######## demux1x4_reg ########
==> src/rtl/demux1x4_reg_pkg.sv <==
// Shared constants and lane-state encoding for the registered 1-to-N demultiplexer.
package demux1x4_reg_pkg;

  localparam int DEF_W = 8;
  localparam int DEF_N = 4;
  localparam int CNT_W = 8;

  typedef enum logic {
    LANE_EMPTY = 1'b0,
    LANE_FULL  = 1'b1
  } lane_state_e;

endpackage

==> src/rtl/demux1x4_reg_demux_lane.sv <==
// One output lane: a one-entry data register plus its EMPTY/FULL valid state.
//
// state      | meaning
// LANE_EMPTY | no word held, o_vout=0, o_y keeps the last drained word
// LANE_FULL  | word held in o_y, o_vout=1 until drained
module demux_lane
  import demux1x4_reg_pkg::*;
#(
  parameter int W = DEF_W
) (
  input  logic         clk,
  input  logic         rst_n,
  input  logic         i_load,
  input  logic [W-1:0] i_data,
  input  logic         i_drain,
  output logic [W-1:0] o_y,
  output logic         o_vout
);

  lane_state_e  r_state;
  logic [W-1:0] r_data;

  // A load in the same cycle as a drain overwrites the word and stays FULL.
  always_ff @(posedge clk or negedge rst_n) begin
    if (!rst_n) begin
      r_state <= LANE_EMPTY;
      r_data  <= '0;
    end else begin
      case (r_state)
        LANE_EMPTY: begin
          if (i_load) begin
            r_data  <= i_data;
            r_state <= LANE_FULL;
          end
        end
        LANE_FULL: begin
          if (i_load) begin
            r_data <= i_data;
          end else if (i_drain) begin
            r_state <= LANE_EMPTY;
          end
        end
        default: r_state <= LANE_EMPTY;
      endcase
    end
  end

  assign o_y    = r_data;
  assign o_vout = (r_state == LANE_FULL);

endmodule

==> src/rtl/demux1x4_reg.sv <==
// Registered 1-to-N demultiplexer with per-lane valid/ready handshake.
// Optional per-lane drain counters are enabled by defining DEMUX1X4_CNT_EN.
module demux1x4_reg
  import demux1x4_reg_pkg::*;
#(
  parameter  int W    = DEF_W,
  parameter  int N    = DEF_N,
  localparam int SELW = $clog2(N)
) (
  input  logic              CLK,
  input  logic              RSTbar,
  input  logic              Gbar,
  input  logic [W-1:0]      DIN,
  input  logic [SELW-1:0]   SEL,
  input  logic              VIN,
  output logic              RDY_IN,
  output logic [N*W-1:0]    Y,
  output logic [N-1:0]      VOUT,
  input  logic [N-1:0]      RDY
`ifdef DEMUX1X4_CNT_EN
  ,
  output logic [N*CNT_W-1:0] CNT,
  input  logic               CNT_CLR
`endif
);

  logic         w_accept;
  logic [N-1:0] w_load;
  logic [N-1:0] w_drain;

  // Ready ignores VIN so the producer can see it before committing a word.
  assign RDY_IN   = !Gbar && (!VOUT[SEL] || RDY[SEL]);
  assign w_accept = VIN && RDY_IN;
  assign w_load   = w_accept ? (N'(1) << SEL) : '0;
  assign w_drain  = VOUT & RDY;

  for (genvar k = 0; k < N; k++) begin : g_lane
    demux_lane #(
      .W (W)
    ) u_lane (
      .clk     (CLK),
      .rst_n   (RSTbar),
      .i_load  (w_load[k]),
      .i_data  (DIN),
      .i_drain (w_drain[k]),
      .o_y     (Y[k*W +: W]),
      .o_vout  (VOUT[k])
    );
  end

`ifdef DEMUX1X4_CNT_EN
  for (genvar k = 0; k < N; k++) begin : g_cnt
    logic [CNT_W-1:0] r_cnt;

    // Clear wins over a simultaneous drain; counting wraps naturally.
    always_ff @(posedge CLK or negedge RSTbar) begin
      if (!RSTbar) begin
        r_cnt <= '0;
      end else if (CNT_CLR) begin
        r_cnt <= '0;
      end else if (w_drain[k]) begin
        r_cnt <= r_cnt + CNT_W'(1);
      end
    end

    assign CNT[k*CNT_W +: CNT_W] = r_cnt;
  end
`endif

endmodule

==> config.mk <==
export PLATFORM = sky130hd
export DESIGN_NAME = demux1x4_reg
export DESIGN_NICKNAME = d
export VERILOG_FILES = /design/src/rtl/demux1x4_reg_pkg.sv /design/src/rtl/demux1x4_reg_demux_lane.sv /design/src/rtl/demux1x4_reg.sv
export SDC_FILE = /design/constraint.sdc
export NUM_CORES = 1
export LEC_CHECK = 0
export CAP_MARGIN = 20
export CORE_ASPECT_RATIO = 0.7
export CORE_MARGIN = 2
export CORE_UTILIZATION = 39
export DETAILED_ROUTE_END_ITERATION = 10
export PLACE_DENSITY = 0.8
export SETUP_SLACK_MARGIN = 0.15
export SYNTH_ARGS = -nofsm -noshare
export SYNTH_HDL_FRONTEND = slang
export SYNTH_SLANG_ARGS = --single-unit
==> constraint.sdc <==
create_clock -name CLK -period 1.32 [get_ports CLK]
set_input_delay 0.198 -clock CLK [delete_from_list [all_inputs] [get_ports CLK]]
set_output_delay 0.198 -clock CLK [all_outputs]
set_load 0.01 [all_outputs]
==> run_results.csv <==
group,metric,value,unit
routing,drt-wirelength-per-cell,19.3,um
clock_network,buffer_cell_driving_the_clock_tree_root,"clkbuf_8",
critical_path,regToRegEndpoint,"g_lane[2].u_lane.o_y[7]",
outcome,status,"finished with violations",
outcome,violations_in_the_final_reports,"setup timing",
final_timing,final.setup.tns,-948,ps
power_and_ir_drop,combinational_share_of_power,32.2,%
layout,logic_gates,53,
logic_synthesis,number_of_cells_in_yosys_stat,96,
critical_path,timing.reg2reg.worst_path_depth,4,
layout,final_layout_size_suffix_gt1_share,44.7,%
power_and_ir_drop,seq_cell_power,1470,uW
global_routing,antenna_found_initial,0,
final_timing,timing_worst_slew_pin_value,278,ps
layout,utilization,72.0,%
logic_synthesis,enable_flop_cells,0,
clock_network,cts_tree,"built",
final_timing,setup_repair_after_global_routing_missed_its_margin,"yes",
placement,placedInstanceArea,2160,um^2
logic_synthesis,synthArstFlopShare,100,%
layout,nets,196,
placement,routabilityCongestion,0.913,
floorplan,ioPinCount,55,
power_and_ir_drop,seqPwrFrac,41.1,%
clock_network,post_cts_resized,91,
critical_path,setup.reg_to_reg.worst_slack,-110,ps
power_and_ir_drop,power-per-cell-area,1380,nW/um^2
flow_run,openroad.warnings,29,
logic_synthesis,postSynth.topFlopCell,"dfrtp_1",
clock_network,cts_setup_buffers,8,
layout,sh_comb_area,28.5,%
layout,regArea,901,um^2
global_routing,gr-max-usage-layer,"met2",
layout,fillCellCount,240,
logic_synthesis,synthMostInstantiatedCell,"dfrtp_1",
logic_synthesis,syn_avg_cell_area,15.7,um^2
clock_network,clock_buffers_created_by_tritoncts,5,
floorplan,die_area,4380,um^2
final_timing,post-route-period-util,111,%
power_and_ir_drop,power.clock.fraction,26.7,%
power_and_ir_drop,max-vdd-ir-drop,0.00110,V
final_timing,setup_ws,-145,ps
placement,dp.final_hpwl,2700,um
global_routing,groute.layer.met1.usage,26.6,%
floorplan,floorplan.initialDensity,41.8,%
critical_path,crit_path_capture,"RDY_IN",
final_timing,timing_hold_violations_final,0,
critical_path,worst_setup_path_start_kind,"register",
logic_synthesis,ys.warnings.count,0,
floorplan,rows,18,
final_timing,slew_headroom,81.4,%
logic_synthesis,synthCells,96,
layout,antenna_cells_inserted,0,
routing,vias_per_cell,5.03,
logic_synthesis,synth_sequential_area_ratio,59.9,%
final_timing,final-setup-viol-count,9,
critical_path,crit_path_start,"g_lane[2].u_lane.o_vout",
floorplan,die_h,56.0,um
logic_synthesis,post_synth_main_area_contributors,"dfrtp_1 (60%), mux2_2 (18%), mux2_4 (8.0%)",
## metrics by stage
step,power [uW],hold WS [ps],std cells
final,3580,267,229
after global routing,3740,282,229
after CTS,3470,279,222
after detailed placement,2480,493,204
after global placement,2440,488,204
after floorplan,1840,-97.6,96
## worst max-delay path, cell delays in order, from the launching register on
cell and delay (ps):
dfrtp_1 400, nand4bb_1 180, o311ai_4 140, a21oi_1 120, buf_2 140
## flip-flops by register name, indices dropped and copies added (netlist names)
register              cells
g_lane.u_lane.o_y        32
g_lane.u_lane.o_vout      4
## cells by family (layout without fill, tap and decap cells)
group | count (synthesis) | count (layout) | synth area share, %
AND/OR/NAND/NOR | 15 | 17 | 7.90
multiplexers | 33 | 33 | 26.6
AND-OR/OR-AND | 3 | 3 | 1.25
flip-flops | 36 | 36 | 59.9
buffers and inverters | 9 | 90 | 4.41
## placed cells by master (no fill, tap or decap), types with 3 or more instances in the layout
master           synthesis  layout
nand2b_4                 0       3
buf_4                    4      18
dlygate4sd2_1            0       8
buf_6                    2       7
dfrtp_1                 36      36
mux2_4                   8      32
nand2_1                  4       4
clkdlybuf4s50_1          0      12
clkbuf_8                 0       5
clkdlybuf4s15_1          0      31
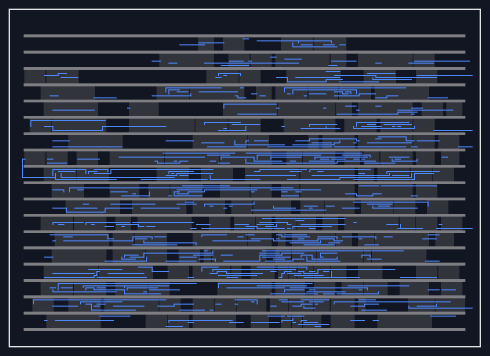
*M1 wires, demux1x4_reg*
(6 px per um) Supply wires on this layer in grey. Cells faint in the background.
longest straight run: 37.3 um
share of all routed wire: 44%
main direction: horizontal
nets with wire on the layer: 172
wire length on this layer: 1940 um


######## ex_alu_stage ########
<file path="src/rtl/ex_alu_stage.sv">
// ex_alu_stage - registered execute-stage ALU with a valid/ready handshake
// and a one-deep output register.
//
// Single-cycle ops: ADD/SUB (saturating), XOR, SLL, SRA, ROR, PADDSB
// (per-nibble saturating add) and illegal opcodes. RED (signed byte
// reduction) takes two cycles: the byte sums are latched on accept and
// combined in the RED2 state.
//
// Ports:
//   clk        system clock
//   rst_n      synchronous active-low reset
//   in_valid   operand bundle valid
//   in_ready   stage can accept a bundle this cycle
//   opcode     operation select (see op_e)
//   A, B       operands; shifts use B[3:0] as the amount
//   out_valid  result register holds an unconsumed result
//   out_ready  downstream accepts the result
//   result     registered result
//   flags      {N,Z,V} flag register
module ex_alu_stage #(
    parameter int WIDTH = 16
) (
    input  logic             clk,
    input  logic             rst_n,
    input  logic             in_valid,
    output logic             in_ready,
    input  logic [3:0]       opcode,
    input  logic [WIDTH-1:0] A,
    input  logic [WIDTH-1:0] B,
    output logic             out_valid,
    input  logic             out_ready,
    output logic [WIDTH-1:0] result,
    output logic [2:0]       flags
);

    typedef enum logic [3:0] {
        OP_ADD    = 4'b0000,
        OP_SUB    = 4'b0001,
        OP_XOR    = 4'b0010,
        OP_RED    = 4'b0011,
        OP_SLL    = 4'b0100,
        OP_SRA    = 4'b0101,
        OP_ROR    = 4'b0110,
        OP_PADDSB = 4'b0111
    } op_e;

    typedef enum logic {
        S_IDLE,
        S_RED2
    } state_e;

    state_e           state_q, state_d;
    logic             out_valid_q, out_valid_d;
    logic [WIDTH-1:0] result_q, result_d;
    logic [2:0]       flags_q, flags_d;
    logic [8:0]       s1_q, s1_d;
    logic [8:0]       s0_q, s0_d;

    logic             out_free;
    logic             accept;
    logic             is_sub;
    logic [WIDTH-1:0] addend;
    logic [WIDTH-1:0] sum;
    logic             add_ovf;
    logic [WIDTH-1:0] add_sat;
    logic [3:0]       shamt;
    logic [WIDTH-1:0] alu_res;
    logic [2:0]       alu_flags;
    logic [8:0]       red_s1;
    logic [8:0]       red_s0;
    logic [9:0]       red_sum;
    logic [WIDTH-1:0] red_ext;

    // Four independent signed nibble adds, each clamped to [-8,+7].
    function automatic logic [15:0] paddsb(input logic [15:0] a, input logic [15:0] b);
        logic [15:0] r;
        logic [3:0]  na;
        logic [3:0]  nb;
        logic [4:0]  s;
        r = '0;
        for (int unsigned i = 0; i < 4; i++) begin
            na = a[4*i +: 4];
            nb = b[4*i +: 4];
            s  = {na[3], na} + {nb[3], nb};
            if (s[4] != s[3]) begin
                r[4*i +: 4] = s[4] ? 4'h8 : 4'h7;
            end else begin
                r[4*i +: 4] = s[3:0];
            end
        end
        return r;
    endfunction

    // The output register can take a new value when it is empty or being drained.
    assign out_free = !out_valid_q || out_ready;
    assign in_ready = rst_n && (state_q == S_IDLE) && out_free;
    assign accept   = in_valid && in_ready;

    assign shamt = B[3:0];

    // Shared adder: SUB is A + ~B + 1, overflow judged on the inverted operand.
    always_comb begin
        is_sub  = (opcode == OP_SUB);
        addend  = is_sub ? ~B : B;
        sum     = A + addend + {{(WIDTH-1){1'b0}}, is_sub};
        add_ovf = (A[WIDTH-1] == addend[WIDTH-1]) && (sum[WIDTH-1] != A[WIDTH-1]);
        if (add_ovf) begin
            add_sat = A[WIDTH-1] ? 16'h8000 : 16'h7FFF;
        end else begin
            add_sat = sum;
        end
    end

    // RED partial sums (9-bit signed) and the final 10-bit signed combine.
    assign red_s1  = {A[15], A[15:8]} + {B[15], B[15:8]};
    assign red_s0  = {A[7], A[7:0]} + {B[7], B[7:0]};
    assign red_sum = {s1_q[8], s1_q} + {s0_q[8], s0_q};
    assign red_ext = {{6{red_sum[9]}}, red_sum};

    always_comb begin
        alu_res   = '0;
        alu_flags = flags_q;
        case (opcode)
            OP_ADD, OP_SUB: begin
                alu_res   = add_sat;
                alu_flags = {add_sat[WIDTH-1], (add_sat == '0), add_ovf};
            end
            OP_XOR: begin
                alu_res      = A ^ B;
                alu_flags[1] = (alu_res == '0);
            end
            OP_SLL: begin
                alu_res      = A << shamt;
                alu_flags[1] = (alu_res == '0);
            end
            OP_SRA: begin
                alu_res      = $signed(A) >>> shamt;
                alu_flags[1] = (alu_res == '0);
            end
            OP_ROR: begin
                // A left shift by 16 yields zero, so shamt==0 passes A through.
                alu_res      = (A >> shamt) | (A << (5'd16 - {1'b0, shamt}));
                alu_flags[1] = (alu_res == '0);
            end
            OP_PADDSB: begin
                alu_res = paddsb(A, B);
            end
            default: begin
                // RED is finished in RED2; illegal opcodes produce zero.
                alu_res = '0;
            end
        endcase
    end

    always_comb begin
        state_d     = state_q;
        out_valid_d = out_valid_q && !out_ready;
        result_d    = result_q;
        flags_d     = flags_q;
        s1_d        = s1_q;
        s0_d        = s0_q;
        case (state_q)
            S_IDLE: begin
                if (accept) begin
                    if (opcode == OP_RED) begin
                        s1_d    = red_s1;
                        s0_d    = red_s0;
                        state_d = S_RED2;
                    end else begin
                        result_d    = alu_res;
                        flags_d     = alu_flags;
                        out_valid_d = 1'b1;
                    end
                end
            end
            S_RED2: begin
                if (out_free) begin
                    result_d    = red_ext;
                    out_valid_d = 1'b1;
                    state_d     = S_IDLE;
                end
            end
            default: begin
                state_d = S_IDLE;
            end
        endcase
    end

    always_ff @(posedge clk) begin
        if (!rst_n) begin
            state_q     <= S_IDLE;
            out_valid_q <= 1'b0;
            result_q    <= '0;
            flags_q     <= '0;
            s1_q        <= '0;
            s0_q        <= '0;
        end else begin
            state_q     <= state_d;
            out_valid_q <= out_valid_d;
            result_q    <= result_d;
            flags_q     <= flags_d;
            s1_q        <= s1_d;
            s0_q        <= s0_d;
        end
    end

    assign out_valid = out_valid_q;
    assign result    = result_q;
    assign flags     = flags_q;

endmodule

</file>
<file path="config.mk">
export PLATFORM = sky130hd
export DESIGN_NAME = ex_alu_stage
export DESIGN_NICKNAME = d
export VERILOG_FILES = /design/src/rtl/ex_alu_stage.sv
export SDC_FILE = /design/constraint.sdc
export NUM_CORES = 1
export LEC_CHECK = 0
export ABC_AREA = 1
export CORE_ASPECT_RATIO = 0.7
export CORE_MARGIN = 2
export CORE_UTILIZATION = 35
export CTS_CLUSTER_DIAMETER = 120
export DETAILED_ROUTE_END_ITERATION = 6
export MAX_ROUTING_LAYER = met4
export PLACE_DENSITY = 0.56
export SLEW_MARGIN = 10
export SYNTH_ARGS = -nofsm -noshare
export SYNTH_HDL_FRONTEND = slang
export SYNTH_SLANG_ARGS = --single-unit
</file>
<file path="constraint.sdc">
create_clock -name clk -period 8.5 [get_ports clk]
set_clock_uncertainty 0.1 [all_clocks]
set_input_delay 1.7 -clock clk [delete_from_list [all_inputs] [get_ports clk]]
set_output_delay 1.7 -clock clk [all_outputs]
set_load 0.01 [all_outputs]
</file>
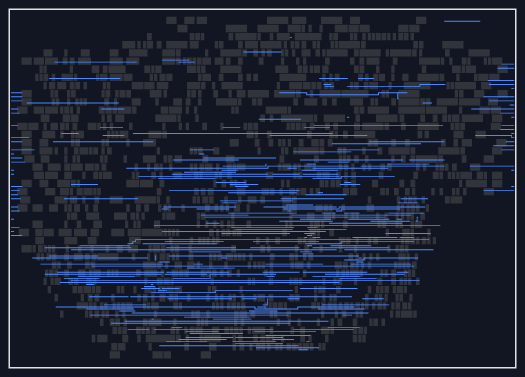
*Met3 routing, ex_alu_stage*
(3 px per um) Cells faint in the background.
main direction: horizontal
longest straight run: 116 um

==> run_results.csv <==
group,metric,value,unit
outcome,status,"completed",
critical_path,timing.reg2reg.worst_path_depth,8,
clock_network,clock-sinks,39,
critical_path,crit_required,6700,ps
logic_synthesis,synthMostInstantiatedCell,"nand2_1",
clock_network,cts_setup_buffers,0,
layout,logic_gates,964,
layout,clock_cell_area_share,2.32,%
clock_network,clock_buffers_created_by_tritoncts,5,
routing,drt-wirelength-per-cell,20.4,um
final_timing,fmax,176,MHz
layout,syn2layout_area_growth,13.1,%
final_timing,timing.final.crit_period,5690,ps
logic_synthesis,enable_flop_cells,0,
critical_path,setup.reg_to_reg.worst_slack,5830,ps
layout,antenna_cells_inserted,0,
power_and_ir_drop,max-vdd-ir-drop,0.0000695,V
layout,mostFrequentLayoutCell,"nand2_1",
routing,dr_total_vias,8026,
clock_network,cts-htree-levels,2,
critical_path,timing.critical_path.slowest_cell_delay,1160,ps
clock_network,cts.reportedPaths.clkPinSlew,60,ps
critical_path,cpMostUsedCell,"clkdlybuf4s50_1",
worst_hold_path,min_delay_worst_endpoint,"s1_q[2]",
floorplan,die_h,119,um
placement,io_buffer_count,60,
layout,signal_buffers,65,
logic_synthesis,synth-area-yosys,6620,um^2
global_routing,gr-usage-met3,11.0,%
layout,area_dominant_class,"multi-input combinational cells",
critical_path,slowest_stage,"clkdlybuf4s50_1",
routing,vias_per_cell,5.62,
power_and_ir_drop,switching_share,46.1,%
layout,buffer_area_share,8.53,%
logic_synthesis,synthCells,1156,
global_routing,groute.layer.met1.usage,44.0,%
layout,sequential_fraction_of_total_cell_area,10.4,%
logic_synthesis,ys.warnings.count,0,
layout,nets,1273,
layout,largest_register_ff_count,16,
final_timing,setup_repair_after_global_routing_missed_its_margin,"no",
layout,layout.sequential_cells,39,
placement,routabilityCongestion,1.05,
flow_run,max-cap-violations,0,
final_timing,final.setup.tns,0,ps
-- kinds of logic after synthesis --
group | synth area share, %
buffers and inverters | 9.97
xor gates and xnor gates | 5.54
AOI/OAI and AO/OA | 22.7
adders and majority gates | 9.95
and+or+nand+nor | 40.0
DFF | 11.8
-- power by group through the flow --
stage                     Combinational [uW]  Clock [uW]  Sequential [uW]
after CTS                                480         221              195
final                                    499         219              195
after floorplan                          306           0              201
after global routing                     539         233              195
after global placement                   482           0              199
after detailed placement                 478           0              199
-- worst reg2reg max path, cell delays in order (launching register included) --
cell,delay (ps)
dfxtp_1,450
nor3_2,250
nand2_1,140
nor2_1,110
nor2_1,70
a21oi_2,640
inv_1,280
nor2_2,370
a21oi_1,120
-- stage by stage --
stage | util, % | cells | worst slack (ps) | hold slack, ps
after floorplan | - | 1156 | 4290 | 362
after detailed placement | 39.1 | 1419 | 2850 | 396
final | 40.0 | 1427 | 2810 | 411
after global placement | 39.1 | 1419 | 2840 | 389
after global routing | 40.0 | 1427 | 2620 | 440
after CTS | 40.0 | 1427 | 2840 | 409

######## load_store_unit ########
### M1 wires, load_store_unit

(6 px per um) Supply wires on this layer in grey. Cells faint in the background.
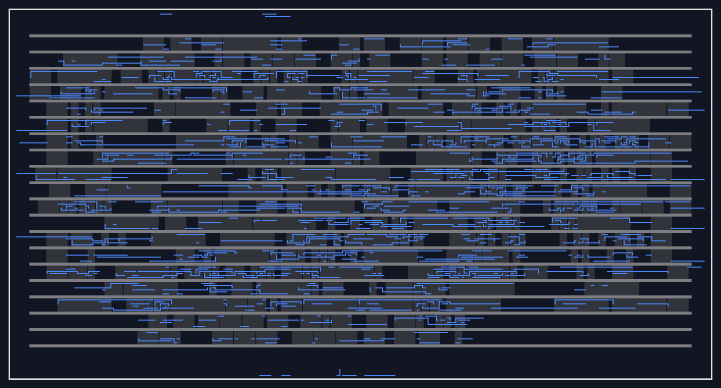
### The metal 2 layer, load_store_unit

(6 px per um)
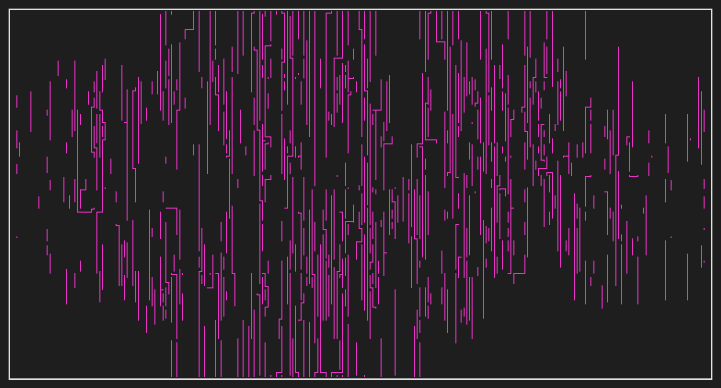
[config.mk]
export PLATFORM = sky130hd
export DESIGN_NAME = load_store_unit
export DESIGN_NICKNAME = d
export VERILOG_FILES = /design/src/rtl/load_store_unit.sv
export SDC_FILE = /design/constraint.sdc
export NUM_CORES = 1
export LEC_CHECK = 0
export ABC_AREA = 1
export CAP_MARGIN = 20
export CORE_ASPECT_RATIO = 0.5
export CORE_MARGIN = 3
export CORE_UTILIZATION = 41
export DETAILED_ROUTE_END_ITERATION = 10
export PLACE_DENSITY = 0.8
export SYNTH_ARGS = -nofsm -noshare
export SYNTH_HDL_FRONTEND = slang
export SYNTH_SLANG_ARGS = --single-unit
[constraint.sdc]
create_clock -name clk -period 1.9 [get_ports clk]
set_input_delay 0.19 -clock clk [delete_from_list [all_inputs] [get_ports clk]]
set_output_delay 0.19 -clock clk [all_outputs]
set_load 0.01 [all_outputs]
[src/rtl/load_store_unit.sv]
// Memory-stage load/store sequencer. It registers one request, drives the data memory and returns a registered response.
// Optional macro SPLIT_UNALIGNED_EN turns an unaligned word access into two byte accesses. Without it, the access is rejected.
//
// state | meaning
// IDLE  | req_ready high, waiting for a request
// ACC0  | first (or only) memory cycle; unaligned reject waits here with memory idle
// ACC1  | second byte of a split unaligned word access
// RESP  | resp_valid pulse, memory idle
module load_store_unit #(
   parameter int ADDR_W = 16,
   parameter int DATA_W = 16
) (
   input  logic              clk,
   input  logic              reset,
   input  logic              req_valid,
   input  logic              req_write,
   input  logic              req_byte,
   input  logic [ADDR_W-1:0] req_addr,
   input  logic [DATA_W-1:0] req_wdata,
   output logic              req_ready,
   output logic              resp_valid,
   output logic [DATA_W-1:0] resp_rdata,
   output logic              misalign_err,
   output logic              dm_memWrite,
   output logic              dm_byte_en,
   output logic [ADDR_W-1:0] dm_address,
   output logic [DATA_W-1:0] dm_writeData,
   input  logic [DATA_W-1:0] dm_readData
);

   typedef enum logic [1:0] {IDLE, ACC0, ACC1, RESP} state_t;

   state_t              state_q, state_d;
   logic                write_q, write_d;
   logic                byte_q, byte_d;
   logic                unal_q, unal_d;
   logic                mem_write_q, mem_write_d;
   logic                byte_en_q, byte_en_d;
   logic [ADDR_W-1:0]   address_q, address_d;
   logic [DATA_W-1:0]   write_data_q, write_data_d;
   logic [DATA_W-1:0]   rdata_q, rdata_d;
   logic                misalign_q, misalign_d;
`ifdef SPLIT_UNALIGNED_EN
   logic [7:0]          wdata_hi_q, wdata_hi_d;
`endif

   logic                req_unal;

   assign req_unal = ~req_byte & req_addr[0];

   always_comb begin
      state_d      = state_q;
      write_d      = write_q;
      byte_d       = byte_q;
      unal_d       = unal_q;
      mem_write_d  = mem_write_q;
      byte_en_d    = byte_en_q;
      address_d    = address_q;
      write_data_d = write_data_q;
      rdata_d      = rdata_q;
      misalign_d   = misalign_q;
`ifdef SPLIT_UNALIGNED_EN
      wdata_hi_d   = wdata_hi_q;
`endif
      case (state_q)
         IDLE: begin
            if (req_valid) begin
               write_d    = req_write;
               byte_d     = req_byte;
               unal_d     = req_unal;
               address_d  = req_addr;
               rdata_d    = '0;
               misalign_d = 1'b0;
               state_d    = ACC0;
               if (req_unal) begin
`ifdef SPLIT_UNALIGNED_EN
                  wdata_hi_d   = req_wdata[15:8];
                  byte_en_d    = 1'b1;
                  mem_write_d  = req_write;
                  write_data_d = {{(DATA_W-8){1'b0}}, req_wdata[7:0]};
`else
                  byte_en_d    = 1'b0;
                  mem_write_d  = 1'b0;
                  write_data_d = '0;
`endif
               end else begin
                  byte_en_d    = req_byte;
                  mem_write_d  = req_write;
                  write_data_d = req_byte ? {{(DATA_W-8){1'b0}}, req_wdata[7:0]} : req_wdata;
               end
            end
         end
         ACC0: begin
            if (unal_q) begin
`ifdef SPLIT_UNALIGNED_EN
               if (!write_q) rdata_d = {{(DATA_W-8){1'b0}}, dm_readData[7:0]};
               address_d    = address_q + ADDR_W'(1);
               write_data_d = {{(DATA_W-8){1'b0}}, wdata_hi_q};
               state_d      = ACC1;
`else
               misalign_d  = 1'b1;
               mem_write_d = 1'b0;
               byte_en_d   = 1'b0;
               state_d     = RESP;
`endif
            end else begin
               if (!write_q)
                  rdata_d = byte_q ? {{(DATA_W-8){1'b0}}, dm_readData[7:0]} : dm_readData;
               mem_write_d = 1'b0;
               byte_en_d   = 1'b0;
               state_d     = RESP;
            end
         end
         ACC1: begin
            // high byte of a split load lands on top of the low byte from ACC0
            if (!write_q) rdata_d[15:8] = dm_readData[7:0];
            mem_write_d = 1'b0;
            byte_en_d   = 1'b0;
            state_d     = RESP;
         end
         RESP: begin
            state_d = IDLE;
         end
      endcase
   end

   always_ff @(posedge clk or negedge reset) begin
      if (!reset) begin
         state_q      <= IDLE;
         write_q      <= 1'b0;
         byte_q       <= 1'b0;
         unal_q       <= 1'b0;
         mem_write_q  <= 1'b0;
         byte_en_q    <= 1'b0;
         address_q    <= '0;
         write_data_q <= '0;
         rdata_q      <= '0;
         misalign_q   <= 1'b0;
`ifdef SPLIT_UNALIGNED_EN
         wdata_hi_q   <= '0;
`endif
      end else begin
         state_q      <= state_d;
         write_q      <= write_d;
         byte_q       <= byte_d;
         unal_q       <= unal_d;
         mem_write_q  <= mem_write_d;
         byte_en_q    <= byte_en_d;
         address_q    <= address_d;
         write_data_q <= write_data_d;
         rdata_q      <= rdata_d;
         misalign_q   <= misalign_d;
`ifdef SPLIT_UNALIGNED_EN
         wdata_hi_q   <= wdata_hi_d;
`endif
      end
   end

   assign req_ready    = (state_q == IDLE);
   assign resp_valid   = (state_q == RESP);
   assign resp_rdata   = rdata_q;
   assign misalign_err = resp_valid & misalign_q;
   assign dm_memWrite  = mem_write_q;
   assign dm_byte_en   = byte_en_q;
   assign dm_address   = address_q;
   assign dm_writeData = write_data_q;

endmodule

==> run_results.csv <==
group,metric,value,unit
final_timing,setup_repair_after_global_routing_missed_its_margin,"yes",
logic_synthesis,synthCells,307,
clock_network,cts-hold-fix-buffers,0,
logic_synthesis,synthArstFlopShare,100,%
logic_synthesis,simple_gate_area_share,29.5,%
placement,io_buffer_count,105,
routing,vias_per_cell,4.75,
layout,regArea,1400,um^2
power_and_ir_drop,switching_power,2210,uW
logic_synthesis,netlist_area,2520,um^2
critical_path,worst_setup_path_start_kind,"register",
final_timing,timing.final.crit_period,1830,ps
power_and_ir_drop,power-per-cell-area,1550,nW/um^2
outcome,status,"completed",
logic_synthesis,yosys.cell_types.count,23,
logic_synthesis,synthXorXnorAreaFrac,0,%
clock_network,buffer_cell_driving_the_clock_tree_root,"clkbuf_16",
routing,drt_iter0_markers,165,
layout,mostFrequentLayoutCell,"nand2_1",
final_timing,finClkSkew,3.76,ps
layout,final_layout_top_logic_cells,"nand2_1 (170), clkdlybuf4s50_1 (103), dfrtp_1 (56), inv_1 (15), nand3_1 (9)",
## Picture notes: 'M1 wires' of load_store_unit
longest straight run: 34.0 um
nets with wire on the layer: 421
main direction: horizontal

## Picture notes: 'The metal 2 layer' of load_store_unit
share of all routed wire: 52%
wire length on this layer: 3490 um
longest straight run: 29.0 um
main direction: vertical
nets with wire on the layer: 379

==> worst max-delay path: cells and delay by family (launching register included) <==
kind          cells  cell delay [ps]
simple gates      1               70
flops             1              450
buf+inv           2              570
fa+ha+maj         1              260
==> worst paths after layout <==
path                               start          endpoint  slack, ps  cells past startpoint
hold / removal                     reset        misalign_q         30                      2
setup reg to reg              state_q[1]     resp_rdata[7]        140                      9
setup / recovery              state_q[0]      misalign_err         70                      4
max in group asynchronous          reset  dm_writeData[14]       1400                      2
hold reg to reg            resp_rdata[1]     resp_rdata[1]        470                      2
min in group clk            req_wdata[5]   dm_writeData[5]        430                      3
==> cell type report <==
| type | count | area share (%) |
|---|---|---|
| multi-input combinational | 222 | 26.1 |
| sequential | 56 | 36.9 |
| timing repair buffer | 108 | 28.2 |
| inverter | 20 | 2.07 |
| clock buffer | 5 | 3.29 |
| tap | 73 | 2.40 |
| clock inverter | 3 | 1.12 |
==> layer usage <==
| metal | vias up | part of all wire, % | global-route usage [%] |
|---|---|---|---|
| li1 | 1149 | - | - |
| met4 | 0 | 0.57 | 3.43 |
| met2 | 55 | 52 | 34.6 |
| met5 | - | 0 | 0 |
| met3 | 6 | 4.1 | 4.61 |
| met1 | 1105 | 43 | 24.4 |

######## nios2_oci_dct_packer ########
### M1 wires, nios2_oci_dct_packer

(4 px per um) Supply wires on this layer in grey. Cells faint in the background.
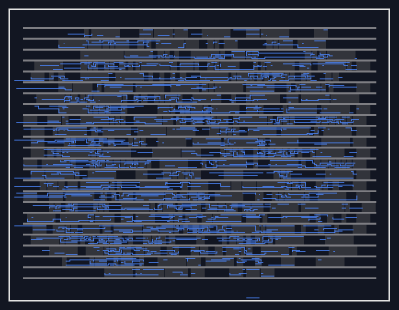
### The metal 2 layer, nios2_oci_dct_packer

(4 px per um)
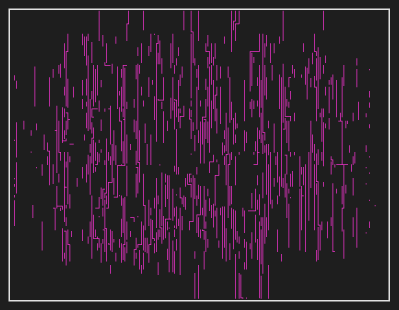
### Met3 routing, nios2_oci_dct_packer

(6 px per um) Cells faint in the background.
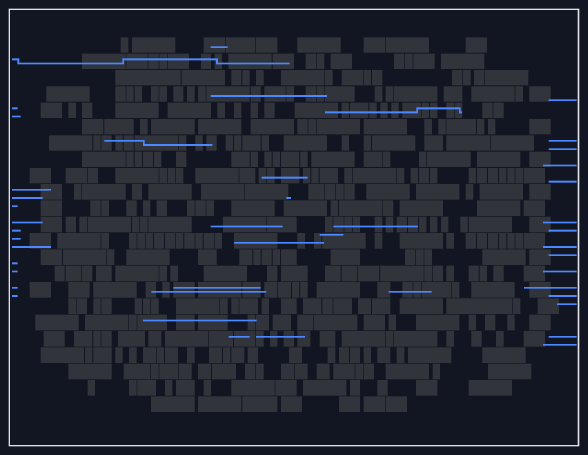
**src/rtl/nios2_oci_dct_packer.sv**
```systemverilog
// Packs 2-bit direct-branch trace symbols into 30-bit records (up to 15 symbols)
// behind a valid/ready output stage, and runs the end-of-test drain handshake.
module nios2_oci_dct_packer #(
  parameter int SEAL_TIMEOUT = 64,
  parameter int MAX_SYMS     = 15
) (
  input  logic        clk,
  input  logic        reset,
  input  logic        br_valid,
  input  logic [1:0]  br_code,
  output logic        br_ready,
  input  logic        flush,
  input  logic        end_req,
  output logic        dct_valid,
  input  logic        dct_ready,
  output logic [29:0] dct_buffer,
  output logic [3:0]  dct_count,
  output logic        test_ending,
  output logic        test_has_ended,
  output logic [1:0]  dbg_state
);

  // Handshakes: a beat moves on a rising edge where valid && ready; valid never
  // depends on ready, and an offered record holds its data until it is taken.

  localparam int IW = (SEAL_TIMEOUT > 0) ? $clog2(SEAL_TIMEOUT + 1) : 1;
  localparam logic [IW-1:0] TMO = IW'(SEAL_TIMEOUT);
  // MAX_SYMS must stay 15: the 30-bit buffer holds exactly fifteen symbols.
  localparam logic [3:0] FULL = 4'(MAX_SYMS);

  typedef enum logic [1:0] {
    RUN    = 2'd0,
    DRAIN  = 2'd1,
    ENDING = 2'd2,
    ENDED  = 2'd3
  } end_state_t;

  end_state_t state;

  logic          live;
  logic          flush_pending;
  logic          end_pending;
  logic [29:0]   acc_buf;
  logic [3:0]    acc_cnt;
  logic [IW-1:0] idle_cnt;

  logic          acc_full;
  logic          timeout_hit;
  logic          seal;
  logic          xfer;
  logic          accept;
  logic          flush_req;
  logic [29:0]   base_buf;
  logic [3:0]    base_cnt;
  logic [29:0]   next_buf;
  logic [3:0]    next_cnt;

  assign dbg_state = state;

  always_comb begin
    acc_full    = (acc_cnt == FULL);
    timeout_hit = (SEAL_TIMEOUT != 0) && (idle_cnt == TMO);
    seal        = acc_full || ((acc_cnt != 4'd0) && (flush_pending || timeout_hit));
    xfer        = seal && (!dct_valid || dct_ready);
    br_ready    = live && !test_has_ended && !end_pending && !(acc_full && !xfer);
    accept      = br_valid && br_ready;
    flush_req   = (flush || (end_req && state == RUN)) && (state == RUN || state == DRAIN);
    // A transfer empties the accumulator first, so a symbol taken in the same
    // cycle starts the next record instead of being merged into the sealed one.
    base_buf    = xfer ? 30'd0 : acc_buf;
    base_cnt    = xfer ? 4'd0 : acc_cnt;
    next_buf    = accept ? {base_buf[27:0], br_code} : base_buf;
    next_cnt    = accept ? base_cnt + 4'd1 : base_cnt;
  end

  always_ff @(posedge clk) begin
    if (reset) begin
      live          <= 1'b0;
      acc_buf       <= 30'd0;
      acc_cnt       <= 4'd0;
      idle_cnt      <= '0;
      flush_pending <= 1'b0;
      dct_valid     <= 1'b0;
      dct_buffer    <= 30'd0;
      dct_count     <= 4'd0;
    end else begin
      live    <= 1'b1;
      acc_buf <= next_buf;
      acc_cnt <= next_cnt;

      if (accept || xfer) begin
        idle_cnt <= '0;
      end else if ((SEAL_TIMEOUT != 0) && (acc_cnt != 4'd0) && (idle_cnt != TMO)) begin
        idle_cnt <= idle_cnt + 1'b1;
      end

      // A flush against an empty accumulator is dropped on the spot.
      if (flush_req) begin
        flush_pending <= (next_cnt != 4'd0);
      end else begin
        flush_pending <= flush_pending && !xfer && (acc_cnt != 4'd0);
      end

      if (xfer) begin
        dct_valid  <= 1'b1;
        dct_buffer <= acc_buf;
        dct_count  <= acc_cnt;
      end else if (dct_ready) begin
        dct_valid <= 1'b0;
      end
    end
  end

  always_ff @(posedge clk) begin
    if (reset) begin
      state          <= RUN;
      end_pending    <= 1'b0;
      test_ending    <= 1'b0;
      test_has_ended <= 1'b0;
    end else begin
      test_ending <= 1'b0;
      case (state)
        RUN: begin
          if (end_req) begin
            end_pending <= 1'b1;
            state       <= DRAIN;
          end
        end
        DRAIN: begin
          if ((acc_cnt == 4'd0) && !dct_valid) begin
            test_ending <= 1'b1;
            state       <= ENDING;
          end
        end
        ENDING: begin
          test_has_ended <= 1'b1;
          state          <= ENDED;
        end
        ENDED: begin
          state <= ENDED;
        end
        default: begin
          state <= RUN;
        end
      endcase
    end
  end

endmodule
```
**config.mk**
```make
export PLATFORM = sky130hd
export DESIGN_NAME = nios2_oci_dct_packer
export DESIGN_NICKNAME = d
export VERILOG_FILES = /design/src/rtl/nios2_oci_dct_packer.sv
export SDC_FILE = /design/constraint.sdc
export NUM_CORES = 1
export LEC_CHECK = 0
export CAP_MARGIN = 20
export CORE_ASPECT_RATIO = 0.75
export CORE_MARGIN = 3
export CORE_UTILIZATION = 53
export DETAILED_ROUTE_END_ITERATION = 12
export MAX_ROUTING_LAYER = met4
export PLACE_DENSITY = 0.79
export SKIP_LAST_GASP = 1
export SLEW_MARGIN = 20
export SYNTH_ARGS = -nofsm -noshare
export SYNTH_HDL_FRONTEND = slang
export SYNTH_SLANG_ARGS = --single-unit
```
**constraint.sdc**
```tcl
create_clock -name clk -period 3 [get_ports clk]
set_clock_uncertainty 0.15 [all_clocks]
set_input_delay 0.45 -clock clk [delete_from_list [all_inputs] [get_ports clk]]
set_output_delay 0.45 -clock clk [all_outputs]
set_load 0.05 [all_outputs]
```
==> run_results.csv <==
group,metric,value,unit
layout,clock_cell_area_share,5.82,%
clock_network,clock_tree.buffer_depth,2,
outcome,status,"completed",
clock_network,buffer_cell_driving_the_clock_tree_root,"clkbuf_8",
logic_synthesis,synth_sequential_area_ratio,53.2,%
layout,sequential_fraction_of_total_cell_area,43.2,%
flow_run,max-cap-violations,0,
layout,finalNonFillerCells,503,
clock_network,clock-sinks,83,
floorplan,tap-cell-count,75,
routing,drc,0,
logic_synthesis,synth-area-yosys,3120,um^2
clock_network,cts_setup_buffers,0,
global_routing,antenna_found_initial,0,
worst_hold_path,class_of_the_worst_hold_path,"in2reg",
About 'M1 wires' of nios2_oci_dct_packer:
share of all routed wire: 50%
main direction: horizontal
wire length on this layer: 3210 um
longest straight run: 23.5 um
nets with wire on the layer: 394
total number of vias: 2625
met1 Usage GRT: 28.2%
drt total wl: 6440 um

About 'The metal 2 layer' of nios2_oci_dct_packer:
share of all routed wire: 44%
longest straight run: 27.2 um
main direction: vertical

About 'Met3 routing' of nios2_oci_dct_packer:
main direction: horizontal
nets with wire on the layer: 38
wire length on this layer: 336 um
share of all routed wire: 5.2%
longest straight run: 19.1 um
M3 GR Usage: 6.84%

sequential cells by signal, summed over array words and instances, names as in the netlist:
name	count
live	1
test_has_ended	1
acc_buf	30
flush_pending	1
end_pending	1
test_ending	1
dct_count	4
dct_buffer	30
dct_valid	1
acc_cnt	4
idle_cnt	7
dbg_state	2
stage by stage:
step | hold WS [ps] | power, uW
2_1_floorplan | 282 | 1270
3_3_place_gp | 293 | 1320
3_5_place_dp | 295 | 1330
4_1_cts | 159 | 2210
5_1_grt | 170 | 2270
6_report | 181 | 2190
power breakdown:
| group | switching [uW] | internal [uW] | leakage, uW |
|---|---|---|---|
| combinational | 113 | 55.9 | 0.000517 |
| sequential | 16.0 | 1120 | 0.000670 |
| clock | 416 | 474 | 0.000102 |
| total | 545 | 1650 | 0.00129 |
worst max-delay path, cell delays in order, from the launching register on:
cell      delay [ps]
dfxtp_1          390
or4_4            600
and4_4           220
o21ai_4          160
and2_1           190
ha_1             240
or4_1            500
o22ai_1          170
a311oi_1         100
logic make-up after synthesis:
group,synth area share [%]
compound gates,14.9
xor+xnor,2.24
fa+ha+maj,1.20
buf+inv,4.69
flops,53.2
simple gates,23.7

######## angle_out_channel ########
### M1 wires, angle_out_channel

(2 px per um) Supply wires on this layer in grey. Cells faint in the background.
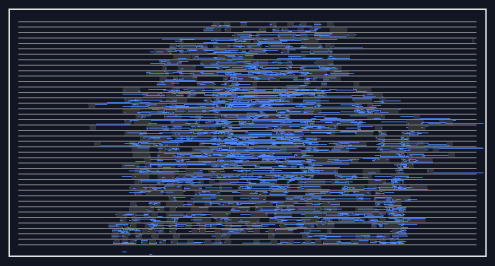
### The metal 2 layer, angle_out_channel

(2 px per um)
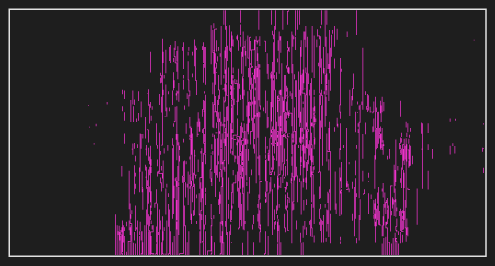
`src/rtl/angle_out_pkg.sv`:
```
`default_nettype none
// ============================================================================
//  Module   : angle_out_pkg
//  Purpose  : Shared types and angle constants for the angle-scheduled
//             output channel.
//  Contents : channel state enum, 720/360 degree angle tops, ticks per tooth.
//  Revision : 1.0 - initial release
// ============================================================================
package angle_out_pkg;

  typedef enum logic [1:0] {
    DISABLED = 2'd0,
    ARMED    = 2'd1,
    ACTIVE   = 2'd2
  } ch_state_e;

  // 60 teeth x 64 ticks x 2 revolutions, minus 1
  localparam int unsigned ACNT_TOP_720    = 7679;
  localparam int unsigned TICKS_PER_TOOTH = 64;
  localparam int unsigned ACNT_TOP_360    = 3839;

endpackage
`default_nettype wire

```
`src/rtl/angle_out_channel_match.sv`:
```
`default_nettype none
// ============================================================================
//  Module   : angle_match
//  Purpose  : Angle equality compare qualified by the previous angle sample.
//             Fires only on the cycle the counter arrives at the target, so a
//             stalled counter yields one event and a reload straight onto the
//             target (previous sample invalid) yields none.
//  Ports    : i_acnt        current angle
//             i_acnt_prev   angle registered one cycle earlier
//             i_valid       counter valid this cycle
//             i_valid_prev  counter valid previous cycle
//             i_target      compare angle
//             o_match       arrival event
//  Revision : 1.0 - initial release
// ============================================================================
module angle_match
  import angle_out_pkg::*;
#(
  parameter int ACNT_WIDTH = 24
) (
  input  logic [ACNT_WIDTH-1:0] i_acnt,
  input  logic [ACNT_WIDTH-1:0] i_acnt_prev,
  input  logic                  i_valid,
  input  logic                  i_valid_prev,
  input  logic [ACNT_WIDTH-1:0] i_target,
  output logic                  o_match
);

  assign o_match = i_valid & i_valid_prev &
                   (i_acnt == i_target) & (i_acnt_prev != i_target);

endmodule
`default_nettype wire

```
`src/rtl/angle_out_channel.sv`:
```
`default_nettype none
// ============================================================================
//  Module   : angle_out_channel
//  Purpose  : One angle-scheduled output (coil / injector). Drives out high
//             from the set angle to the reset angle of the 720 degree cycle.
//             Angles are double-buffered: writes land in a shadow and are
//             committed while disabled, or on a wrap while armed.
//  Option   : ANGLE_OUT_DWELL_LIMIT_EN - builds the dwell counter, timeout
//             exit and sticky fault flag. Undefined: fault tied low.
//  Ports    : clk, rst (async active-low)
//             acnt_valid, acnt      angle counter input
//             ch_en                 channel enable
//             wr_en, wr_set, wr_reset, wr_ack, wr_err, pending  shadow write
//             out                   channel drive
//             fault, fault_clr      dwell-limit fault
//             fire_cnt              completed activations (wraps)
//  Revision : 1.0 - initial release
// ============================================================================
module angle_out_channel
  import angle_out_pkg::*;
#(
  parameter int                     ACNT_WIDTH  = 24,
  parameter int unsigned            ACNT_TOP    = ACNT_TOP_720,
  parameter int                     DWELL_WIDTH = 24,
  parameter logic [DWELL_WIDTH-1:0] MAX_DWELL   = 24'd1000000
) (
  input  logic                  clk,
  input  logic                  rst,
  input  logic                  acnt_valid,
  input  logic [ACNT_WIDTH-1:0] acnt,
  input  logic                  ch_en,
  input  logic                  wr_en,
  input  logic [ACNT_WIDTH-1:0] wr_set,
  input  logic [ACNT_WIDTH-1:0] wr_reset,
  output logic                  wr_ack,
  output logic                  wr_err,
  output logic                  pending,
  output logic                  out,
  output logic                  fault,
  input  logic                  fault_clr,
  output logic [15:0]           fire_cnt
);

  localparam logic [ACNT_WIDTH-1:0] c_ACNT_TOP = ACNT_WIDTH'(ACNT_TOP);

  ch_state_e             r_state;
  logic [ACNT_WIDTH-1:0] r_set;
  logic [ACNT_WIDTH-1:0] r_reset;
  logic [ACNT_WIDTH-1:0] r_shadow_set;
  logic [ACNT_WIDTH-1:0] r_shadow_reset;
  logic [ACNT_WIDTH-1:0] r_acnt_prev;
  logic                  r_valid_prev;
  logic                  r_pending;
  logic                  r_wr_ack;
  logic                  r_wr_err;
  logic                  r_out;
  logic [15:0]           r_fire_cnt;

  logic w_enable;
  logic w_set_match;
  logic w_reset_match;
  logic w_set_hit;
  logic w_wrap;
  logic w_commit;
  logic w_wr_ok;
  logic w_timeout;

  assign w_enable = acnt_valid & ch_en;

  angle_match #(.ACNT_WIDTH(ACNT_WIDTH)) u_set_match (
    .i_acnt       (acnt),
    .i_acnt_prev  (r_acnt_prev),
    .i_valid      (acnt_valid),
    .i_valid_prev (r_valid_prev),
    .i_target     (r_set),
    .o_match      (w_set_match)
  );

  angle_match #(.ACNT_WIDTH(ACNT_WIDTH)) u_reset_match (
    .i_acnt       (acnt),
    .i_acnt_prev  (r_acnt_prev),
    .i_valid      (acnt_valid),
    .i_valid_prev (r_valid_prev),
    .i_target     (r_reset),
    .o_match      (w_reset_match)
  );

  // A zero-width window (set == reset) never starts a pulse.
  assign w_set_hit = w_set_match & (r_set != r_reset);

  assign w_wrap = acnt_valid & r_valid_prev & (acnt == '0) &
                  (r_acnt_prev == c_ACNT_TOP);

  // No commit in ACTIVE: a pulse spanning the wrap finishes on its old angles
  // and the shadow waits for the next wrap seen while armed.
  assign w_commit = ((r_state == DISABLED) & r_pending) |
                    ((r_state == ARMED) & w_wrap);

  assign w_wr_ok = (wr_set <= c_ACNT_TOP) & (wr_reset <= c_ACNT_TOP);

`ifdef ANGLE_OUT_DWELL_LIMIT_EN
  localparam logic [DWELL_WIDTH-1:0] c_DWELL_LAST = MAX_DWELL - 1'b1;

  logic [DWELL_WIDTH-1:0] r_dwell;
  logic                   r_fault;

  // r_dwell holds (cycles high - 1); hitting the last value makes out fall
  // after exactly MAX_DWELL high cycles.
  assign w_timeout = (r_state == ACTIVE) & w_enable & (r_dwell == c_DWELL_LAST);

  always_ff @(posedge clk or negedge rst) begin
    if (!rst) begin
      r_dwell <= '0;
      r_fault <= 1'b0;
    end else begin
      if (r_state == ACTIVE) begin
        r_dwell <= r_dwell + 1'b1;
      end else begin
        r_dwell <= '0;
      end
      if (w_timeout) begin
        r_fault <= 1'b1;
      end else if (fault_clr) begin
        r_fault <= 1'b0;
      end
    end
  end

  assign fault = r_fault;
`else
  logic w_unused_fault_clr;

  assign w_unused_fault_clr = fault_clr;
  assign w_timeout          = 1'b0;
  assign fault              = 1'b0;
`endif

  // Channel state machine with registered drive and activation counter.
  always_ff @(posedge clk or negedge rst) begin
    if (!rst) begin
      r_state    <= DISABLED;
      r_out      <= 1'b0;
      r_fire_cnt <= '0;
    end else if (!w_enable) begin
      r_state <= DISABLED;
      r_out   <= 1'b0;
    end else begin
      case (r_state)
        DISABLED: begin
          r_state <= ARMED;
        end
        ARMED: begin
          if (w_set_hit) begin
            r_state <= ACTIVE;
            r_out   <= 1'b1;
          end
        end
        ACTIVE: begin
          if (w_reset_match | w_timeout) begin
            r_state    <= ARMED;
            r_out      <= 1'b0;
            r_fire_cnt <= r_fire_cnt + 1'b1;
          end
        end
        default: begin
          r_state <= DISABLED;
          r_out   <= 1'b0;
        end
      endcase
    end
  end

  // Angle history, shadow writes and commit.
  always_ff @(posedge clk or negedge rst) begin
    if (!rst) begin
      r_acnt_prev    <= '0;
      r_valid_prev   <= 1'b0;
      r_set          <= '0;
      r_reset        <= '0;
      r_shadow_set   <= '0;
      r_shadow_reset <= '0;
      r_pending      <= 1'b0;
      r_wr_ack       <= 1'b0;
      r_wr_err       <= 1'b0;
    end else begin
      r_acnt_prev  <= acnt;
      r_valid_prev <= acnt_valid;
      r_wr_ack     <= wr_en & w_wr_ok;
      r_wr_err     <= wr_en & ~w_wr_ok;

      // Commit reads the shadow before a coincident write replaces it.
      if (w_commit) begin
        r_set   <= r_shadow_set;
        r_reset <= r_shadow_reset;
      end

      if (wr_en & w_wr_ok) begin
        r_shadow_set   <= wr_set;
        r_shadow_reset <= wr_reset;
        r_pending      <= 1'b1;
      end else if (w_commit) begin
        r_pending <= 1'b0;
      end
    end
  end

  assign wr_ack   = r_wr_ack;
  assign wr_err   = r_wr_err;
  assign pending  = r_pending;
  assign out      = r_out;
  assign fire_cnt = r_fire_cnt;

endmodule
`default_nettype wire

```
`config.mk`:
```
export PLATFORM = sky130hd
export DESIGN_NAME = angle_out_channel
export DESIGN_NICKNAME = d
export VERILOG_FILES = /design/src/rtl/angle_out_pkg.sv /design/src/rtl/angle_out_channel_match.sv /design/src/rtl/angle_out_channel.sv
export SDC_FILE = /design/constraint.sdc
export NUM_CORES = 1
export LEC_CHECK = 0
export CAP_MARGIN = 20
export CORE_ASPECT_RATIO = 0.5
export CORE_MARGIN = 4
export CORE_UTILIZATION = 25
export CTS_BUF_LIST = sky130_fd_sc_hd__clkbuf_8 sky130_fd_sc_hd__clkbuf_16
export CTS_CLUSTER_DIAMETER = 80
export DETAILED_ROUTE_END_ITERATION = 8
export SKIP_CTS_REPAIR_TIMING = 1
export SLEW_MARGIN = 15
export SYNTH_ARGS = -nofsm -noshare
export SYNTH_HDL_FRONTEND = slang
export SYNTH_SLANG_ARGS = --single-unit
```
`constraint.sdc`:
```
create_clock -name clk -period 4.6 [get_ports clk]
set_input_delay 0.69 -clock clk [delete_from_list [all_inputs] [get_ports clk]]
set_output_delay 0.69 -clock clk [all_outputs]
set_load 0.005 [all_outputs]
```
==> run_results.csv <==
group,metric,value,unit
logic_synthesis,biggest_combinational_cell_group_after_synthesis,"XOR/XNOR gates",
logic_synthesis,synth.mux.area_fraction,13.3,%
layout,syn2layout_area_growth,29.1,%
logic_synthesis,synth_sequential_area_ratio,54.3,%
outcome,status,"completed",
logic_synthesis,simple_gate_area_share,11.2,%
layout,nets,697,
power_and_ir_drop,switching_share,23.0,%
layout,fin_area,8500,um^2
layout,area_dominant_class,"flip-flops and latches",
layout,antenna_cells_inserted,0,
layout,sh_comb_area,34.0,%
routing,drc,0,
floorplan,floorplan.initialDensity,25.8,%
layout,fillCellCount,2545,
power_and_ir_drop,fin_total_pwr,2790,uW
final_timing,final-setup-viol-count,0,
final_timing,timing.final.crit_period,2920,ps
layout,comb_area,2890,um^2
global_routing,grt_pass1_wl,27400,um
final_timing,timing_worst_slew_pin_value,910,ps
critical_path,worst_setup_path_start_kind,"input pin",
layout,nClkBuffers,20,
logic_synthesis,synthCells,513,
logic_synthesis,area_leader_share,54.3,%
global_routing,grt_max_degree,95,
power_and_ir_drop,switching_power,642,uW
clock_network,clock-sinks,143,
logic_synthesis,top_post_synthesis_cells_by_count,"dfrtp_1 (143), xor2_1 (73), mux2_2 (66)",
logic_synthesis,synthMostInstantiatedCell,"dfrtp_1",
final_timing,holdWs,358,ps
logic_synthesis,number_of_cells_in_yosys_stat,513,
logic_synthesis,ys.warnings.count,0,
floorplan,rows,41,
global_routing,groute.usage.overall,12.4,%
placement,post-place-ws,1240,ps
logic_synthesis,synth-area-yosys,6590,um^2
layout,clock_cell_area_share,6.78,%
power_and_ir_drop,combinational_share_of_power,5.9,%
clock_network,cts.reportedPaths.clkPinSlew,60,ps
placement,post-place-cells,943,
final_timing,finClkSkew,12.4,ps
global_routing,via_count_of_the_first_global_routing_pass,4726,
critical_path,crit_required,4900,ps
power_and_ir_drop,leakagePower,0.00395,uW
power_and_ir_drop,internal,2150,uW
power_and_ir_drop,max-vdd-ir-drop,0.000218,V
worst_hold_path,class_of_the_worst_hold_path,"in2async",
flow_run,openroad.warnings,27,
final_timing,drv_slew,0,
final_timing,timing_hold_violations_final,0,
logic_synthesis,synthArstFlopShare,100,%
placement,placedInstanceArea,7930,um^2
floorplan,die_w,238,um
## Picture notes: 'M1 wires' of angle_out_channel
nets with wire on the layer: 637
share of all routed wire: 45%
main direction: horizontal

## Picture notes: 'The metal 2 layer' of angle_out_channel
nets with wire on the layer: 600
longest straight run: 63.9 um
share of all routed wire: 50%
main direction: vertical
wire length on this layer: 8610 um
global-route met2 utilization: 21.2%
total number of vias: 4235
drt total wl: 17400 um

[power groups by stage]
stage | Combinational (uW) | Clock [uW] | Sequential, uW
2_1_floorplan | 42.6 | 0 | 1300
3_3_place_gp | 166 | 0 | 1310
3_5_place_dp | 167 | 0 | 1310
4_1_cts | 167 | 1370 | 1280
5_1_grt | 179 | 1430 | 1290
6_report | 164 | 1340 | 1290
[metal layers]
metal | global-route usage, % | up-vias | wire length [um]
li1 | - | 2014 | -
met1 | 15.6 | 2137 | 7800
met2 | 21.2 | 64 | 8610
met3 | 3.05 | 20 | 644
met4 | 4.12 | 0 | 298
met5 | 0 | - | 0
[worst max-delay path, stage by stage]
cell and delay (ps):
clkdlybuf4s50_1 570, nor4_1 520, nand4_1 200, nor4_1 320
a22oi_2 130, buf_4 340, mux2_4 380
[layout by cell type (no fill, tap or decap), types with 8 or more instances in the layout]
master           count
nand4_1             26
clkbuf_16           17
mux2_4               9
clkdlybuf4s50_1     95
nor3_1              14
nor2b_1             23
inv_1                9
nor2_1               8
xor2_1              73
mux2_2              66
xnor2_1             62
dfrtp_1            143
nor4_1              34

######## pipe_hazard_sched_flat ########
**src/rtl/pipe_hazard_sched_if.sv**
```systemverilog
// Bundle of ID-stage instruction fields, pipeline control outputs and
// performance counters that the issue scheduler exchanges with the core.
interface pipe_hazard_sched_if #(
  parameter int CNT_W = 32
);
  logic             in_start;
  logic             in_halt;
  logic [4:0]       in_rs_addr;
  logic [4:0]       in_rt_addr;
  logic             in_rs_rena;
  logic             in_rt_rena;
  logic [4:0]       in_rd_addr;
  logic             in_rd_wena;
  logic             in_branch;
  logic             out_stall;
  logic             out_pc_wena;
  logic             out_if_id_wena;
  logic             out_if_flush;
  logic             out_id_bubble;
  logic             out_busy;
  logic             out_done;
  logic [1:0]       out_state;
  logic [CNT_W-1:0] out_stall_count;
  logic [CNT_W-1:0] out_flush_count;
  logic [CNT_W-1:0] out_issue_count;

  modport master (
    output in_start, in_halt, in_rs_addr, in_rt_addr, in_rs_rena, in_rt_rena,
           in_rd_addr, in_rd_wena, in_branch,
    input  out_stall, out_pc_wena, out_if_id_wena, out_if_flush, out_id_bubble,
           out_busy, out_done, out_state, out_stall_count, out_flush_count,
           out_issue_count
  );

  modport slave (
    input  in_start, in_halt, in_rs_addr, in_rt_addr, in_rs_rena, in_rt_rena,
           in_rd_addr, in_rd_wena, in_branch,
    output out_stall, out_pc_wena, out_if_id_wena, out_if_flush, out_id_bubble,
           out_busy, out_done, out_state, out_stall_count, out_flush_count,
           out_issue_count
  );
endinterface

```
**src/rtl/pipe_hazard_sched.sv**
```systemverilog
// ID-stage issue scheduler: per-register countdown scoreboard for RAW hazards,
// branch flush control, run/drain/done FSM and saturating perf counters.
module pipe_hazard_sched #(
  parameter int WB_LAT = 3,
  parameter int CNT_W  = 32
) (
  input  logic                 in_clk,
  input  logic                 in_rst,
  pipe_hazard_sched_if.slave   bus
);

  typedef enum logic [1:0] {
    IDLE  = 2'd0,
    RUN   = 2'd1,
    DRAIN = 2'd2,
    DONE  = 2'd3
  } state_t;

  localparam logic [1:0] LAT = 2'(WB_LAT);

  state_t           state;
  state_t           state_next;
  logic [1:0]       sb [32];
  logic             hazard;
  logic             issue;
  logic             sb_load;
  logic             busy;
  logic [CNT_W-1:0] stall_count;
  logic [CNT_W-1:0] flush_count;
  logic [CNT_W-1:0] issue_count;

  // r0 is hardwired to zero, so it can never be a pending producer.
  always_comb begin
    hazard = 1'b0;
    if (bus.in_rs_rena && bus.in_rs_addr != 5'd0 && sb[bus.in_rs_addr] != 2'd0)
      hazard = 1'b1;
    if (bus.in_rt_rena && bus.in_rt_addr != 5'd0 && sb[bus.in_rt_addr] != 2'd0)
      hazard = 1'b1;
  end

  always_comb begin
    busy = 1'b0;
    for (int i = 0; i < 32; i++)
      busy = busy | (sb[i] != 2'd0);
  end

  assign issue   = (state == RUN) && !bus.in_halt && !hazard;
  assign sb_load = issue && bus.in_rd_wena && (bus.in_rd_addr != 5'd0);

  always_ff @(posedge in_clk) begin
    if (in_rst) begin
      state <= IDLE;
    end else begin
      state <= state_next;
    end
  end

  // Drain completes on the pre-decrement scoreboard, one edge after the last
  // pending write has counted down to zero.
  always_comb begin
    state_next = state;
    case (state)
      IDLE:    if (bus.in_start) state_next = RUN;
      RUN:     if (bus.in_halt)  state_next = DRAIN;
      DRAIN:   if (!busy)        state_next = DONE;
      DONE:    if (bus.in_start) state_next = RUN;
      default: state_next = IDLE;
    endcase
  end

  // A fresh load wins over the decrement, so a WAW reissue restarts the count.
  always_ff @(posedge in_clk) begin
    if (in_rst) begin
      for (int i = 0; i < 32; i++)
        sb[i] <= 2'd0;
    end else begin
      for (int i = 0; i < 32; i++) begin
        if (sb_load && bus.in_rd_addr == 5'(i))
          sb[i] <= LAT;
        else if (sb[i] != 2'd0)
          sb[i] <= sb[i] - 2'd1;
      end
    end
  end

  always_ff @(posedge in_clk) begin
    if (in_rst) begin
      stall_count <= '0;
      flush_count <= '0;
      issue_count <= '0;
    end else begin
      if (state == RUN && !bus.in_halt && hazard && stall_count != '1)
        stall_count <= stall_count + CNT_W'(1);
      if (issue && bus.in_branch && flush_count != '1)
        flush_count <= flush_count + CNT_W'(1);
      if (issue && issue_count != '1)
        issue_count <= issue_count + CNT_W'(1);
    end
  end

  // A branch seen while stalled has stale operands; only the issuing copy flushes.
  assign bus.out_stall       = !issue;
  assign bus.out_pc_wena     = issue;
  assign bus.out_if_id_wena  = issue;
  assign bus.out_id_bubble   = !issue;
  assign bus.out_if_flush    = issue && bus.in_branch;
  assign bus.out_busy        = busy;
  assign bus.out_done        = (state == DONE);
  assign bus.out_state       = state;
  assign bus.out_stall_count = stall_count;
  assign bus.out_flush_count = flush_count;
  assign bus.out_issue_count = issue_count;

endmodule

```
**src/flat_wrapper.sv**
```systemverilog
// flat-port wrapper written by rule: the top's interface ports become plain ports
module pipe_hazard_sched_flat 
#(
  parameter int WB_LAT = 3,
  parameter int CNT_W  = 32
)
  (in_clk, in_rst, bus_in_start, bus_in_halt, bus_in_rs_addr, bus_in_rt_addr, bus_in_rs_rena, bus_in_rt_rena, bus_in_rd_addr, bus_in_rd_wena, bus_in_branch, bus_out_stall, bus_out_pc_wena, bus_out_if_id_wena, bus_out_if_flush, bus_out_id_bubble, bus_out_busy, bus_out_done, bus_out_state, bus_out_stall_count, bus_out_flush_count, bus_out_issue_count);
  pipe_hazard_sched_if #(.CNT_W(CNT_W)) bus_i ();
  input  logic in_clk;
  input  logic in_rst;
  input wire logic [$bits(bus_i.in_start)-1:0] bus_in_start;
  input wire logic [$bits(bus_i.in_halt)-1:0] bus_in_halt;
  input wire logic [$bits(bus_i.in_rs_addr)-1:0] bus_in_rs_addr;
  input wire logic [$bits(bus_i.in_rt_addr)-1:0] bus_in_rt_addr;
  input wire logic [$bits(bus_i.in_rs_rena)-1:0] bus_in_rs_rena;
  input wire logic [$bits(bus_i.in_rt_rena)-1:0] bus_in_rt_rena;
  input wire logic [$bits(bus_i.in_rd_addr)-1:0] bus_in_rd_addr;
  input wire logic [$bits(bus_i.in_rd_wena)-1:0] bus_in_rd_wena;
  input wire logic [$bits(bus_i.in_branch)-1:0] bus_in_branch;
  output wire logic [$bits(bus_i.out_stall)-1:0] bus_out_stall;
  output wire logic [$bits(bus_i.out_pc_wena)-1:0] bus_out_pc_wena;
  output wire logic [$bits(bus_i.out_if_id_wena)-1:0] bus_out_if_id_wena;
  output wire logic [$bits(bus_i.out_if_flush)-1:0] bus_out_if_flush;
  output wire logic [$bits(bus_i.out_id_bubble)-1:0] bus_out_id_bubble;
  output wire logic [$bits(bus_i.out_busy)-1:0] bus_out_busy;
  output wire logic [$bits(bus_i.out_done)-1:0] bus_out_done;
  output wire logic [$bits(bus_i.out_state)-1:0] bus_out_state;
  output wire logic [$bits(bus_i.out_stall_count)-1:0] bus_out_stall_count;
  output wire logic [$bits(bus_i.out_flush_count)-1:0] bus_out_flush_count;
  output wire logic [$bits(bus_i.out_issue_count)-1:0] bus_out_issue_count;
  assign bus_i.in_start = bus_in_start;
  assign bus_i.in_halt = bus_in_halt;
  assign bus_i.in_rs_addr = bus_in_rs_addr;
  assign bus_i.in_rt_addr = bus_in_rt_addr;
  assign bus_i.in_rs_rena = bus_in_rs_rena;
  assign bus_i.in_rt_rena = bus_in_rt_rena;
  assign bus_i.in_rd_addr = bus_in_rd_addr;
  assign bus_i.in_rd_wena = bus_in_rd_wena;
  assign bus_i.in_branch = bus_in_branch;
  assign bus_out_stall = bus_i.out_stall;
  assign bus_out_pc_wena = bus_i.out_pc_wena;
  assign bus_out_if_id_wena = bus_i.out_if_id_wena;
  assign bus_out_if_flush = bus_i.out_if_flush;
  assign bus_out_id_bubble = bus_i.out_id_bubble;
  assign bus_out_busy = bus_i.out_busy;
  assign bus_out_done = bus_i.out_done;
  assign bus_out_state = bus_i.out_state;
  assign bus_out_stall_count = bus_i.out_stall_count;
  assign bus_out_flush_count = bus_i.out_flush_count;
  assign bus_out_issue_count = bus_i.out_issue_count;
  pipe_hazard_sched #(.WB_LAT(WB_LAT), .CNT_W(CNT_W)) u_core (.in_clk(in_clk), .in_rst(in_rst), .bus(bus_i));
endmodule
```
**config.mk**
```make
export PLATFORM = sky130hd
export DESIGN_NAME = pipe_hazard_sched_flat
export DESIGN_NICKNAME = d
export VERILOG_FILES = /design/src/rtl/pipe_hazard_sched_if.sv /design/src/rtl/pipe_hazard_sched.sv /design/src/flat_wrapper.sv
export SDC_FILE = /design/constraint.sdc
export NUM_CORES = 1
export LEC_CHECK = 0
export CAP_MARGIN = 20
export CORE_AREA = 2 2 135 137
export DETAILED_ROUTE_END_ITERATION = 16
export DIE_AREA = 0 0 137 139
export PLACE_DENSITY_LB_ADDON = 0.25
export SYNTH_ARGS = -nofsm -noshare
export SYNTH_HDL_FRONTEND = slang
export SYNTH_SLANG_ARGS = --single-unit
```
**constraint.sdc**
```tcl
create_clock -name in_clk -period 3.4 [get_ports in_clk]
set_clock_uncertainty 0.15 [all_clocks]
set_input_delay 0.34 -clock in_clk [delete_from_list [all_inputs] [get_ports in_clk]]
set_output_delay 0.34 -clock in_clk [all_outputs]
set_load 0.03 [all_outputs]
```
==> run_results.csv <==
group,metric,value,unit
final_timing,drv_slew,0,
clock_network,clock_buffers_created_by_tritoncts,17,
outcome,status,"completed",
power_and_ir_drop,combinational_share_of_power,34.8,%
routing,met3_wirelength,1490,um
layout,finalNonFillerCells,1503,
critical_path,worst_setup_path_start_kind,"register",
critical_path,crit_path_buf_inv_count,0,
final_timing,final-setup-viol-count,0,
placement,post-place-ws,-489,ps
clock_network,clock_tree.buffer_depth,2,
global_routing,gr-max-usage-layer,"met2",
final_timing,post-route-period-util,98.3,%
worst_hold_path,class_of_the_worst_hold_path,"in2reg",
logic_synthesis,synth_sequential_area_ratio,40.9,%
clock_network,buffer_cell_driving_the_clock_tree_root,"clkbuf_16",
power_and_ir_drop,power.clock.fraction,25.9,%
critical_path,crit_path_category,"reg2reg",
critical_path,cp_cell_sequence,"nor2_1 -> a21oi_1 -> mux4_2 -> a22o_4 -> or4_4 -> or3_1 -> o21ai_0",
critical_path,crit_required,3350,ps
placement,placedInstanceArea,11400,um^2
final_timing,timing.final.crit_period,3340,ps
logic_synthesis,area_leader_share,20.7,%
critical_path,slowest_stage,"or4_4",
power_and_ir_drop,leakagePower,0.00445,uW
logic_synthesis,share_of_synthesized_cell_area_in_and_or_and_or_and_compound_cells,12.5,%
clock_network,cts-htree-levels,4,
logic_synthesis,post_synth_main_area_contributors,"dfxtp_1 (21%), edfxtp_1 (20%), ha_1 (5.0%)",
placement,dp.final_hpwl,18200,um
layout,utilization,69.3,%
routing,drt-wirelength-per-cell,16.8,um
power_and_ir_drop,switching_share,34.0,%
power_and_ir_drop,clock_power,1870,uW
==> synth_stat cells, types with 5 or more instances <==
cell,number
o31ai_1,12
nor2b_1,49
and4_1,12
mux4_2,8
a31oi_1,10
ha_1,38
nand3_1,35
nand2b_1,11
nand3b_1,8
inv_1,85
a21oi_1,65
nor2_1,108
nor4_1,15
and2_1,8
edfxtp_1,64
nand4_1,23
nand2_1,72
or3_1,13
clkbuf_1,47
a2111oi_0,6
o21ai_0,42
nor3_1,55
xor2_1,5
dfxtp_1,98
or4_1,26
nor3b_1,7
mux2_2,14
o32ai_1,34
xnor2_1,45
and3_1,23
==> sequential cells by signal, indices dropped and copies added (netlist names) <==
| signal | flops |
|---|---|
| u_core.bus.out_flush_count | 32 |
| u_core.bus.out_issue_count | 32 |
| u_core.bus.out_stall_count | 32 |
| u_core.bus.out_state | 2 |
| u_core.sb | 64 |
==> area by class of cell <==
| class | instances | area [um^2] |
|---|---|---|
| inverters | 86 | 328 |
| multi-input cells | 778 | 5140 |
| clock buffers | 21 | 470 |
| flip-flops and latches | 162 | 3880 |
| well taps | 229 | 287 |
| repair buffers | 216 | 2030 |
| clock inverters | 11 | 98.8 |
| fillers | 1374 | 5430 |
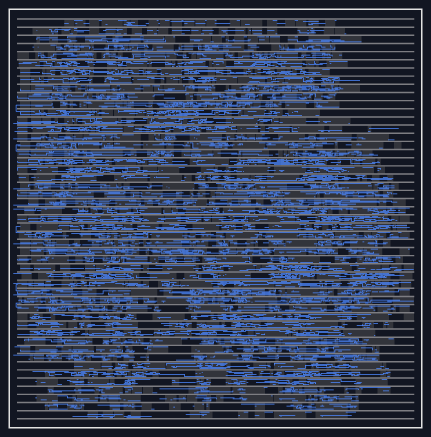
*M1 wires, pipe_hazard_sched_flat*
(3 px per um) Supply wires on this layer in grey. Cells faint in the background.
share of all routed wire: 44%
longest straight run: 26.2 um
wire length on this layer: 11000 um
main direction: horizontal
met1 Usage GRT: 34.6%
total number of vias: 8803
drt total wl: 25300 um

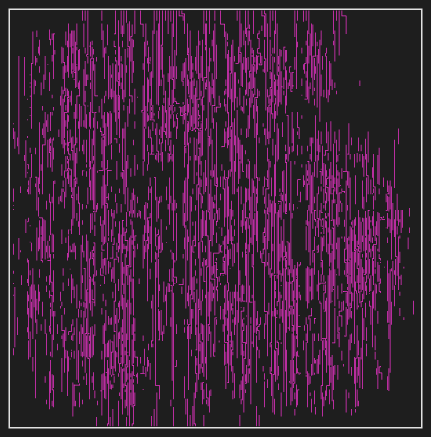
*The metal 2 layer, pipe_hazard_sched_flat*
(3 px per um)
main direction: vertical
wire length on this layer: 12300 um
longest straight run: 45.2 um
share of all routed wire: 49%
nets with wire on the layer: 1154
global-route met2 utilization: 44.3%

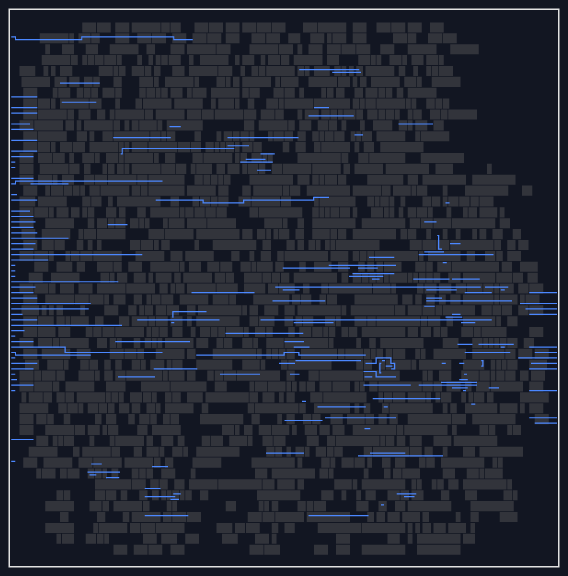
*Met3 routing, pipe_hazard_sched_flat*
(4 px per um) Cells faint in the background.
wire length on this layer: 1500 um
main direction: horizontal
share of all routed wire: 5.9%
M3 GR Usage: 5.41%


######## seq_div_54x27 ########
`src/rtl/div_pkg.sv`:
```
`default_nettype none
// +----------------------------------------------------------------------------+
// | Package : div_pkg                                                          |
// | Brief   : Shared state encoding and width constants for the seq divider.   |
// | Rev     : 1.0                                                              |
// +----------------------------------------------------------------------------+
package div_pkg;

  localparam int c_dividend_width = 54;
  localparam int c_divisor_width  = 27;
  localparam int c_cnt_width      = $clog2(c_dividend_width);

  typedef enum logic [1:0] {
    IDLE = 2'd0,
    CALC = 2'd1,
    FIX  = 2'd2,
    DONE = 2'd3
  } state_t;

  // Counter must hold DIVIDEND_WIDTH-1; keep at least one bit for tiny widths.
  function automatic int cnt_width(input int width);
    return (width < 2) ? 1 : $clog2(width);
  endfunction

endpackage
`default_nettype wire

```
`src/rtl/div_step.sv`:
```
`default_nettype none
// +----------------------------------------------------------------------------+
// | Module : div_step                                                          |
// | Brief  : One combinational restoring-division iteration.                   |
// | Rev    : 1.0                                                               |
// +----------------------------------------------------------------------------+
module div_step #(
  parameter int DIVISOR_WIDTH = 27
) (
  input  logic [DIVISOR_WIDTH:0]   r,
  input  logic                     q_msb,
  input  logic [DIVISOR_WIDTH-1:0] d,
  output logic [DIVISOR_WIDTH:0]   r_next,
  output logic                     q_bit
);

  logic [DIVISOR_WIDTH+1:0] w_shift_full;
  logic [DIVISOR_WIDTH:0]   w_shift;

  // The partial remainder stays below d, so its top bit is zero and the
  // subtraction can be done at DIVISOR_WIDTH+1 bits.
  assign w_shift_full = {r, q_msb};
  assign w_shift      = {r[DIVISOR_WIDTH-1:0], q_msb};
  assign q_bit        = (w_shift_full >= {2'b00, d});
  assign r_next       = q_bit ? (w_shift - {1'b0, d}) : w_shift;

endmodule
`default_nettype wire

```
`src/rtl/seq_div_54x27.sv`:
```
`default_nettype none
// +----------------------------------------------------------------------------+
// | Module : seq_div_54x27                                                     |
// | Brief  : Iterative radix-2 restoring divider with valid/ready handshake.   |
// | Rev    : 1.0                                                               |
// +----------------------------------------------------------------------------+
module seq_div_54x27
  import div_pkg::*;
#(
  parameter int DIVIDEND_WIDTH = c_dividend_width,
  parameter int DIVISOR_WIDTH  = c_divisor_width,
  parameter bit SIGNED         = 1'b0
) (
  input  logic                      clk,
  input  logic                      resetn,
  input  logic                      in_valid,
  output logic                      in_ready,
  input  logic [DIVIDEND_WIDTH-1:0] dividend,
  input  logic [DIVISOR_WIDTH-1:0]  divisor,
  output logic                      out_valid,
  input  logic                      out_ready,
  output logic [DIVIDEND_WIDTH-1:0] quotient,
  output logic [DIVISOR_WIDTH-1:0]  remainder,
  output logic                      div_by_zero
);

  localparam int                 c_cnt_w    = cnt_width(DIVIDEND_WIDTH);
  localparam logic [c_cnt_w-1:0] c_cnt_load = c_cnt_w'(DIVIDEND_WIDTH - 1);

  state_t                      r_state;
  state_t                      w_state_next;
  logic [c_cnt_w-1:0]          r_cnt;
  logic [DIVIDEND_WIDTH-1:0]   r_q;
  logic [DIVISOR_WIDTH:0]      r_rem;
  logic [DIVISOR_WIDTH-1:0]    r_d;
  logic                        r_neg_q;
  logic                        r_neg_r;
  logic [DIVIDEND_WIDTH-1:0]   r_quotient;
  logic [DIVISOR_WIDTH-1:0]    r_remainder;
  logic                        r_out_valid;
  logic                        r_div_by_zero;

  logic                        w_divisor_zero;
  logic                        w_dividend_neg;
  logic                        w_divisor_neg;
  logic [DIVIDEND_WIDTH-1:0]   w_dividend_mag;
  logic [DIVISOR_WIDTH-1:0]    w_divisor_mag;
  logic [DIVISOR_WIDTH:0]      w_rem_next;
  logic                        w_q_bit;

  assign w_divisor_zero = (divisor == '0);
  assign w_dividend_neg = SIGNED && dividend[DIVIDEND_WIDTH-1];
  assign w_divisor_neg  = SIGNED && divisor[DIVISOR_WIDTH-1];
  assign w_dividend_mag = w_dividend_neg ? -dividend : dividend;
  assign w_divisor_mag  = w_divisor_neg  ? -divisor  : divisor;

  div_step #(
    .DIVISOR_WIDTH (DIVISOR_WIDTH)
  ) u_step (
    .r      (r_rem),
    .q_msb  (r_q[DIVIDEND_WIDTH-1]),
    .d      (r_d),
    .r_next (w_rem_next),
    .q_bit  (w_q_bit)
  );

  always_ff @(posedge clk or negedge resetn) begin
    if (!resetn) begin
      r_state <= IDLE;
    end else begin
      r_state <= w_state_next;
    end
  end

  always_comb begin
    w_state_next = r_state;
    case (r_state)
      IDLE:    if (in_valid) w_state_next = w_divisor_zero ? DONE : CALC;
      CALC:    if (r_cnt == '0) w_state_next = FIX;
      FIX:     w_state_next = DONE;
      DONE:    if (r_out_valid && out_ready) w_state_next = IDLE;
      default: w_state_next = IDLE;
    endcase
  end

  always_ff @(posedge clk or negedge resetn) begin
    if (!resetn) begin
      r_cnt         <= '0;
      r_q           <= '0;
      r_rem         <= '0;
      r_d           <= '0;
      r_neg_q       <= 1'b0;
      r_neg_r       <= 1'b0;
      r_quotient    <= '0;
      r_remainder   <= '0;
      r_out_valid   <= 1'b0;
      r_div_by_zero <= 1'b0;
    end else begin
      case (r_state)
        IDLE: begin
          if (in_valid) begin
            r_q     <= w_dividend_mag;
            r_d     <= w_divisor_mag;
            r_rem   <= '0;
            r_cnt   <= c_cnt_load;
            r_neg_q <= w_dividend_neg ^ w_divisor_neg;
            r_neg_r <= w_dividend_neg;
            // Zero divisor skips iteration and publishes the fixed result now.
            if (w_divisor_zero) begin
              r_quotient    <= '1;
              r_remainder   <= dividend[DIVISOR_WIDTH-1:0];
              r_div_by_zero <= 1'b1;
              r_out_valid   <= 1'b1;
            end
          end
        end
        CALC: begin
          r_rem <= w_rem_next;
          r_q   <= {r_q[DIVIDEND_WIDTH-2:0], w_q_bit};
          r_cnt <= r_cnt - 1'b1;
        end
        FIX: begin
          r_quotient    <= r_neg_q ? -r_q : r_q;
          r_remainder   <= r_neg_r ? -r_rem[DIVISOR_WIDTH-1:0] : r_rem[DIVISOR_WIDTH-1:0];
          r_div_by_zero <= 1'b0;
          r_out_valid   <= 1'b1;
        end
        DONE: begin
          if (r_out_valid && out_ready) r_out_valid <= 1'b0;
        end
        default: ;
      endcase
    end
  end

  assign in_ready    = (r_state == IDLE);
  assign out_valid   = r_out_valid;
  assign quotient    = r_quotient;
  assign remainder   = r_remainder;
  assign div_by_zero = r_div_by_zero;

endmodule
`default_nettype wire

```
`config.mk`:
```
export PLATFORM = sky130hd
export DESIGN_NAME = seq_div_54x27
export DESIGN_NICKNAME = d
export VERILOG_FILES = /design/src/rtl/div_pkg.sv /design/src/rtl/div_step.sv /design/src/rtl/seq_div_54x27.sv
export SDC_FILE = /design/constraint.sdc
export NUM_CORES = 1
export LEC_CHECK = 0
export CAP_MARGIN = 25
export CORE_UTILIZATION = 50
export DETAILED_ROUTE_END_ITERATION = 8
export HOLD_SLACK_MARGIN = 0.15
export PLACE_DENSITY_LB_ADDON = 0.2
export SYNTH_ARGS = -nofsm -noshare
export SYNTH_HDL_FRONTEND = slang
export SYNTH_SLANG_ARGS = --single-unit
```
`constraint.sdc`:
```
create_clock -name clk -period 3.1 [get_ports clk]
set_input_delay 0.62 -clock clk [delete_from_list [all_inputs] [get_ports clk]]
set_output_delay 0.62 -clock clk [all_outputs]
set_load 0.1 [all_outputs]
```
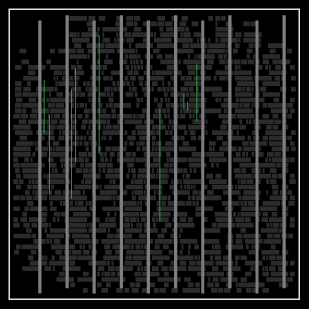
*M4 wires, seq_div_54x27*
(2 px per um) Supply wires on this layer in grey. Cells faint in the background.
main direction: vertical
wire length on this layer: 322 um
nets with wire on the layer: 8
longest straight run: 59.2 um
share of all routed wire: 1.3%
total number of vias: 7885
drt total wl: 25200 um

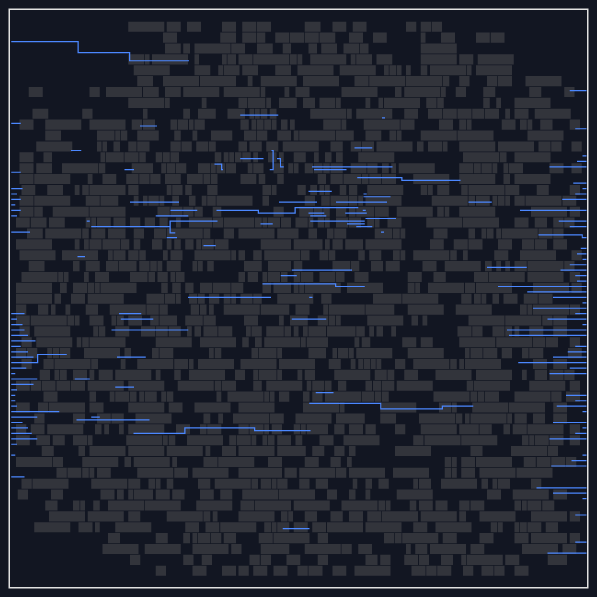
*Met3 routing, seq_div_54x27*
(4 px per um) Cells faint in the background.
wire length on this layer: 1030 um
longest straight run: 21.9 um
share of all routed wire: 4.1%
M3 GR Usage: 4.11%

-- Yosys cell counts (all sizes together) (2+ instances only) --
| cell | n |
|---|---|
| a211oi | 3 |
| nand3 | 12 |
| a21o | 5 |
| nor3 | 7 |
| a21oi | 45 |
| clkbuf | 44 |
| nor2b | 5 |
| buf | 19 |
| o311ai | 2 |
| xor2 | 8 |
| mux2i | 98 |
| ha | 34 |
| nand4 | 10 |
| o2111ai | 2 |
| o31ai | 6 |
| and3 | 3 |
| xnor2 | 17 |
| a31oi | 12 |
| nor4 | 9 |
| or3 | 5 |
| o221ai | 2 |
| a21boi | 2 |
| inv | 37 |
| o21a | 8 |
| o22a | 54 |
| a32oi | 6 |
| nand2 | 106 |
| o21bai | 3 |
| or4 | 2 |
| dfrtp | 200 |
| o21ai | 99 |
| nand3b | 2 |
| and2 | 3 |
| a41oi | 2 |
| mux2 | 27 |
| nand2b | 8 |
| nor2 | 53 |
| o211ai | 5 |
-- state kept, by name, indices dropped and copies added, names as in the netlist --
register,cells
r_q,54
r_cnt,6
r_state,2
div_by_zero,1
r_rem,28
remainder,27
r_d,27
out_valid,1
quotient,54
==> run_results.csv <==
group,metric,value,unit
outcome,status,"completed",
global_routing,groute.layer.met1.usage,35.1,%
critical_path,crit_path_end_kind,"register",
critical_path,cp_cell_sequence,"ha_1 -> nand2_2 -> or3_4 -> or3_4 -> nor4_4 -> a31oi_4 -> o21ai_4 -> buf_12 -> mux2i_1 -> o21ai_1",
flow_run,openroad.warnings,33,
critical_path,slowest_stage,"dfrtp_1",
clock_network,post_cts_resized,0,
clock_network,cts_tree,"built",
flow_run,max-cap-violations,0,
routing,vias_per_cell,5.62,
logic_synthesis,biggest_combinational_cell_group_after_synthesis,"AND-OR/OR-AND gates",
logic_synthesis,synthArstFlopShare,100,%
critical_path,cp_num_cells,10,
routing,drt_pre_antenna_iters,6,
floorplan,die_w,144,um
routing,m1WireLength,11900,um
routing,maxUsedRoutingLayer,"met4",
layout,layout.sequential_cells,200,
placement,placedInstanceArea,12000,um^2

######## fetch_unit ########
### M1 wires, fetch_unit

(4 px per um) Supply wires on this layer in grey. Cells faint in the background.
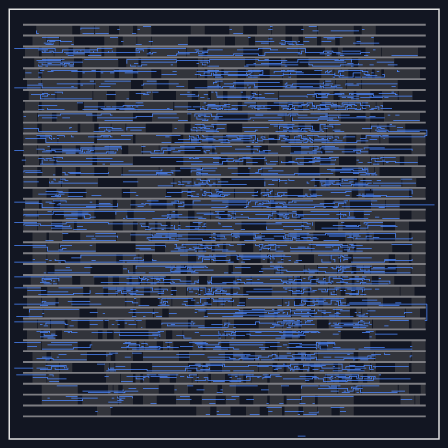
### The metal 2 layer, fetch_unit

(4 px per um)
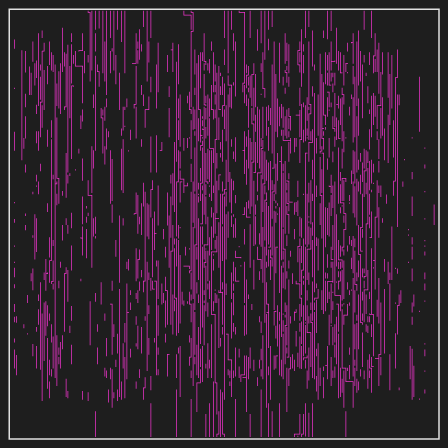
### Met3 routing, fetch_unit

(6 px per um) Cells faint in the background.
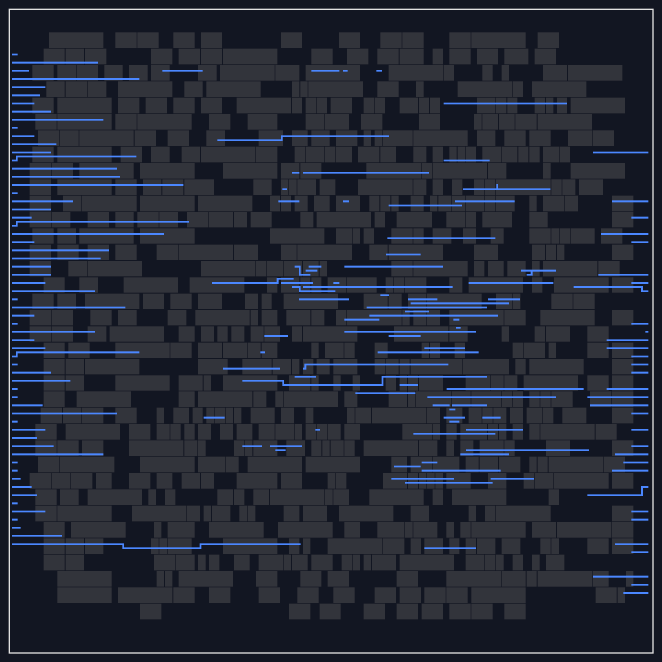
[src/rtl/cpu_pkg.sv]
// Shared definitions for the multicycle core: fetch FSM states and
// the fixed encodings the fetch stage relies on.
package cpu_pkg;

  typedef enum logic [1:0] {
    IDLE = 2'd0,
    REQ  = 2'd1,
    ERR  = 2'd2
  } fetch_state_t;

  localparam logic [31:0] NOP    = 32'h0000_0000;
  localparam logic [31:0] PC_INC = 32'd4;

endpackage

[src/rtl/fetch_timer.sv]
// Loadable up-counter with clear; o_tc flags the cycle in which an enabled
// count reaches LIMIT, i.e. the LIMIT-th enabled cycle since the last load.
module fetch_timer #(
  parameter int WIDTH = 5,
  parameter int LIMIT = 16
) (
  input  logic             clk,
  input  logic             rst_n,
  input  logic             i_clear,
  input  logic             i_load,
  input  logic [WIDTH-1:0] i_loadVal,
  input  logic             i_en,
  output logic             o_tc
);

  localparam logic [WIDTH-1:0] TC_VALUE = WIDTH'(LIMIT - 1);

  logic [WIDTH-1:0] r_count;

  always_ff @(posedge clk or negedge rst_n) begin
    if (!rst_n) begin
      r_count <= '0;
    end else if (i_clear) begin
      r_count <= '0;
    end else if (i_load) begin
      r_count <= i_loadVal;
    end else if (i_en) begin
      r_count <= r_count + 1'b1;
    end
  end

  assign o_tc = i_en && (r_count == TC_VALUE);

endmodule

[src/rtl/fetch_unit.sv]
// Instruction fetch stage: owns PC and IR, fetches one word per load_ir over
// a req/ack handshake, supports branch redirect, restart and a fetch timeout.
module fetch_unit
  import cpu_pkg::*;
#(
  parameter int          ADDR_W   = 10,
  parameter logic [31:0] RESET_PC = 32'h0000_0000,
  parameter int          TIMEOUT  = 16
) (
  input  logic              clk,
  input  logic              rst_n,
  input  logic              load_ir,
  input  logic              load_pc,
  input  logic              clear_pc,
  input  logic [31:0]       pc_in,
  output logic              imem_req,
  output logic [ADDR_W-1:0] imem_addr,
  input  logic [31:0]       imem_rdata,
  input  logic              imem_ack,
  output logic [31:0]       ir,
  output logic              ir_valid,
  output logic [31:0]       pc,
  output logic              busy,
  output logic              fetch_err
);

  localparam int TW = $clog2(TIMEOUT + 1);

  fetch_state_t r_state, w_nextState;

  logic [31:0] r_pc;
  logic [31:0] r_ir;
  logic        r_irValid;
  logic        r_fetchErr;
  logic        r_pendValid;
  logic [31:0] r_pendPc;

  logic [31:0] w_target;
  logic        w_inReq;
  logic        w_tc;

  assign w_target = pc_in & ~32'h3;
  assign w_inReq  = (r_state == REQ);

  fetch_timer #(
    .WIDTH(TW),
    .LIMIT(TIMEOUT)
  ) u_timer (
    .clk      (clk),
    .rst_n    (rst_n),
    .i_clear  (clear_pc),
    .i_load   ((r_state == IDLE) && load_ir),
    .i_loadVal('0),
    .i_en     (w_inReq && !imem_ack),
    .o_tc     (w_tc)
  );

  always_ff @(posedge clk or negedge rst_n) begin
    if (!rst_n) begin
      r_state <= IDLE;
    end else begin
      r_state <= w_nextState;
    end
  end

  // An ack in the timeout cycle completes the fetch; clear_pc overrides all.
  always_comb begin
    w_nextState = r_state;
    case (r_state)
      IDLE: if (load_ir) w_nextState = REQ;
      REQ: begin
        if (imem_ack) begin
          w_nextState = IDLE;
        end else if (w_tc) begin
          w_nextState = ERR;
        end
      end
      ERR:     w_nextState = ERR;
      default: w_nextState = IDLE;
    endcase
    if (clear_pc) w_nextState = IDLE;
  end

  always_ff @(posedge clk or negedge rst_n) begin
    if (!rst_n) begin
      r_pc        <= RESET_PC;
      r_ir        <= NOP;
      r_irValid   <= 1'b0;
      r_fetchErr  <= 1'b0;
      r_pendValid <= 1'b0;
      r_pendPc    <= '0;
    end else begin
      r_irValid <= 1'b0;
      if (clear_pc) begin
        r_pc        <= RESET_PC;
        r_ir        <= NOP;
        r_fetchErr  <= 1'b0;
        r_pendValid <= 1'b0;
      end else begin
        case (r_state)
          IDLE: if (load_pc) r_pc <= w_target;
          REQ: begin
            if (imem_ack) begin
              r_ir        <= imem_rdata;
              r_irValid   <= 1'b1;
              r_pendValid <= 1'b0;
              // A redirect arriving with the ack is the newest one and wins.
              if (load_pc) begin
                r_pc <= w_target;
              end else if (r_pendValid) begin
                r_pc <= r_pendPc;
              end else begin
                r_pc <= r_pc + PC_INC;
              end
            end else begin
              if (load_pc) begin
                r_pendValid <= 1'b1;
                r_pendPc    <= w_target;
              end
              if (w_tc) r_fetchErr <= 1'b1;
            end
          end
          default: ;
        endcase
      end
    end
  end

  assign imem_req  = w_inReq;
  assign busy      = w_inReq;
  assign imem_addr = r_pc[ADDR_W+1:2];
  assign ir        = r_ir;
  assign ir_valid  = r_irValid;
  assign pc        = r_pc;
  assign fetch_err = r_fetchErr;

endmodule

[config.mk]
export PLATFORM = sky130hd
export DESIGN_NAME = fetch_unit
export DESIGN_NICKNAME = d
export VERILOG_FILES = /design/src/rtl/cpu_pkg.sv /design/src/rtl/fetch_timer.sv /design/src/rtl/fetch_unit.sv
export SDC_FILE = /design/constraint.sdc
export NUM_CORES = 1
export LEC_CHECK = 0
export CAP_MARGIN = 10
export CORE_MARGIN = 3
export CORE_UTILIZATION = 53
export CTS_CLUSTER_DIAMETER = 150
export DETAILED_ROUTE_END_ITERATION = 7
export GPL_ROUTABILITY_DRIVEN = 0
export HOLD_SLACK_MARGIN = 0.03
export PLACE_DENSITY_LB_ADDON = 0.12
export SLEW_MARGIN = 20
export SYNTH_ARGS = -nofsm -noshare
export SYNTH_HDL_FRONTEND = slang
export SYNTH_HIERARCHICAL = 1
export SYNTH_SLANG_ARGS = --single-unit
[constraint.sdc]
create_clock -name clk -period 4.6 [get_ports clk]
set_clock_uncertainty 0.2 [all_clocks]
set_input_delay 0.92 -clock clk [delete_from_list [all_inputs] [get_ports clk]]
set_output_delay 0.92 -clock clk [all_outputs]
set_load 0.05 [all_outputs]
==> run_results.csv <==
group,metric,value,unit
outcome,status,"completed",
final_timing,post-route-period-util,78.3,%
layout,mostFrequentLayoutCell,"clkdlybuf4s50_1",
final_timing,drv_slew,0,
logic_synthesis,number_of_cells_in_yosys_stat,530,
critical_path,cp_cell_sequence,"nor2b_1 -> clkdlybuf4s50_1",
flow_run,max-cap-violations,0,
logic_synthesis,synthArstFlopShare,100,%
final_timing,timing.final.crit_period,3600,ps
logic_synthesis,synth_sequential_area_ratio,47.2,%
logic_synthesis,synth-area-yosys,5410,um^2
logic_synthesis,post_synth_main_area_contributors,"dfrtp_1 (47%), mux2_2 (6.5%), a22o_1 (5.5%)",
logic_synthesis,postSynth.topFlopCell,"dfrtp_1",
flow_run,openroad.warnings,28,
worst_hold_path,min_delay_worst_endpoint,"fetch_err",
logic_synthesis,ys_ff,102,
placement,post-place-cells,776,
critical_path,critical-path-top-delay-family,"buffers and inverters",
routing,drt_iter0_markers,437,
critical_path,timing.reg2reg.worst_path_depth,5,
critical_path,crit_path_category,"reg2out",
global_routing,groute.layer.met1.usage,34.1,%
routing,m1WireLength,6080,um
layout,largest_register_ff_count,32,
worst_hold_path,class_of_the_worst_hold_path,"reg2reg",
routing,maxUsedRoutingLayer,"met4",
logic_synthesis,yosys.cell_types.count,67,
logic_synthesis,syn_avg_cell_area,10.2,um^2
floorplan,rows,36,
logic_synthesis,synthCells,530,
final_timing,timing_worst_slew_pin_value,831,ps
logic_synthesis,area_leader_share,47.2,%
final_timing,setup_repair_after_global_routing_missed_its_margin,"no",
clock_network,clock-sinks,102,
routing,drt-wirelength-per-cell,18.6,um
## Picture notes: 'M1 wires' of fetch_unit
main direction: horizontal
wire length on this layer: 6080 um
share of all routed wire: 41%
nets with wire on the layer: 638

## Picture notes: 'The metal 2 layer' of fetch_unit
share of all routed wire: 48%
longest straight run: 78.2 um
global-route met2 utilization: 41.5%
drt total wl: 14700 um

## Picture notes: 'Met3 routing' of fetch_unit
main direction: horizontal
nets with wire on the layer: 145
share of all routed wire: 9.2%
wire length on this layer: 1350 um

## through the flow
stage	util (%)	cell area, um^2	total power (uW)	hold slack (ps)
floorplan	-	5430	1460	265
global placement	69.6	6870	1660	274
global route	71.8	7080	2330	319
CTS	71.7	7070	2250	306
detailed placement	69.6	6870	1680	281
finish	71.8	7080	2240	306
## power breakdown
group	total [uW]	internal [uW]	leakage (uW)	switching [uW]
Combinational	572	246	0.00155	326
Sequential	1100	1000	0.00134	92.2
Clock	570	216	0.000103	354
## kinds of logic after synthesis
group,Yosys count,share of synthesized area (%)
AOI/OAI and AO/OA,153,19.6
DFF,102,47.2
muxes,46,9.27
and+or+nand+nor,155,15.6
xor gates and xnor gates,11,1.78
buffers and inverters,59,5.80
adders and majority gates,3,0.694
other,1,0.0693
## layout make-up
| cell class | count | area [um^2] |
|---|---|---|
| Multi-Input combinational cell | 375 | 2590 |
| Fill cell | 739 | 2790 |
| Tap cell | 133 | 166 |
| Inverter | 9 | 33.8 |
| Clock buffer | 9 | 124 |
| Sequential cell | 102 | 2550 |
| Timing Repair Buffer | 157 | 1530 |
| Clock inverter | 7 | 77.6 |

######## nand_cmd_scheduler_flat ########
<file path="src/rtl/nand_cmd_scheduler_if.sv">
// nand_cmd_scheduler_if
//   Command bus between the scheduler and the NAND flash controller core.
//   master : scheduler side (drives the command fields, oCmdValid, oAbort)
//   slave  : core side (drives iCmdReady, iCmdDone, iCmdFail)
// Signals:
//   oCmd/oAddr/oLen/oDMAR/oDMAW  command fields presented with oCmdValid
//   oCmdValid / iCmdReady        issue handshake
//   iCmdDone / iCmdFail          completion pulses (fail also completes)
//   oAbort                       one-cycle abort pulse on WAIT timeout
interface nand_cmd_scheduler_if;
    logic [31:0] oCmd;
    logic [31:0] oAddr;
    logic [15:0] oLen;
    logic [31:0] oDMAR;
    logic [31:0] oDMAW;
    logic        oCmdValid;
    logic        iCmdReady;
    logic        iCmdDone;
    logic        iCmdFail;
    logic        oAbort;

    modport master (
        output oCmd, oAddr, oLen, oDMAR, oDMAW, oCmdValid, oAbort,
        input  iCmdReady, iCmdDone, iCmdFail
    );

    modport slave (
        input  oCmd, oAddr, oLen, oDMAR, oDMAW, oCmdValid, oAbort,
        output iCmdReady, iCmdDone, iCmdFail
    );
endinterface

</file>
<file path="src/rtl/nand_cmd_scheduler.sv">
// nand_cmd_scheduler
//   Queues software command writes in a DEPTH-entry FIFO and issues them to
//   the NAND controller core one at a time, waiting for completion between
//   commands. Keeps sticky drop/fail/timeout status and a saturating fail
//   counter for software readback.
// Ports:
//   clk, rst_n                 clock, async active-low reset
//   iCommand..iDMAWAddress     command fields, pushed on iCommandValid
//   iFlush                     discard queued, not-yet-issued entries
//   iClearStatus               clear sticky status and the fail counter
//   core                       command bus to the core (master modport)
//   oBusy, oQueueCount, oQueueFull   activity and occupancy
//   oDropped, oCommandFail, oTimeout, oFailCount, oLastFailCmd   status
// Build option:
//   NAND_CMD_SCHED_TIMEOUT_EN  adds the WAIT timeout counter and oAbort;
//                              otherwise oAbort/oTimeout are tied low.
//
// state   | meaning
// --------+------------------------------------------------------------
// S_IDLE  | nothing in flight; loads the queue head when one exists
// S_ISSUE | head presented with oCmdValid, waiting for iCmdReady
// S_WAIT  | command accepted, waiting for done/fail (or timeout)
module nand_cmd_scheduler #(
    parameter int          DEPTH          = 4,
    parameter logic [23:0] TIMEOUT_CYCLES = 24'd10_000_000
) (
    input  logic                   clk,
    input  logic                   rst_n,
    input  logic [31:0]            iCommand,
    input  logic                   iCommandValid,
    input  logic [31:0]            iAddress,
    input  logic [15:0]            iLength,
    input  logic [31:0]            iDMARAddress,
    input  logic [31:0]            iDMAWAddress,
    input  logic                   iFlush,
    input  logic                   iClearStatus,
    nand_cmd_scheduler_if.master   core,
    output logic                   oBusy,
    output logic [$clog2(DEPTH):0] oQueueCount,
    output logic                   oQueueFull,
    output logic                   oDropped,
    output logic                   oCommandFail,
    output logic                   oTimeout,
    output logic [7:0]             oFailCount,
    output logic [31:0]            oLastFailCmd
);
    localparam int AW = $clog2(DEPTH);
    localparam int CW = AW + 1;

    typedef struct packed {
        logic [31:0] cmd;
        logic [31:0] addr;
        logic [15:0] len;
        logic [31:0] dmar;
        logic [31:0] dmaw;
    } entry_t;

    typedef enum logic [1:0] {S_IDLE, S_ISSUE, S_WAIT} state_t;

    state_t        state, state_nxt;
    entry_t        mem [DEPTH];
    entry_t        head;
    logic [AW-1:0] rd_ptr, wr_ptr;
    logic          pop, push_room, push_ok, push_drop, load_head;
    logic          wait_exit, wait_fail, timeout_hit, fail_event;

    assign head      = mem[rd_ptr];
    assign pop       = (state == S_ISSUE) && core.iCmdReady;
    assign load_head = (state == S_IDLE) && (oQueueCount != '0) && !iFlush;
    // A full queue still accepts a push when the head leaves in the same cycle.
    assign push_room = (oQueueCount < CW'(DEPTH)) || pop;
    assign push_ok   = iCommandValid && !iFlush && push_room;
    assign push_drop = iCommandValid && !iFlush && !push_room;
    assign wait_exit = (state == S_WAIT) && (core.iCmdDone || core.iCmdFail);
    assign wait_fail = (state == S_WAIT) && core.iCmdFail;
    assign fail_event = wait_fail || timeout_hit;

`ifdef NAND_CMD_SCHED_TIMEOUT_EN
    logic [23:0] wait_cnt;

    always_ff @(posedge clk or negedge rst_n) begin
        if (!rst_n)
            wait_cnt <= '0;
        else if (pop)
            wait_cnt <= '0;
        else if (state == S_WAIT)
            wait_cnt <= wait_cnt + 24'd1;
    end

    // A completion in the same cycle beats the timeout.
    assign timeout_hit = (state == S_WAIT) && (wait_cnt == TIMEOUT_CYCLES) && !wait_exit;

    always_ff @(posedge clk or negedge rst_n) begin
        if (!rst_n)
            oTimeout <= 1'b0;
        else if (timeout_hit)
            oTimeout <= 1'b1;
        else if (iClearStatus)
            oTimeout <= 1'b0;
    end
`else
    logic unused_timeout_cycles;
    assign unused_timeout_cycles = ^TIMEOUT_CYCLES;
    assign timeout_hit = 1'b0;
    assign oTimeout    = 1'b0;
`endif

    always_ff @(posedge clk or negedge rst_n) begin
        if (!rst_n)
            state <= S_IDLE;
        else
            state <= state_nxt;
    end

    always_comb begin
        state_nxt = state;
        case (state)
            S_IDLE:  if (load_head) state_nxt = S_ISSUE;
            S_ISSUE: if (core.iCmdReady) state_nxt = S_WAIT;
            S_WAIT:  if (wait_exit || timeout_hit) state_nxt = S_IDLE;
            default: state_nxt = S_IDLE;
        endcase
    end

    always_comb begin
        core.oCmdValid = (state == S_ISSUE);
        core.oAbort    = timeout_hit;
        oBusy          = (state != S_IDLE) || (oQueueCount != '0);
    end

    assign oQueueFull = (oQueueCount == CW'(DEPTH));

    always_ff @(posedge clk) begin
        if (push_ok)
            mem[wr_ptr] <= '{iCommand, iAddress, iLength, iDMARAddress, iDMAWAddress};
    end

    // The head being presented in ISSUE counts as queued until its handshake,
    // but a flush must not discard it, so it survives as the only entry.
    always_ff @(posedge clk or negedge rst_n) begin
        if (!rst_n) begin
            rd_ptr      <= '0;
            wr_ptr      <= '0;
            oQueueCount <= '0;
        end else if (iFlush) begin
            rd_ptr      <= rd_ptr + AW'(pop);
            wr_ptr      <= rd_ptr + AW'(state == S_ISSUE);
            oQueueCount <= CW'((state == S_ISSUE) && !pop);
        end else begin
            rd_ptr      <= rd_ptr + AW'(pop);
            wr_ptr      <= wr_ptr + AW'(push_ok);
            oQueueCount <= oQueueCount + CW'(push_ok) - CW'(pop);
        end
    end

    always_ff @(posedge clk or negedge rst_n) begin
        if (!rst_n) begin
            core.oCmd  <= '0;
            core.oAddr <= '0;
            core.oLen  <= '0;
            core.oDMAR <= '0;
            core.oDMAW <= '0;
        end else if (load_head) begin
            core.oCmd  <= head.cmd;
            core.oAddr <= head.addr;
            core.oLen  <= head.len;
            core.oDMAR <= head.dmar;
            core.oDMAW <= head.dmaw;
        end
    end

    // Set events win over a same-cycle clear.
    always_ff @(posedge clk or negedge rst_n) begin
        if (!rst_n) begin
            oDropped     <= 1'b0;
            oCommandFail <= 1'b0;
            oFailCount   <= '0;
            oLastFailCmd <= '0;
        end else begin
            if (push_drop)
                oDropped <= 1'b1;
            else if (iClearStatus)
                oDropped <= 1'b0;

            if (fail_event) begin
                oCommandFail <= 1'b1;
                oLastFailCmd <= core.oCmd;
                if (iClearStatus)
                    oFailCount <= 8'd1;
                else if (oFailCount != 8'hFF)
                    oFailCount <= oFailCount + 8'd1;
            end else if (iClearStatus) begin
                oCommandFail <= 1'b0;
                oFailCount   <= '0;
            end
        end
    end
endmodule

</file>
<file path="src/flat_wrapper.sv">
// flat-port wrapper written by rule: the top's interface ports become plain ports
module nand_cmd_scheduler_flat 
#(
    parameter int          DEPTH          = 4,
    parameter logic [23:0] TIMEOUT_CYCLES = 24'd10_000_000
)
  (clk, rst_n, iCommand, iCommandValid, iAddress, iLength, iDMARAddress, iDMAWAddress, iFlush, iClearStatus, oBusy, oQueueCount, oQueueFull, oDropped, oCommandFail, oTimeout, oFailCount, oLastFailCmd, core_oCmd, core_oAddr, core_oLen, core_oDMAR, core_oDMAW, core_oCmdValid, core_oAbort, core_iCmdReady, core_iCmdDone, core_iCmdFail);
  nand_cmd_scheduler_if core_i ();
  input  logic clk;
  input  logic rst_n;
  input  logic [31:0] iCommand;
  input  logic iCommandValid;
  input  logic [31:0] iAddress;
  input  logic [15:0] iLength;
  input  logic [31:0] iDMARAddress;
  input  logic [31:0] iDMAWAddress;
  input  logic iFlush;
  input  logic iClearStatus;
  output logic oBusy;
  output logic [$clog2(DEPTH):0] oQueueCount;
  output logic oQueueFull;
  output logic oDropped;
  output logic oCommandFail;
  output logic oTimeout;
  output logic [7:0] oFailCount;
  output logic [31:0] oLastFailCmd;
  output wire logic [$bits(core_i.oCmd)-1:0] core_oCmd;
  output wire logic [$bits(core_i.oAddr)-1:0] core_oAddr;
  output wire logic [$bits(core_i.oLen)-1:0] core_oLen;
  output wire logic [$bits(core_i.oDMAR)-1:0] core_oDMAR;
  output wire logic [$bits(core_i.oDMAW)-1:0] core_oDMAW;
  output wire logic [$bits(core_i.oCmdValid)-1:0] core_oCmdValid;
  output wire logic [$bits(core_i.oAbort)-1:0] core_oAbort;
  input wire logic [$bits(core_i.iCmdReady)-1:0] core_iCmdReady;
  input wire logic [$bits(core_i.iCmdDone)-1:0] core_iCmdDone;
  input wire logic [$bits(core_i.iCmdFail)-1:0] core_iCmdFail;
  assign core_oCmd = core_i.oCmd;
  assign core_oAddr = core_i.oAddr;
  assign core_oLen = core_i.oLen;
  assign core_oDMAR = core_i.oDMAR;
  assign core_oDMAW = core_i.oDMAW;
  assign core_oCmdValid = core_i.oCmdValid;
  assign core_oAbort = core_i.oAbort;
  assign core_i.iCmdReady = core_iCmdReady;
  assign core_i.iCmdDone = core_iCmdDone;
  assign core_i.iCmdFail = core_iCmdFail;
  nand_cmd_scheduler #(.DEPTH(DEPTH), .TIMEOUT_CYCLES(TIMEOUT_CYCLES)) u_core (.clk(clk), .rst_n(rst_n), .iCommand(iCommand), .iCommandValid(iCommandValid), .iAddress(iAddress), .iLength(iLength), .iDMARAddress(iDMARAddress), .iDMAWAddress(iDMAWAddress), .iFlush(iFlush), .iClearStatus(iClearStatus), .core(core_i), .oBusy(oBusy), .oQueueCount(oQueueCount), .oQueueFull(oQueueFull), .oDropped(oDropped), .oCommandFail(oCommandFail), .oTimeout(oTimeout), .oFailCount(oFailCount), .oLastFailCmd(oLastFailCmd));
endmodule
</file>
<file path="config.mk">
export PLATFORM = sky130hd
export DESIGN_NAME = nand_cmd_scheduler_flat
export DESIGN_NICKNAME = d
export VERILOG_FILES = /design/src/rtl/nand_cmd_scheduler_if.sv /design/src/rtl/nand_cmd_scheduler.sv /design/src/flat_wrapper.sv
export SDC_FILE = /design/constraint.sdc
export NUM_CORES = 1
export LEC_CHECK = 0
export CORE_MARGIN = 2
export CORE_UTILIZATION = 55
export DETAILED_ROUTE_END_ITERATION = 8
export PLACE_DENSITY = 0.82
export SYNTH_ARGS = -nofsm -noshare
export SYNTH_HDL_FRONTEND = slang
export SYNTH_SLANG_ARGS = --single-unit
export TNS_END_PERCENT = 20
</file>
<file path="constraint.sdc">
create_clock -name clk -period 14.6 [get_ports clk]
set_input_delay 2.19 -clock clk [delete_from_list [all_inputs] [get_ports clk]]
set_output_delay 2.19 -clock clk [all_outputs]
set_load 0.005 [all_outputs]
</file>
==> run_results.csv <==
group,metric,value,unit
critical_path,critical_path.reg2reg.startpoint,"u_core.rd_ptr[0]",
clock_network,cts_tree,"built",
clock_network,clock-sinks,771,
placement,routabilityCongestion,0.805,
floorplan,tap-cell-count,680,
layout,utilization,68.8,%
layout,sh_comb_area,16.9,%
global_routing,grt_overflow_total,0,
clock_network,clock_buffers_created_by_tritoncts,77,
clock_network,clock_tree.buffer_depth,3,
logic_synthesis,area_leader_share,60.8,%
final_timing,fmax,209,MHz
global_routing,antenna_found_initial,15,
logic_synthesis,synthArstFlopShare,25.3,%
routing,met2_wirelength,30000,um
power_and_ir_drop,power.clock.fraction,28.2,%
layout,n_all_inverters,9,
logic_synthesis,synthMostInstantiatedCell,"edfxtp_1",
logic_synthesis,synth-area-yosys,28400,um^2
outcome,status,"completed",
sequential cells by signal (all words and copies together), names as in the netlist:
name	cells
u_core.oLastFailCmd	32
u_core.oFailCount	8
u_core.core.oLen	16
u_core.rd_ptr	2
u_core.core.oDMAW	32
u_core.oDropped	1
u_core.wr_ptr	2
u_core.oCommandFail	1
u_core.core.oCmd	32
u_core.core.oAddr	32
u_core.core.oDMAR	32
u_core.mem	576
u_core.oQueueCount	3
u_core.state	2
power groups by stage:
stage          clock network, uW  registers [uW]  logic, uW
2_1_floorplan                  0            3070       1140
3_3_place_gp                   0            3090       1940
3_5_place_dp                   0            3120       2000
4_1_cts                     2030            3080       2020
5_1_grt                     2110            3120       2110
6_report                    1990            3080       1970
worst min-delay path: stages, from the launching register on:
cell and delay (ps):
dfrtp_1 340, nand2_1 50, nand2_1 50
cells by family after synthesis:
family,synth area share (%)
buffers and inverters,1.23
other,0.0132
xor gates and xnor gates,0.216
AOI/OAI and AO/OA,0.440
and+or+nand+nor,1.95
adders and majority gates,0.246
DFF,78.0
muxes,17.9
routing by layer:
metal  up-vias  track usage [%]
li1       5939                -
met1      7265             29.9
met2       459             36.5
met3        98             5.08
met4         6             9.19
met5         -                0
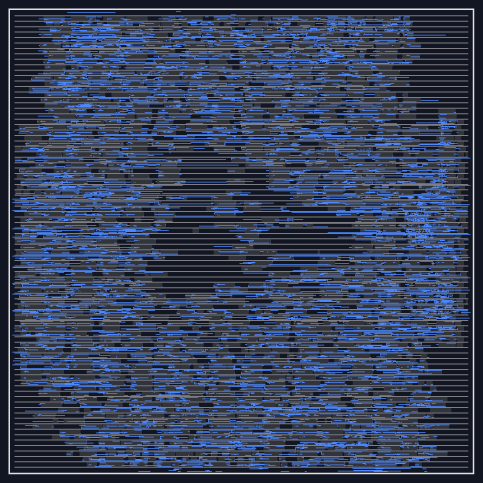
*M1 wires, nand_cmd_scheduler_flat*
(2 px per um) Supply wires on this layer in grey. Cells faint in the background.
main direction: horizontal
share of all routed wire: 39%

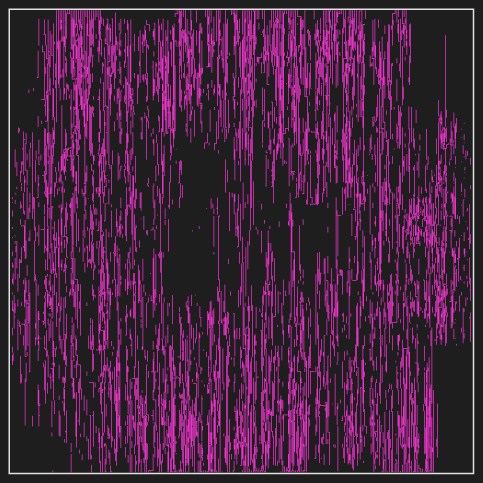
*The metal 2 layer, nand_cmd_scheduler_flat*
(2 px per um)
wire length on this layer: 30.0 mm
longest straight run: 92.5 um
global-route met2 utilization: 36.5%
drt total wl: 59100 um
total number of vias: 13800


######## instr_fetch ########
### M1 wires, instr_fetch

(6 px per um) Supply wires on this layer in grey. Cells faint in the background.
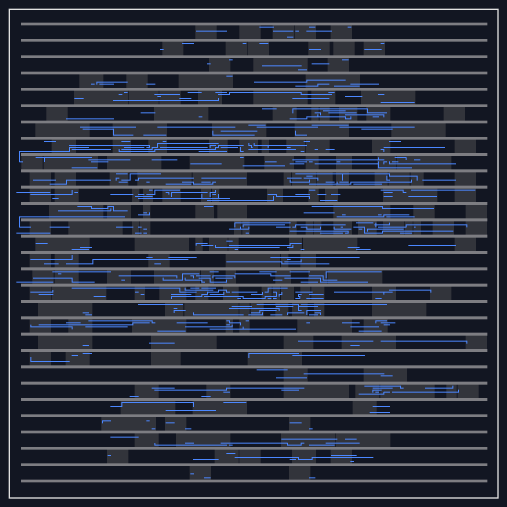
### The metal 2 layer, instr_fetch

(6 px per um)
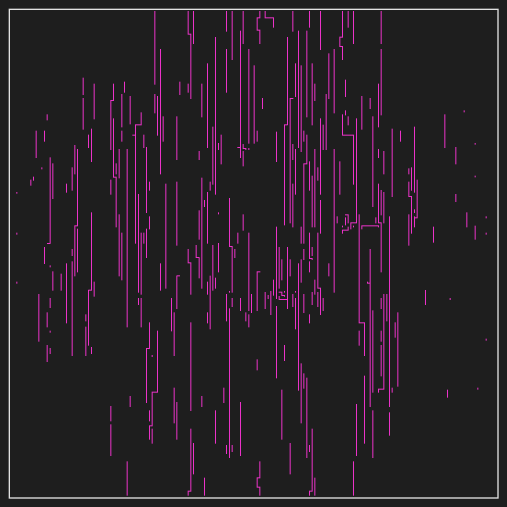
### Met3 routing, instr_fetch

(8 px per um) Cells faint in the background.
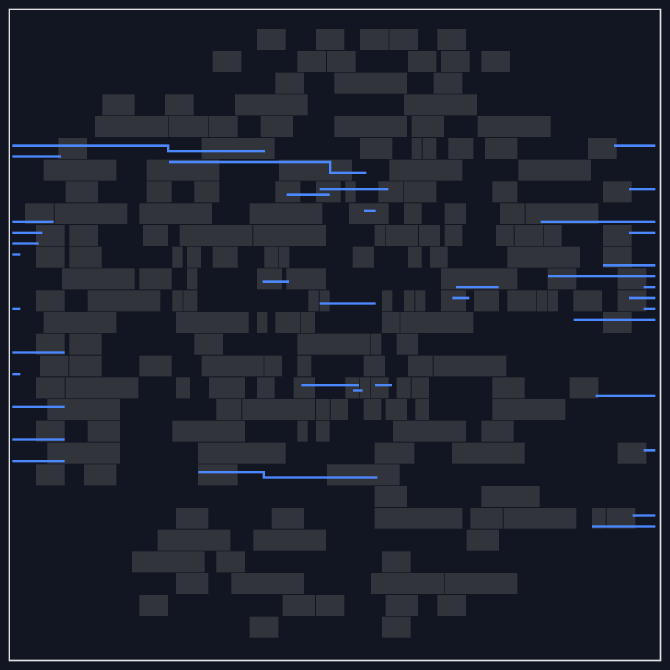
**config.mk**
```make
export PLATFORM = sky130hd
export DESIGN_NAME = instr_fetch
export DESIGN_NICKNAME = d
export VERILOG_FILES = /design/src/rtl/cpu_isa_pkg.sv /design/src/rtl/ifetch_pc.sv /design/src/rtl/instr_fetch.sv
export SDC_FILE = /design/constraint.sdc
export NUM_CORES = 1
export LEC_CHECK = 0
export CAP_MARGIN = 25
export CORE_MARGIN = 1.5
export CORE_UTILIZATION = 30
export CTS_CLUSTER_DIAMETER = 150
export DETAILED_ROUTE_END_ITERATION = 8
export PLACE_DENSITY = 0.61
export SLEW_MARGIN = 20
export SYNTH_ARGS = -nofsm -noshare
export SYNTH_HDL_FRONTEND = slang
export SYNTH_HIERARCHICAL = 1
export SYNTH_SLANG_ARGS = --single-unit
```
**constraint.sdc**
```tcl
create_clock -name clk -period 2.6 [get_ports clk]
set_input_delay 0.39 -clock clk [delete_from_list [all_inputs] [get_ports clk]]
set_output_delay 0.39 -clock clk [all_outputs]
set_load 0.01 [all_outputs]
```
**src/rtl/cpu_isa_pkg.sv**
```systemverilog
// -----------------------------------------------------------------------------
// cpu_isa_pkg
//   Shared ISA definitions for the 8-bit CPU: opcode values (upper nibble of
//   the first instruction byte), the instruction-length helper and the fetch
//   stage state type.
//   No ports; imported by instr_fetch.
// -----------------------------------------------------------------------------
package cpu_isa_pkg;

    localparam logic [3:0] OP_NOP = 4'h0;
    localparam logic [3:0] OP_LDO = 4'h1;
    localparam logic [3:0] OP_LDA = 4'h2;
    localparam logic [3:0] OP_STO = 4'h3;
    localparam logic [3:0] OP_ADD = 4'h4;
    localparam logic [3:0] OP_SUB = 4'h5;
    localparam logic [3:0] OP_AND = 4'h6;
    localparam logic [3:0] OP_OR  = 4'h7;
    localparam logic [3:0] OP_XOR = 4'h8;
    localparam logic [3:0] OP_MOV = 4'h9;
    localparam logic [3:0] OP_JMP = 4'hA;
    localparam logic [3:0] OP_HLT = 4'hF;

    typedef enum logic [1:0] {
        FETCH_OP,
        FETCH_ARG,
        ISSUE,
        HALTED
    } fetch_state_t;

    // Opcodes that carry a second (operand/address) byte.
    function automatic logic is_two_byte(input logic [3:0] op);
        return (op == OP_LDO) || (op == OP_LDA) || (op == OP_STO) || (op == OP_JMP);
    endfunction

endpackage

```
**src/rtl/ifetch_pc.sv**
```systemverilog
// -----------------------------------------------------------------------------
// ifetch_pc
//   Program counter for the fetch stage: jump load, increment, and a sticky
//   overflow flag raised by an increment from the all-ones address.
//   Build option: IFETCH_PC_WRAP_EN defined -> increments simply wrap and the
//   overflow flag is tied low.
// Ports
//   clk       in   1       clock, rising edge
//   rst_n     in   1       asynchronous active-low reset (pc <= RESET_PC)
//   load      in   1       load pc from load_val (takes priority over inc)
//   load_val  in   ADDR_W  jump target
//   inc       in   1       pc <= pc + 1
//   pc        out  ADDR_W  current program counter
//   ovf       out  1       sticky: an increment from the last address happened
// -----------------------------------------------------------------------------
module ifetch_pc #(
    parameter int                 ADDR_W   = 8,
    parameter logic [ADDR_W-1:0]  RESET_PC = '0
) (
    input  logic              clk,
    input  logic              rst_n,
    input  logic              load,
    input  logic [ADDR_W-1:0] load_val,
    input  logic              inc,
    output logic [ADDR_W-1:0] pc,
    output logic              ovf
);

    logic [ADDR_W-1:0] pc_reg;

    always_ff @(posedge clk or negedge rst_n) begin
        if (!rst_n) begin
            pc_reg <= RESET_PC;
        end else if (load) begin
            pc_reg <= load_val;
        end else if (inc) begin
            pc_reg <= pc_reg + ADDR_W'(1);
        end
    end

    assign pc = pc_reg;

`ifdef IFETCH_PC_WRAP_EN
    assign ovf = 1'b0;
`else
    logic ovf_reg;

    // Once set, only reset clears it: the fetch stage treats it as a fault.
    always_ff @(posedge clk or negedge rst_n) begin
        if (!rst_n) begin
            ovf_reg <= 1'b0;
        end else if (inc && !load && (&pc_reg)) begin
            ovf_reg <= 1'b1;
        end
    end

    assign ovf = ovf_reg;
`endif

endmodule

```
**src/rtl/instr_fetch.sv**
```systemverilog
// -----------------------------------------------------------------------------
// instr_fetch
//   Instruction fetch stage. Reads 1- or 2-byte instructions from the program
//   ROM, assembles them into an instruction register and presents them to the
//   decoder over valid/ready. JMP is resolved here and never issued. After HLT
//   is accepted (or a PC overflow fault) the stage stops until reset.
//   Build option: IFETCH_PC_WRAP_EN defined -> the PC wraps from the last
//   address to 0 and fetch_err is tied low; otherwise running past the last
//   address is a fault that halts the stage with fetch_err=1.
// Ports
//   clk, rst_n               clock, asynchronous active-low reset
//   rom_addr/read/ena (out)  ROM byte address and strobes (active in fetch states)
//   rom_data (in)            ROM byte, combinational from rom_addr
//   ir_valid (out)/ir_ready  decoder handshake
//   ir_opcode/operand/pc     assembled instruction and its address
//   halted, fetch_err (out)  stopped; stopped because of a PC overflow fault
// -----------------------------------------------------------------------------
module instr_fetch
    import cpu_isa_pkg::*;
#(
    parameter int                 ADDR_W   = 8,
    parameter int                 DATA_W   = 8,
    parameter logic [ADDR_W-1:0]  RESET_PC = '0
) (
    input  logic              clk,
    input  logic              rst_n,
    output logic [ADDR_W-1:0] rom_addr,
    output logic              rom_read,
    output logic              rom_ena,
    input  logic [DATA_W-1:0] rom_data,
    output logic              ir_valid,
    input  logic              ir_ready,
    output logic [DATA_W-1:0] ir_opcode,
    output logic [DATA_W-1:0] ir_operand,
    output logic [ADDR_W-1:0] ir_pc,
    output logic              halted,
    output logic              fetch_err
);

`ifdef IFETCH_PC_WRAP_EN
    localparam bit PC_WRAP = 1'b1;
`else
    localparam bit PC_WRAP = 1'b0;
`endif

    fetch_state_t      state_reg, state_next;
    logic [DATA_W-1:0] ir_opcode_reg, ir_operand_reg;
    logic [ADDR_W-1:0] ir_pc_reg, addr_hold_reg;

    logic [ADDR_W-1:0] pc;
    logic              pc_ovf, pc_inc, pc_load, fetching;
    logic [3:0]        rom_op, ir_op;

    assign rom_op = rom_data[DATA_W-1 -: 4];
    assign ir_op  = ir_opcode_reg[DATA_W-1 -: 4];

    ifetch_pc #(
        .ADDR_W   (ADDR_W),
        .RESET_PC (RESET_PC)
    ) u_pc (
        .clk      (clk),
        .rst_n    (rst_n),
        .load     (pc_load),
        .load_val (ADDR_W'(rom_data)),
        .inc      (pc_inc),
        .pc       (pc),
        .ovf      (pc_ovf)
    );

    always_ff @(posedge clk or negedge rst_n) begin
        if (!rst_n) begin
            state_reg      <= FETCH_OP;
            ir_opcode_reg  <= '0;
            ir_operand_reg <= '0;
            ir_pc_reg      <= '0;
            addr_hold_reg  <= RESET_PC;
        end else begin
            state_reg <= state_next;
            if (fetching) begin
                addr_hold_reg <= pc;
            end
            if (state_reg == FETCH_OP) begin
                ir_opcode_reg  <= rom_data;
                ir_pc_reg      <= pc;
                ir_operand_reg <= '0;
            end
            if (state_reg == FETCH_ARG) begin
                ir_operand_reg <= rom_data;
            end
        end
    end

    always_comb begin
        state_next = state_reg;
        fetching   = 1'b0;
        pc_inc     = 1'b0;
        pc_load    = 1'b0;
        unique case (state_reg)
            FETCH_OP: begin
                fetching = 1'b1;
                pc_inc   = 1'b1;
                if (is_two_byte(rom_op)) begin
                    // Without wrap there is no address left for the operand.
                    if (!PC_WRAP && (&pc)) begin
                        state_next = HALTED;
                    end else begin
                        state_next = FETCH_ARG;
                    end
                end else begin
                    state_next = ISSUE;
                end
            end
            FETCH_ARG: begin
                fetching = 1'b1;
                if (ir_op == OP_JMP) begin
                    pc_load    = 1'b1;
                    state_next = FETCH_OP;
                end else begin
                    pc_inc     = 1'b1;
                    state_next = ISSUE;
                end
            end
            ISSUE: begin
                // An overflowed PC has nowhere valid to fetch from next.
                if (ir_ready) begin
                    state_next = (ir_op == OP_HLT || pc_ovf) ? HALTED : FETCH_OP;
                end
            end
            HALTED: begin
                state_next = HALTED;
            end
            default: begin
                state_next = FETCH_OP;
            end
        endcase
    end

    assign rom_read   = fetching;
    assign rom_ena    = fetching;
    assign rom_addr   = fetching ? pc : addr_hold_reg;
    assign ir_valid   = (state_reg == ISSUE);
    assign halted     = (state_reg == HALTED);
    assign ir_opcode  = ir_opcode_reg;
    assign ir_operand = ir_operand_reg;
    assign ir_pc      = ir_pc_reg;

`ifdef IFETCH_PC_WRAP_EN
    assign fetch_err = 1'b0;
`else
    assign fetch_err = halted && pc_ovf;
`endif

endmodule

```
==> run_results.csv <==
group,metric,value,unit
final_timing,post-route-period-util,86.1,%
layout,nets,204,
power_and_ir_drop,fin_total_pwr,3420,uW
routing,drt_pre_antenna_iters,4,
critical_path,crit_path_start,"state_reg[1]",
logic_synthesis,synth.mux.area_fraction,15.3,%
critical_path,crit_path_capture,"ir_valid",
global_routing,antenna_found_initial,0,
logic_synthesis,biggest_combinational_cell_group_after_synthesis,"multiplexers",
placement,dp.final_hpwl,2660,um
final_timing,holdWs,11.0,ps
critical_path,regToRegEndpoint,"u_pc/pc[6]",
flow_run,max-cap-violations,0,
clock_network,clock_buffers_created_by_tritoncts,5,
floorplan,rows,28,
logic_synthesis,synth_sequential_area_ratio,58.6,%
floorplan,design.core.area,5920,um^2
routing,met3_wirelength,242,um
clock_network,clock-sinks,43,
logic_synthesis,synthArstFlopShare,100,%
placement,placedInstanceArea,2370,um^2
outcome,status,"completed",
logic_synthesis,area_leader_share,58.6,%
layout,final_layout_size_suffix_gt1_share,20.2,%
logic_synthesis,ys_ff,43,
critical_path,crit_path_category,"reg2out",
final_timing,slew_headroom,60.4,%
floorplan,die_area,6600,um^2
final_timing,setup_repair_after_global_routing_missed_its_margin,"no",
global_routing,grt_overflow_total,0,
logic_synthesis,simple_gate_area_share,11.1,%
logic_synthesis,enable_flop_cells,0,
logic_synthesis,post_synth_main_area_contributors,"dfrtp_1 (59%), mux2_2 (15%), a22o_1 (3.8%)",
global_routing,grt_pass1_wl,6040,um
global_routing,gr-max-usage-layer,"met2",
final_timing,drv_slew,0,
final_timing,final.setup.tns,0,ps
layout,utilization,42.6,%
routing,vias_per_cell,4.84,
floorplan,ioPinCount,48,
## Picture notes: 'M1 wires' of instr_fetch
longest straight run: 17.9 um
main direction: horizontal
wire length on this layer: 1770 um
share of all routed wire: 46%

## Picture notes: 'The metal 2 layer' of instr_fetch
nets with wire on the layer: 183
main direction: vertical
longest straight run: 31.6 um
share of all routed wire: 46%
wire length on this layer: 1780 um
global-route met2 utilization: 18.6%
drt total wl: 3840 um

## Picture notes: 'Met3 routing' of instr_fetch
share of all routed wire: 6.3%
nets with wire on the layer: 34
total number of vias: 1297
M3 GR Usage: 4.61%

-- kinds of logic after synthesis --
kind of cell,Yosys count
XOR/XNOR,4
AND-OR/OR-AND,23
buffers and inverters,10
AND/OR/NAND/NOR,37
flip-flops,43
multiplexers,25
adder cells (fa/ha/maj),1
-- critical path: stages (launching register included) --
cell and delay, ps:
dfrtp_2 640, inv_1 160, nor2_1 190, clkdlybuf4s50_1 560
-- synthesized netlist by cell type (2+ instances only) --
master	instances
nand4_1	4
or4_1	3
buf_4	2
nor2b_1	3
nand2_1	11
nor2_1	5
a22o_1	8
o21ai_1	3
xor2_1	3
mux2_2	24
nand3_1	4
o21ai_0	4
dfrtp_1	43
and2_1	2
clkbuf_1	4
-- final cells by class --
type                       instances  area (um^2)  share of cell area (%)
inverter                           1         3.75                   0.149
sequential                        43         1080                    42.7
multi-input combinational         90          706                    28.0
clock buffer                       6         72.6                    2.88
clock inverter                     2         60.1                    2.38
tap                               75         93.8                    3.72
timing repair buffer              51          508                    20.1
-- power breakdown --
part | switching, uW | internal, uW
clock network | 228 | 384
registers | 313 | 1010
logic | 538 | 942
total | 1080 | 2340
-- repair_timing --
item,in CTS,in global routing
resized,0,1
buffers inserted,0,0
endpoints found under the setup margin,0,1


## Gallery

Congestion heat map.
shot_01.png
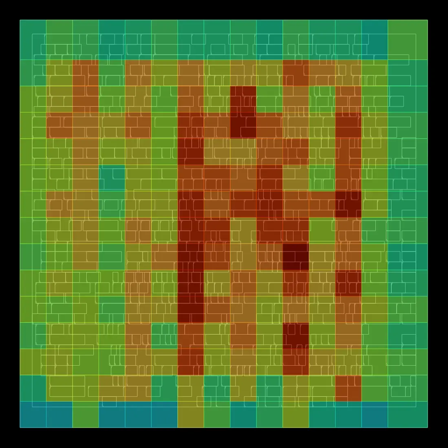
shot_02.png
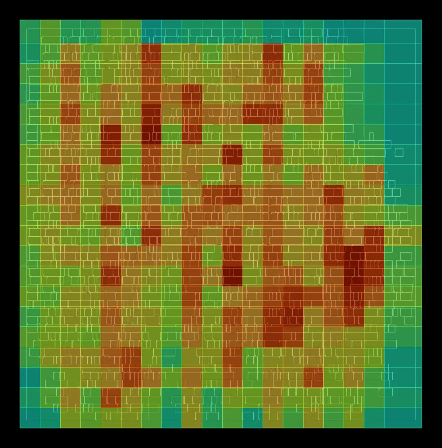
shot_03.png
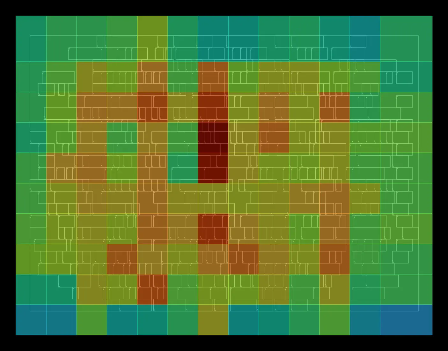
shot_04.png
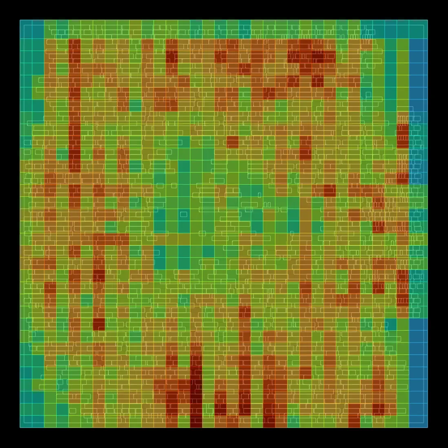
shot_05.png
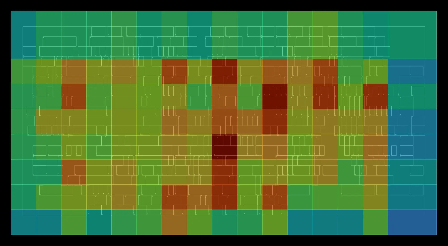
shot_06.png
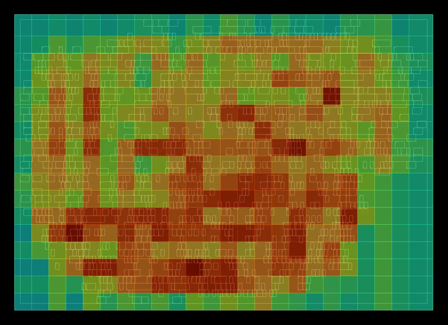
The one with the most wire per cell is shot_04.png.
The one with the lowest utilization is shot_06.png.
- nand_cmd_scheduler_flat = shot_04.png
- fetch_unit = shot_01.png
- pipe_hazard_sched_flat = shot_02.png
- ex_alu_stage = shot_06.png
- load_store_unit = shot_05.png
- nios2_oci_dct_packer = shot_03.png


==> screenshots <==
The metal 2 layer.
Plate I
(3 px per um)
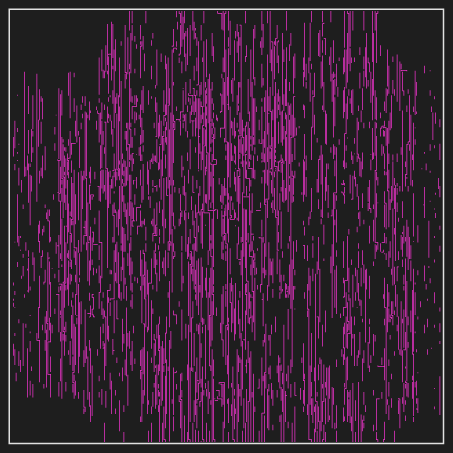
Plate II
(3 px per um)
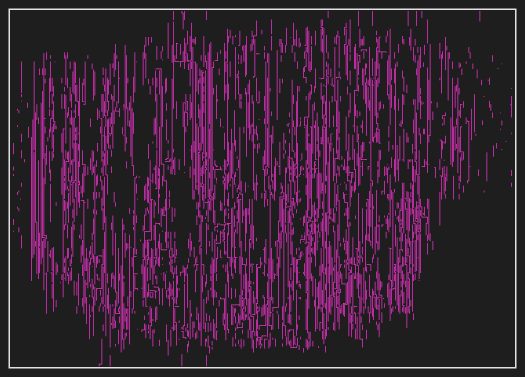
Plate III
(6 px per um)
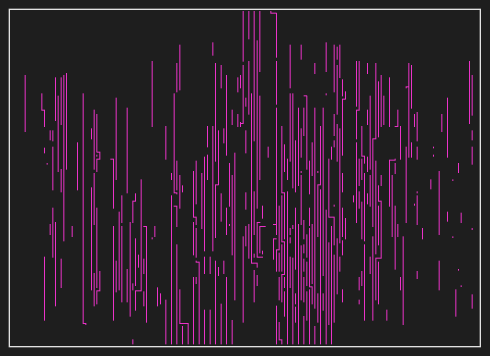
Plate III comes from demux1x4_reg.
Plate I comes from seq_div_54x27.
Plate II comes from ex_alu_stage.
The one with the smallest die is Plate III.

Power figures rest on the tool's default switching activity, not on a simulated workload.
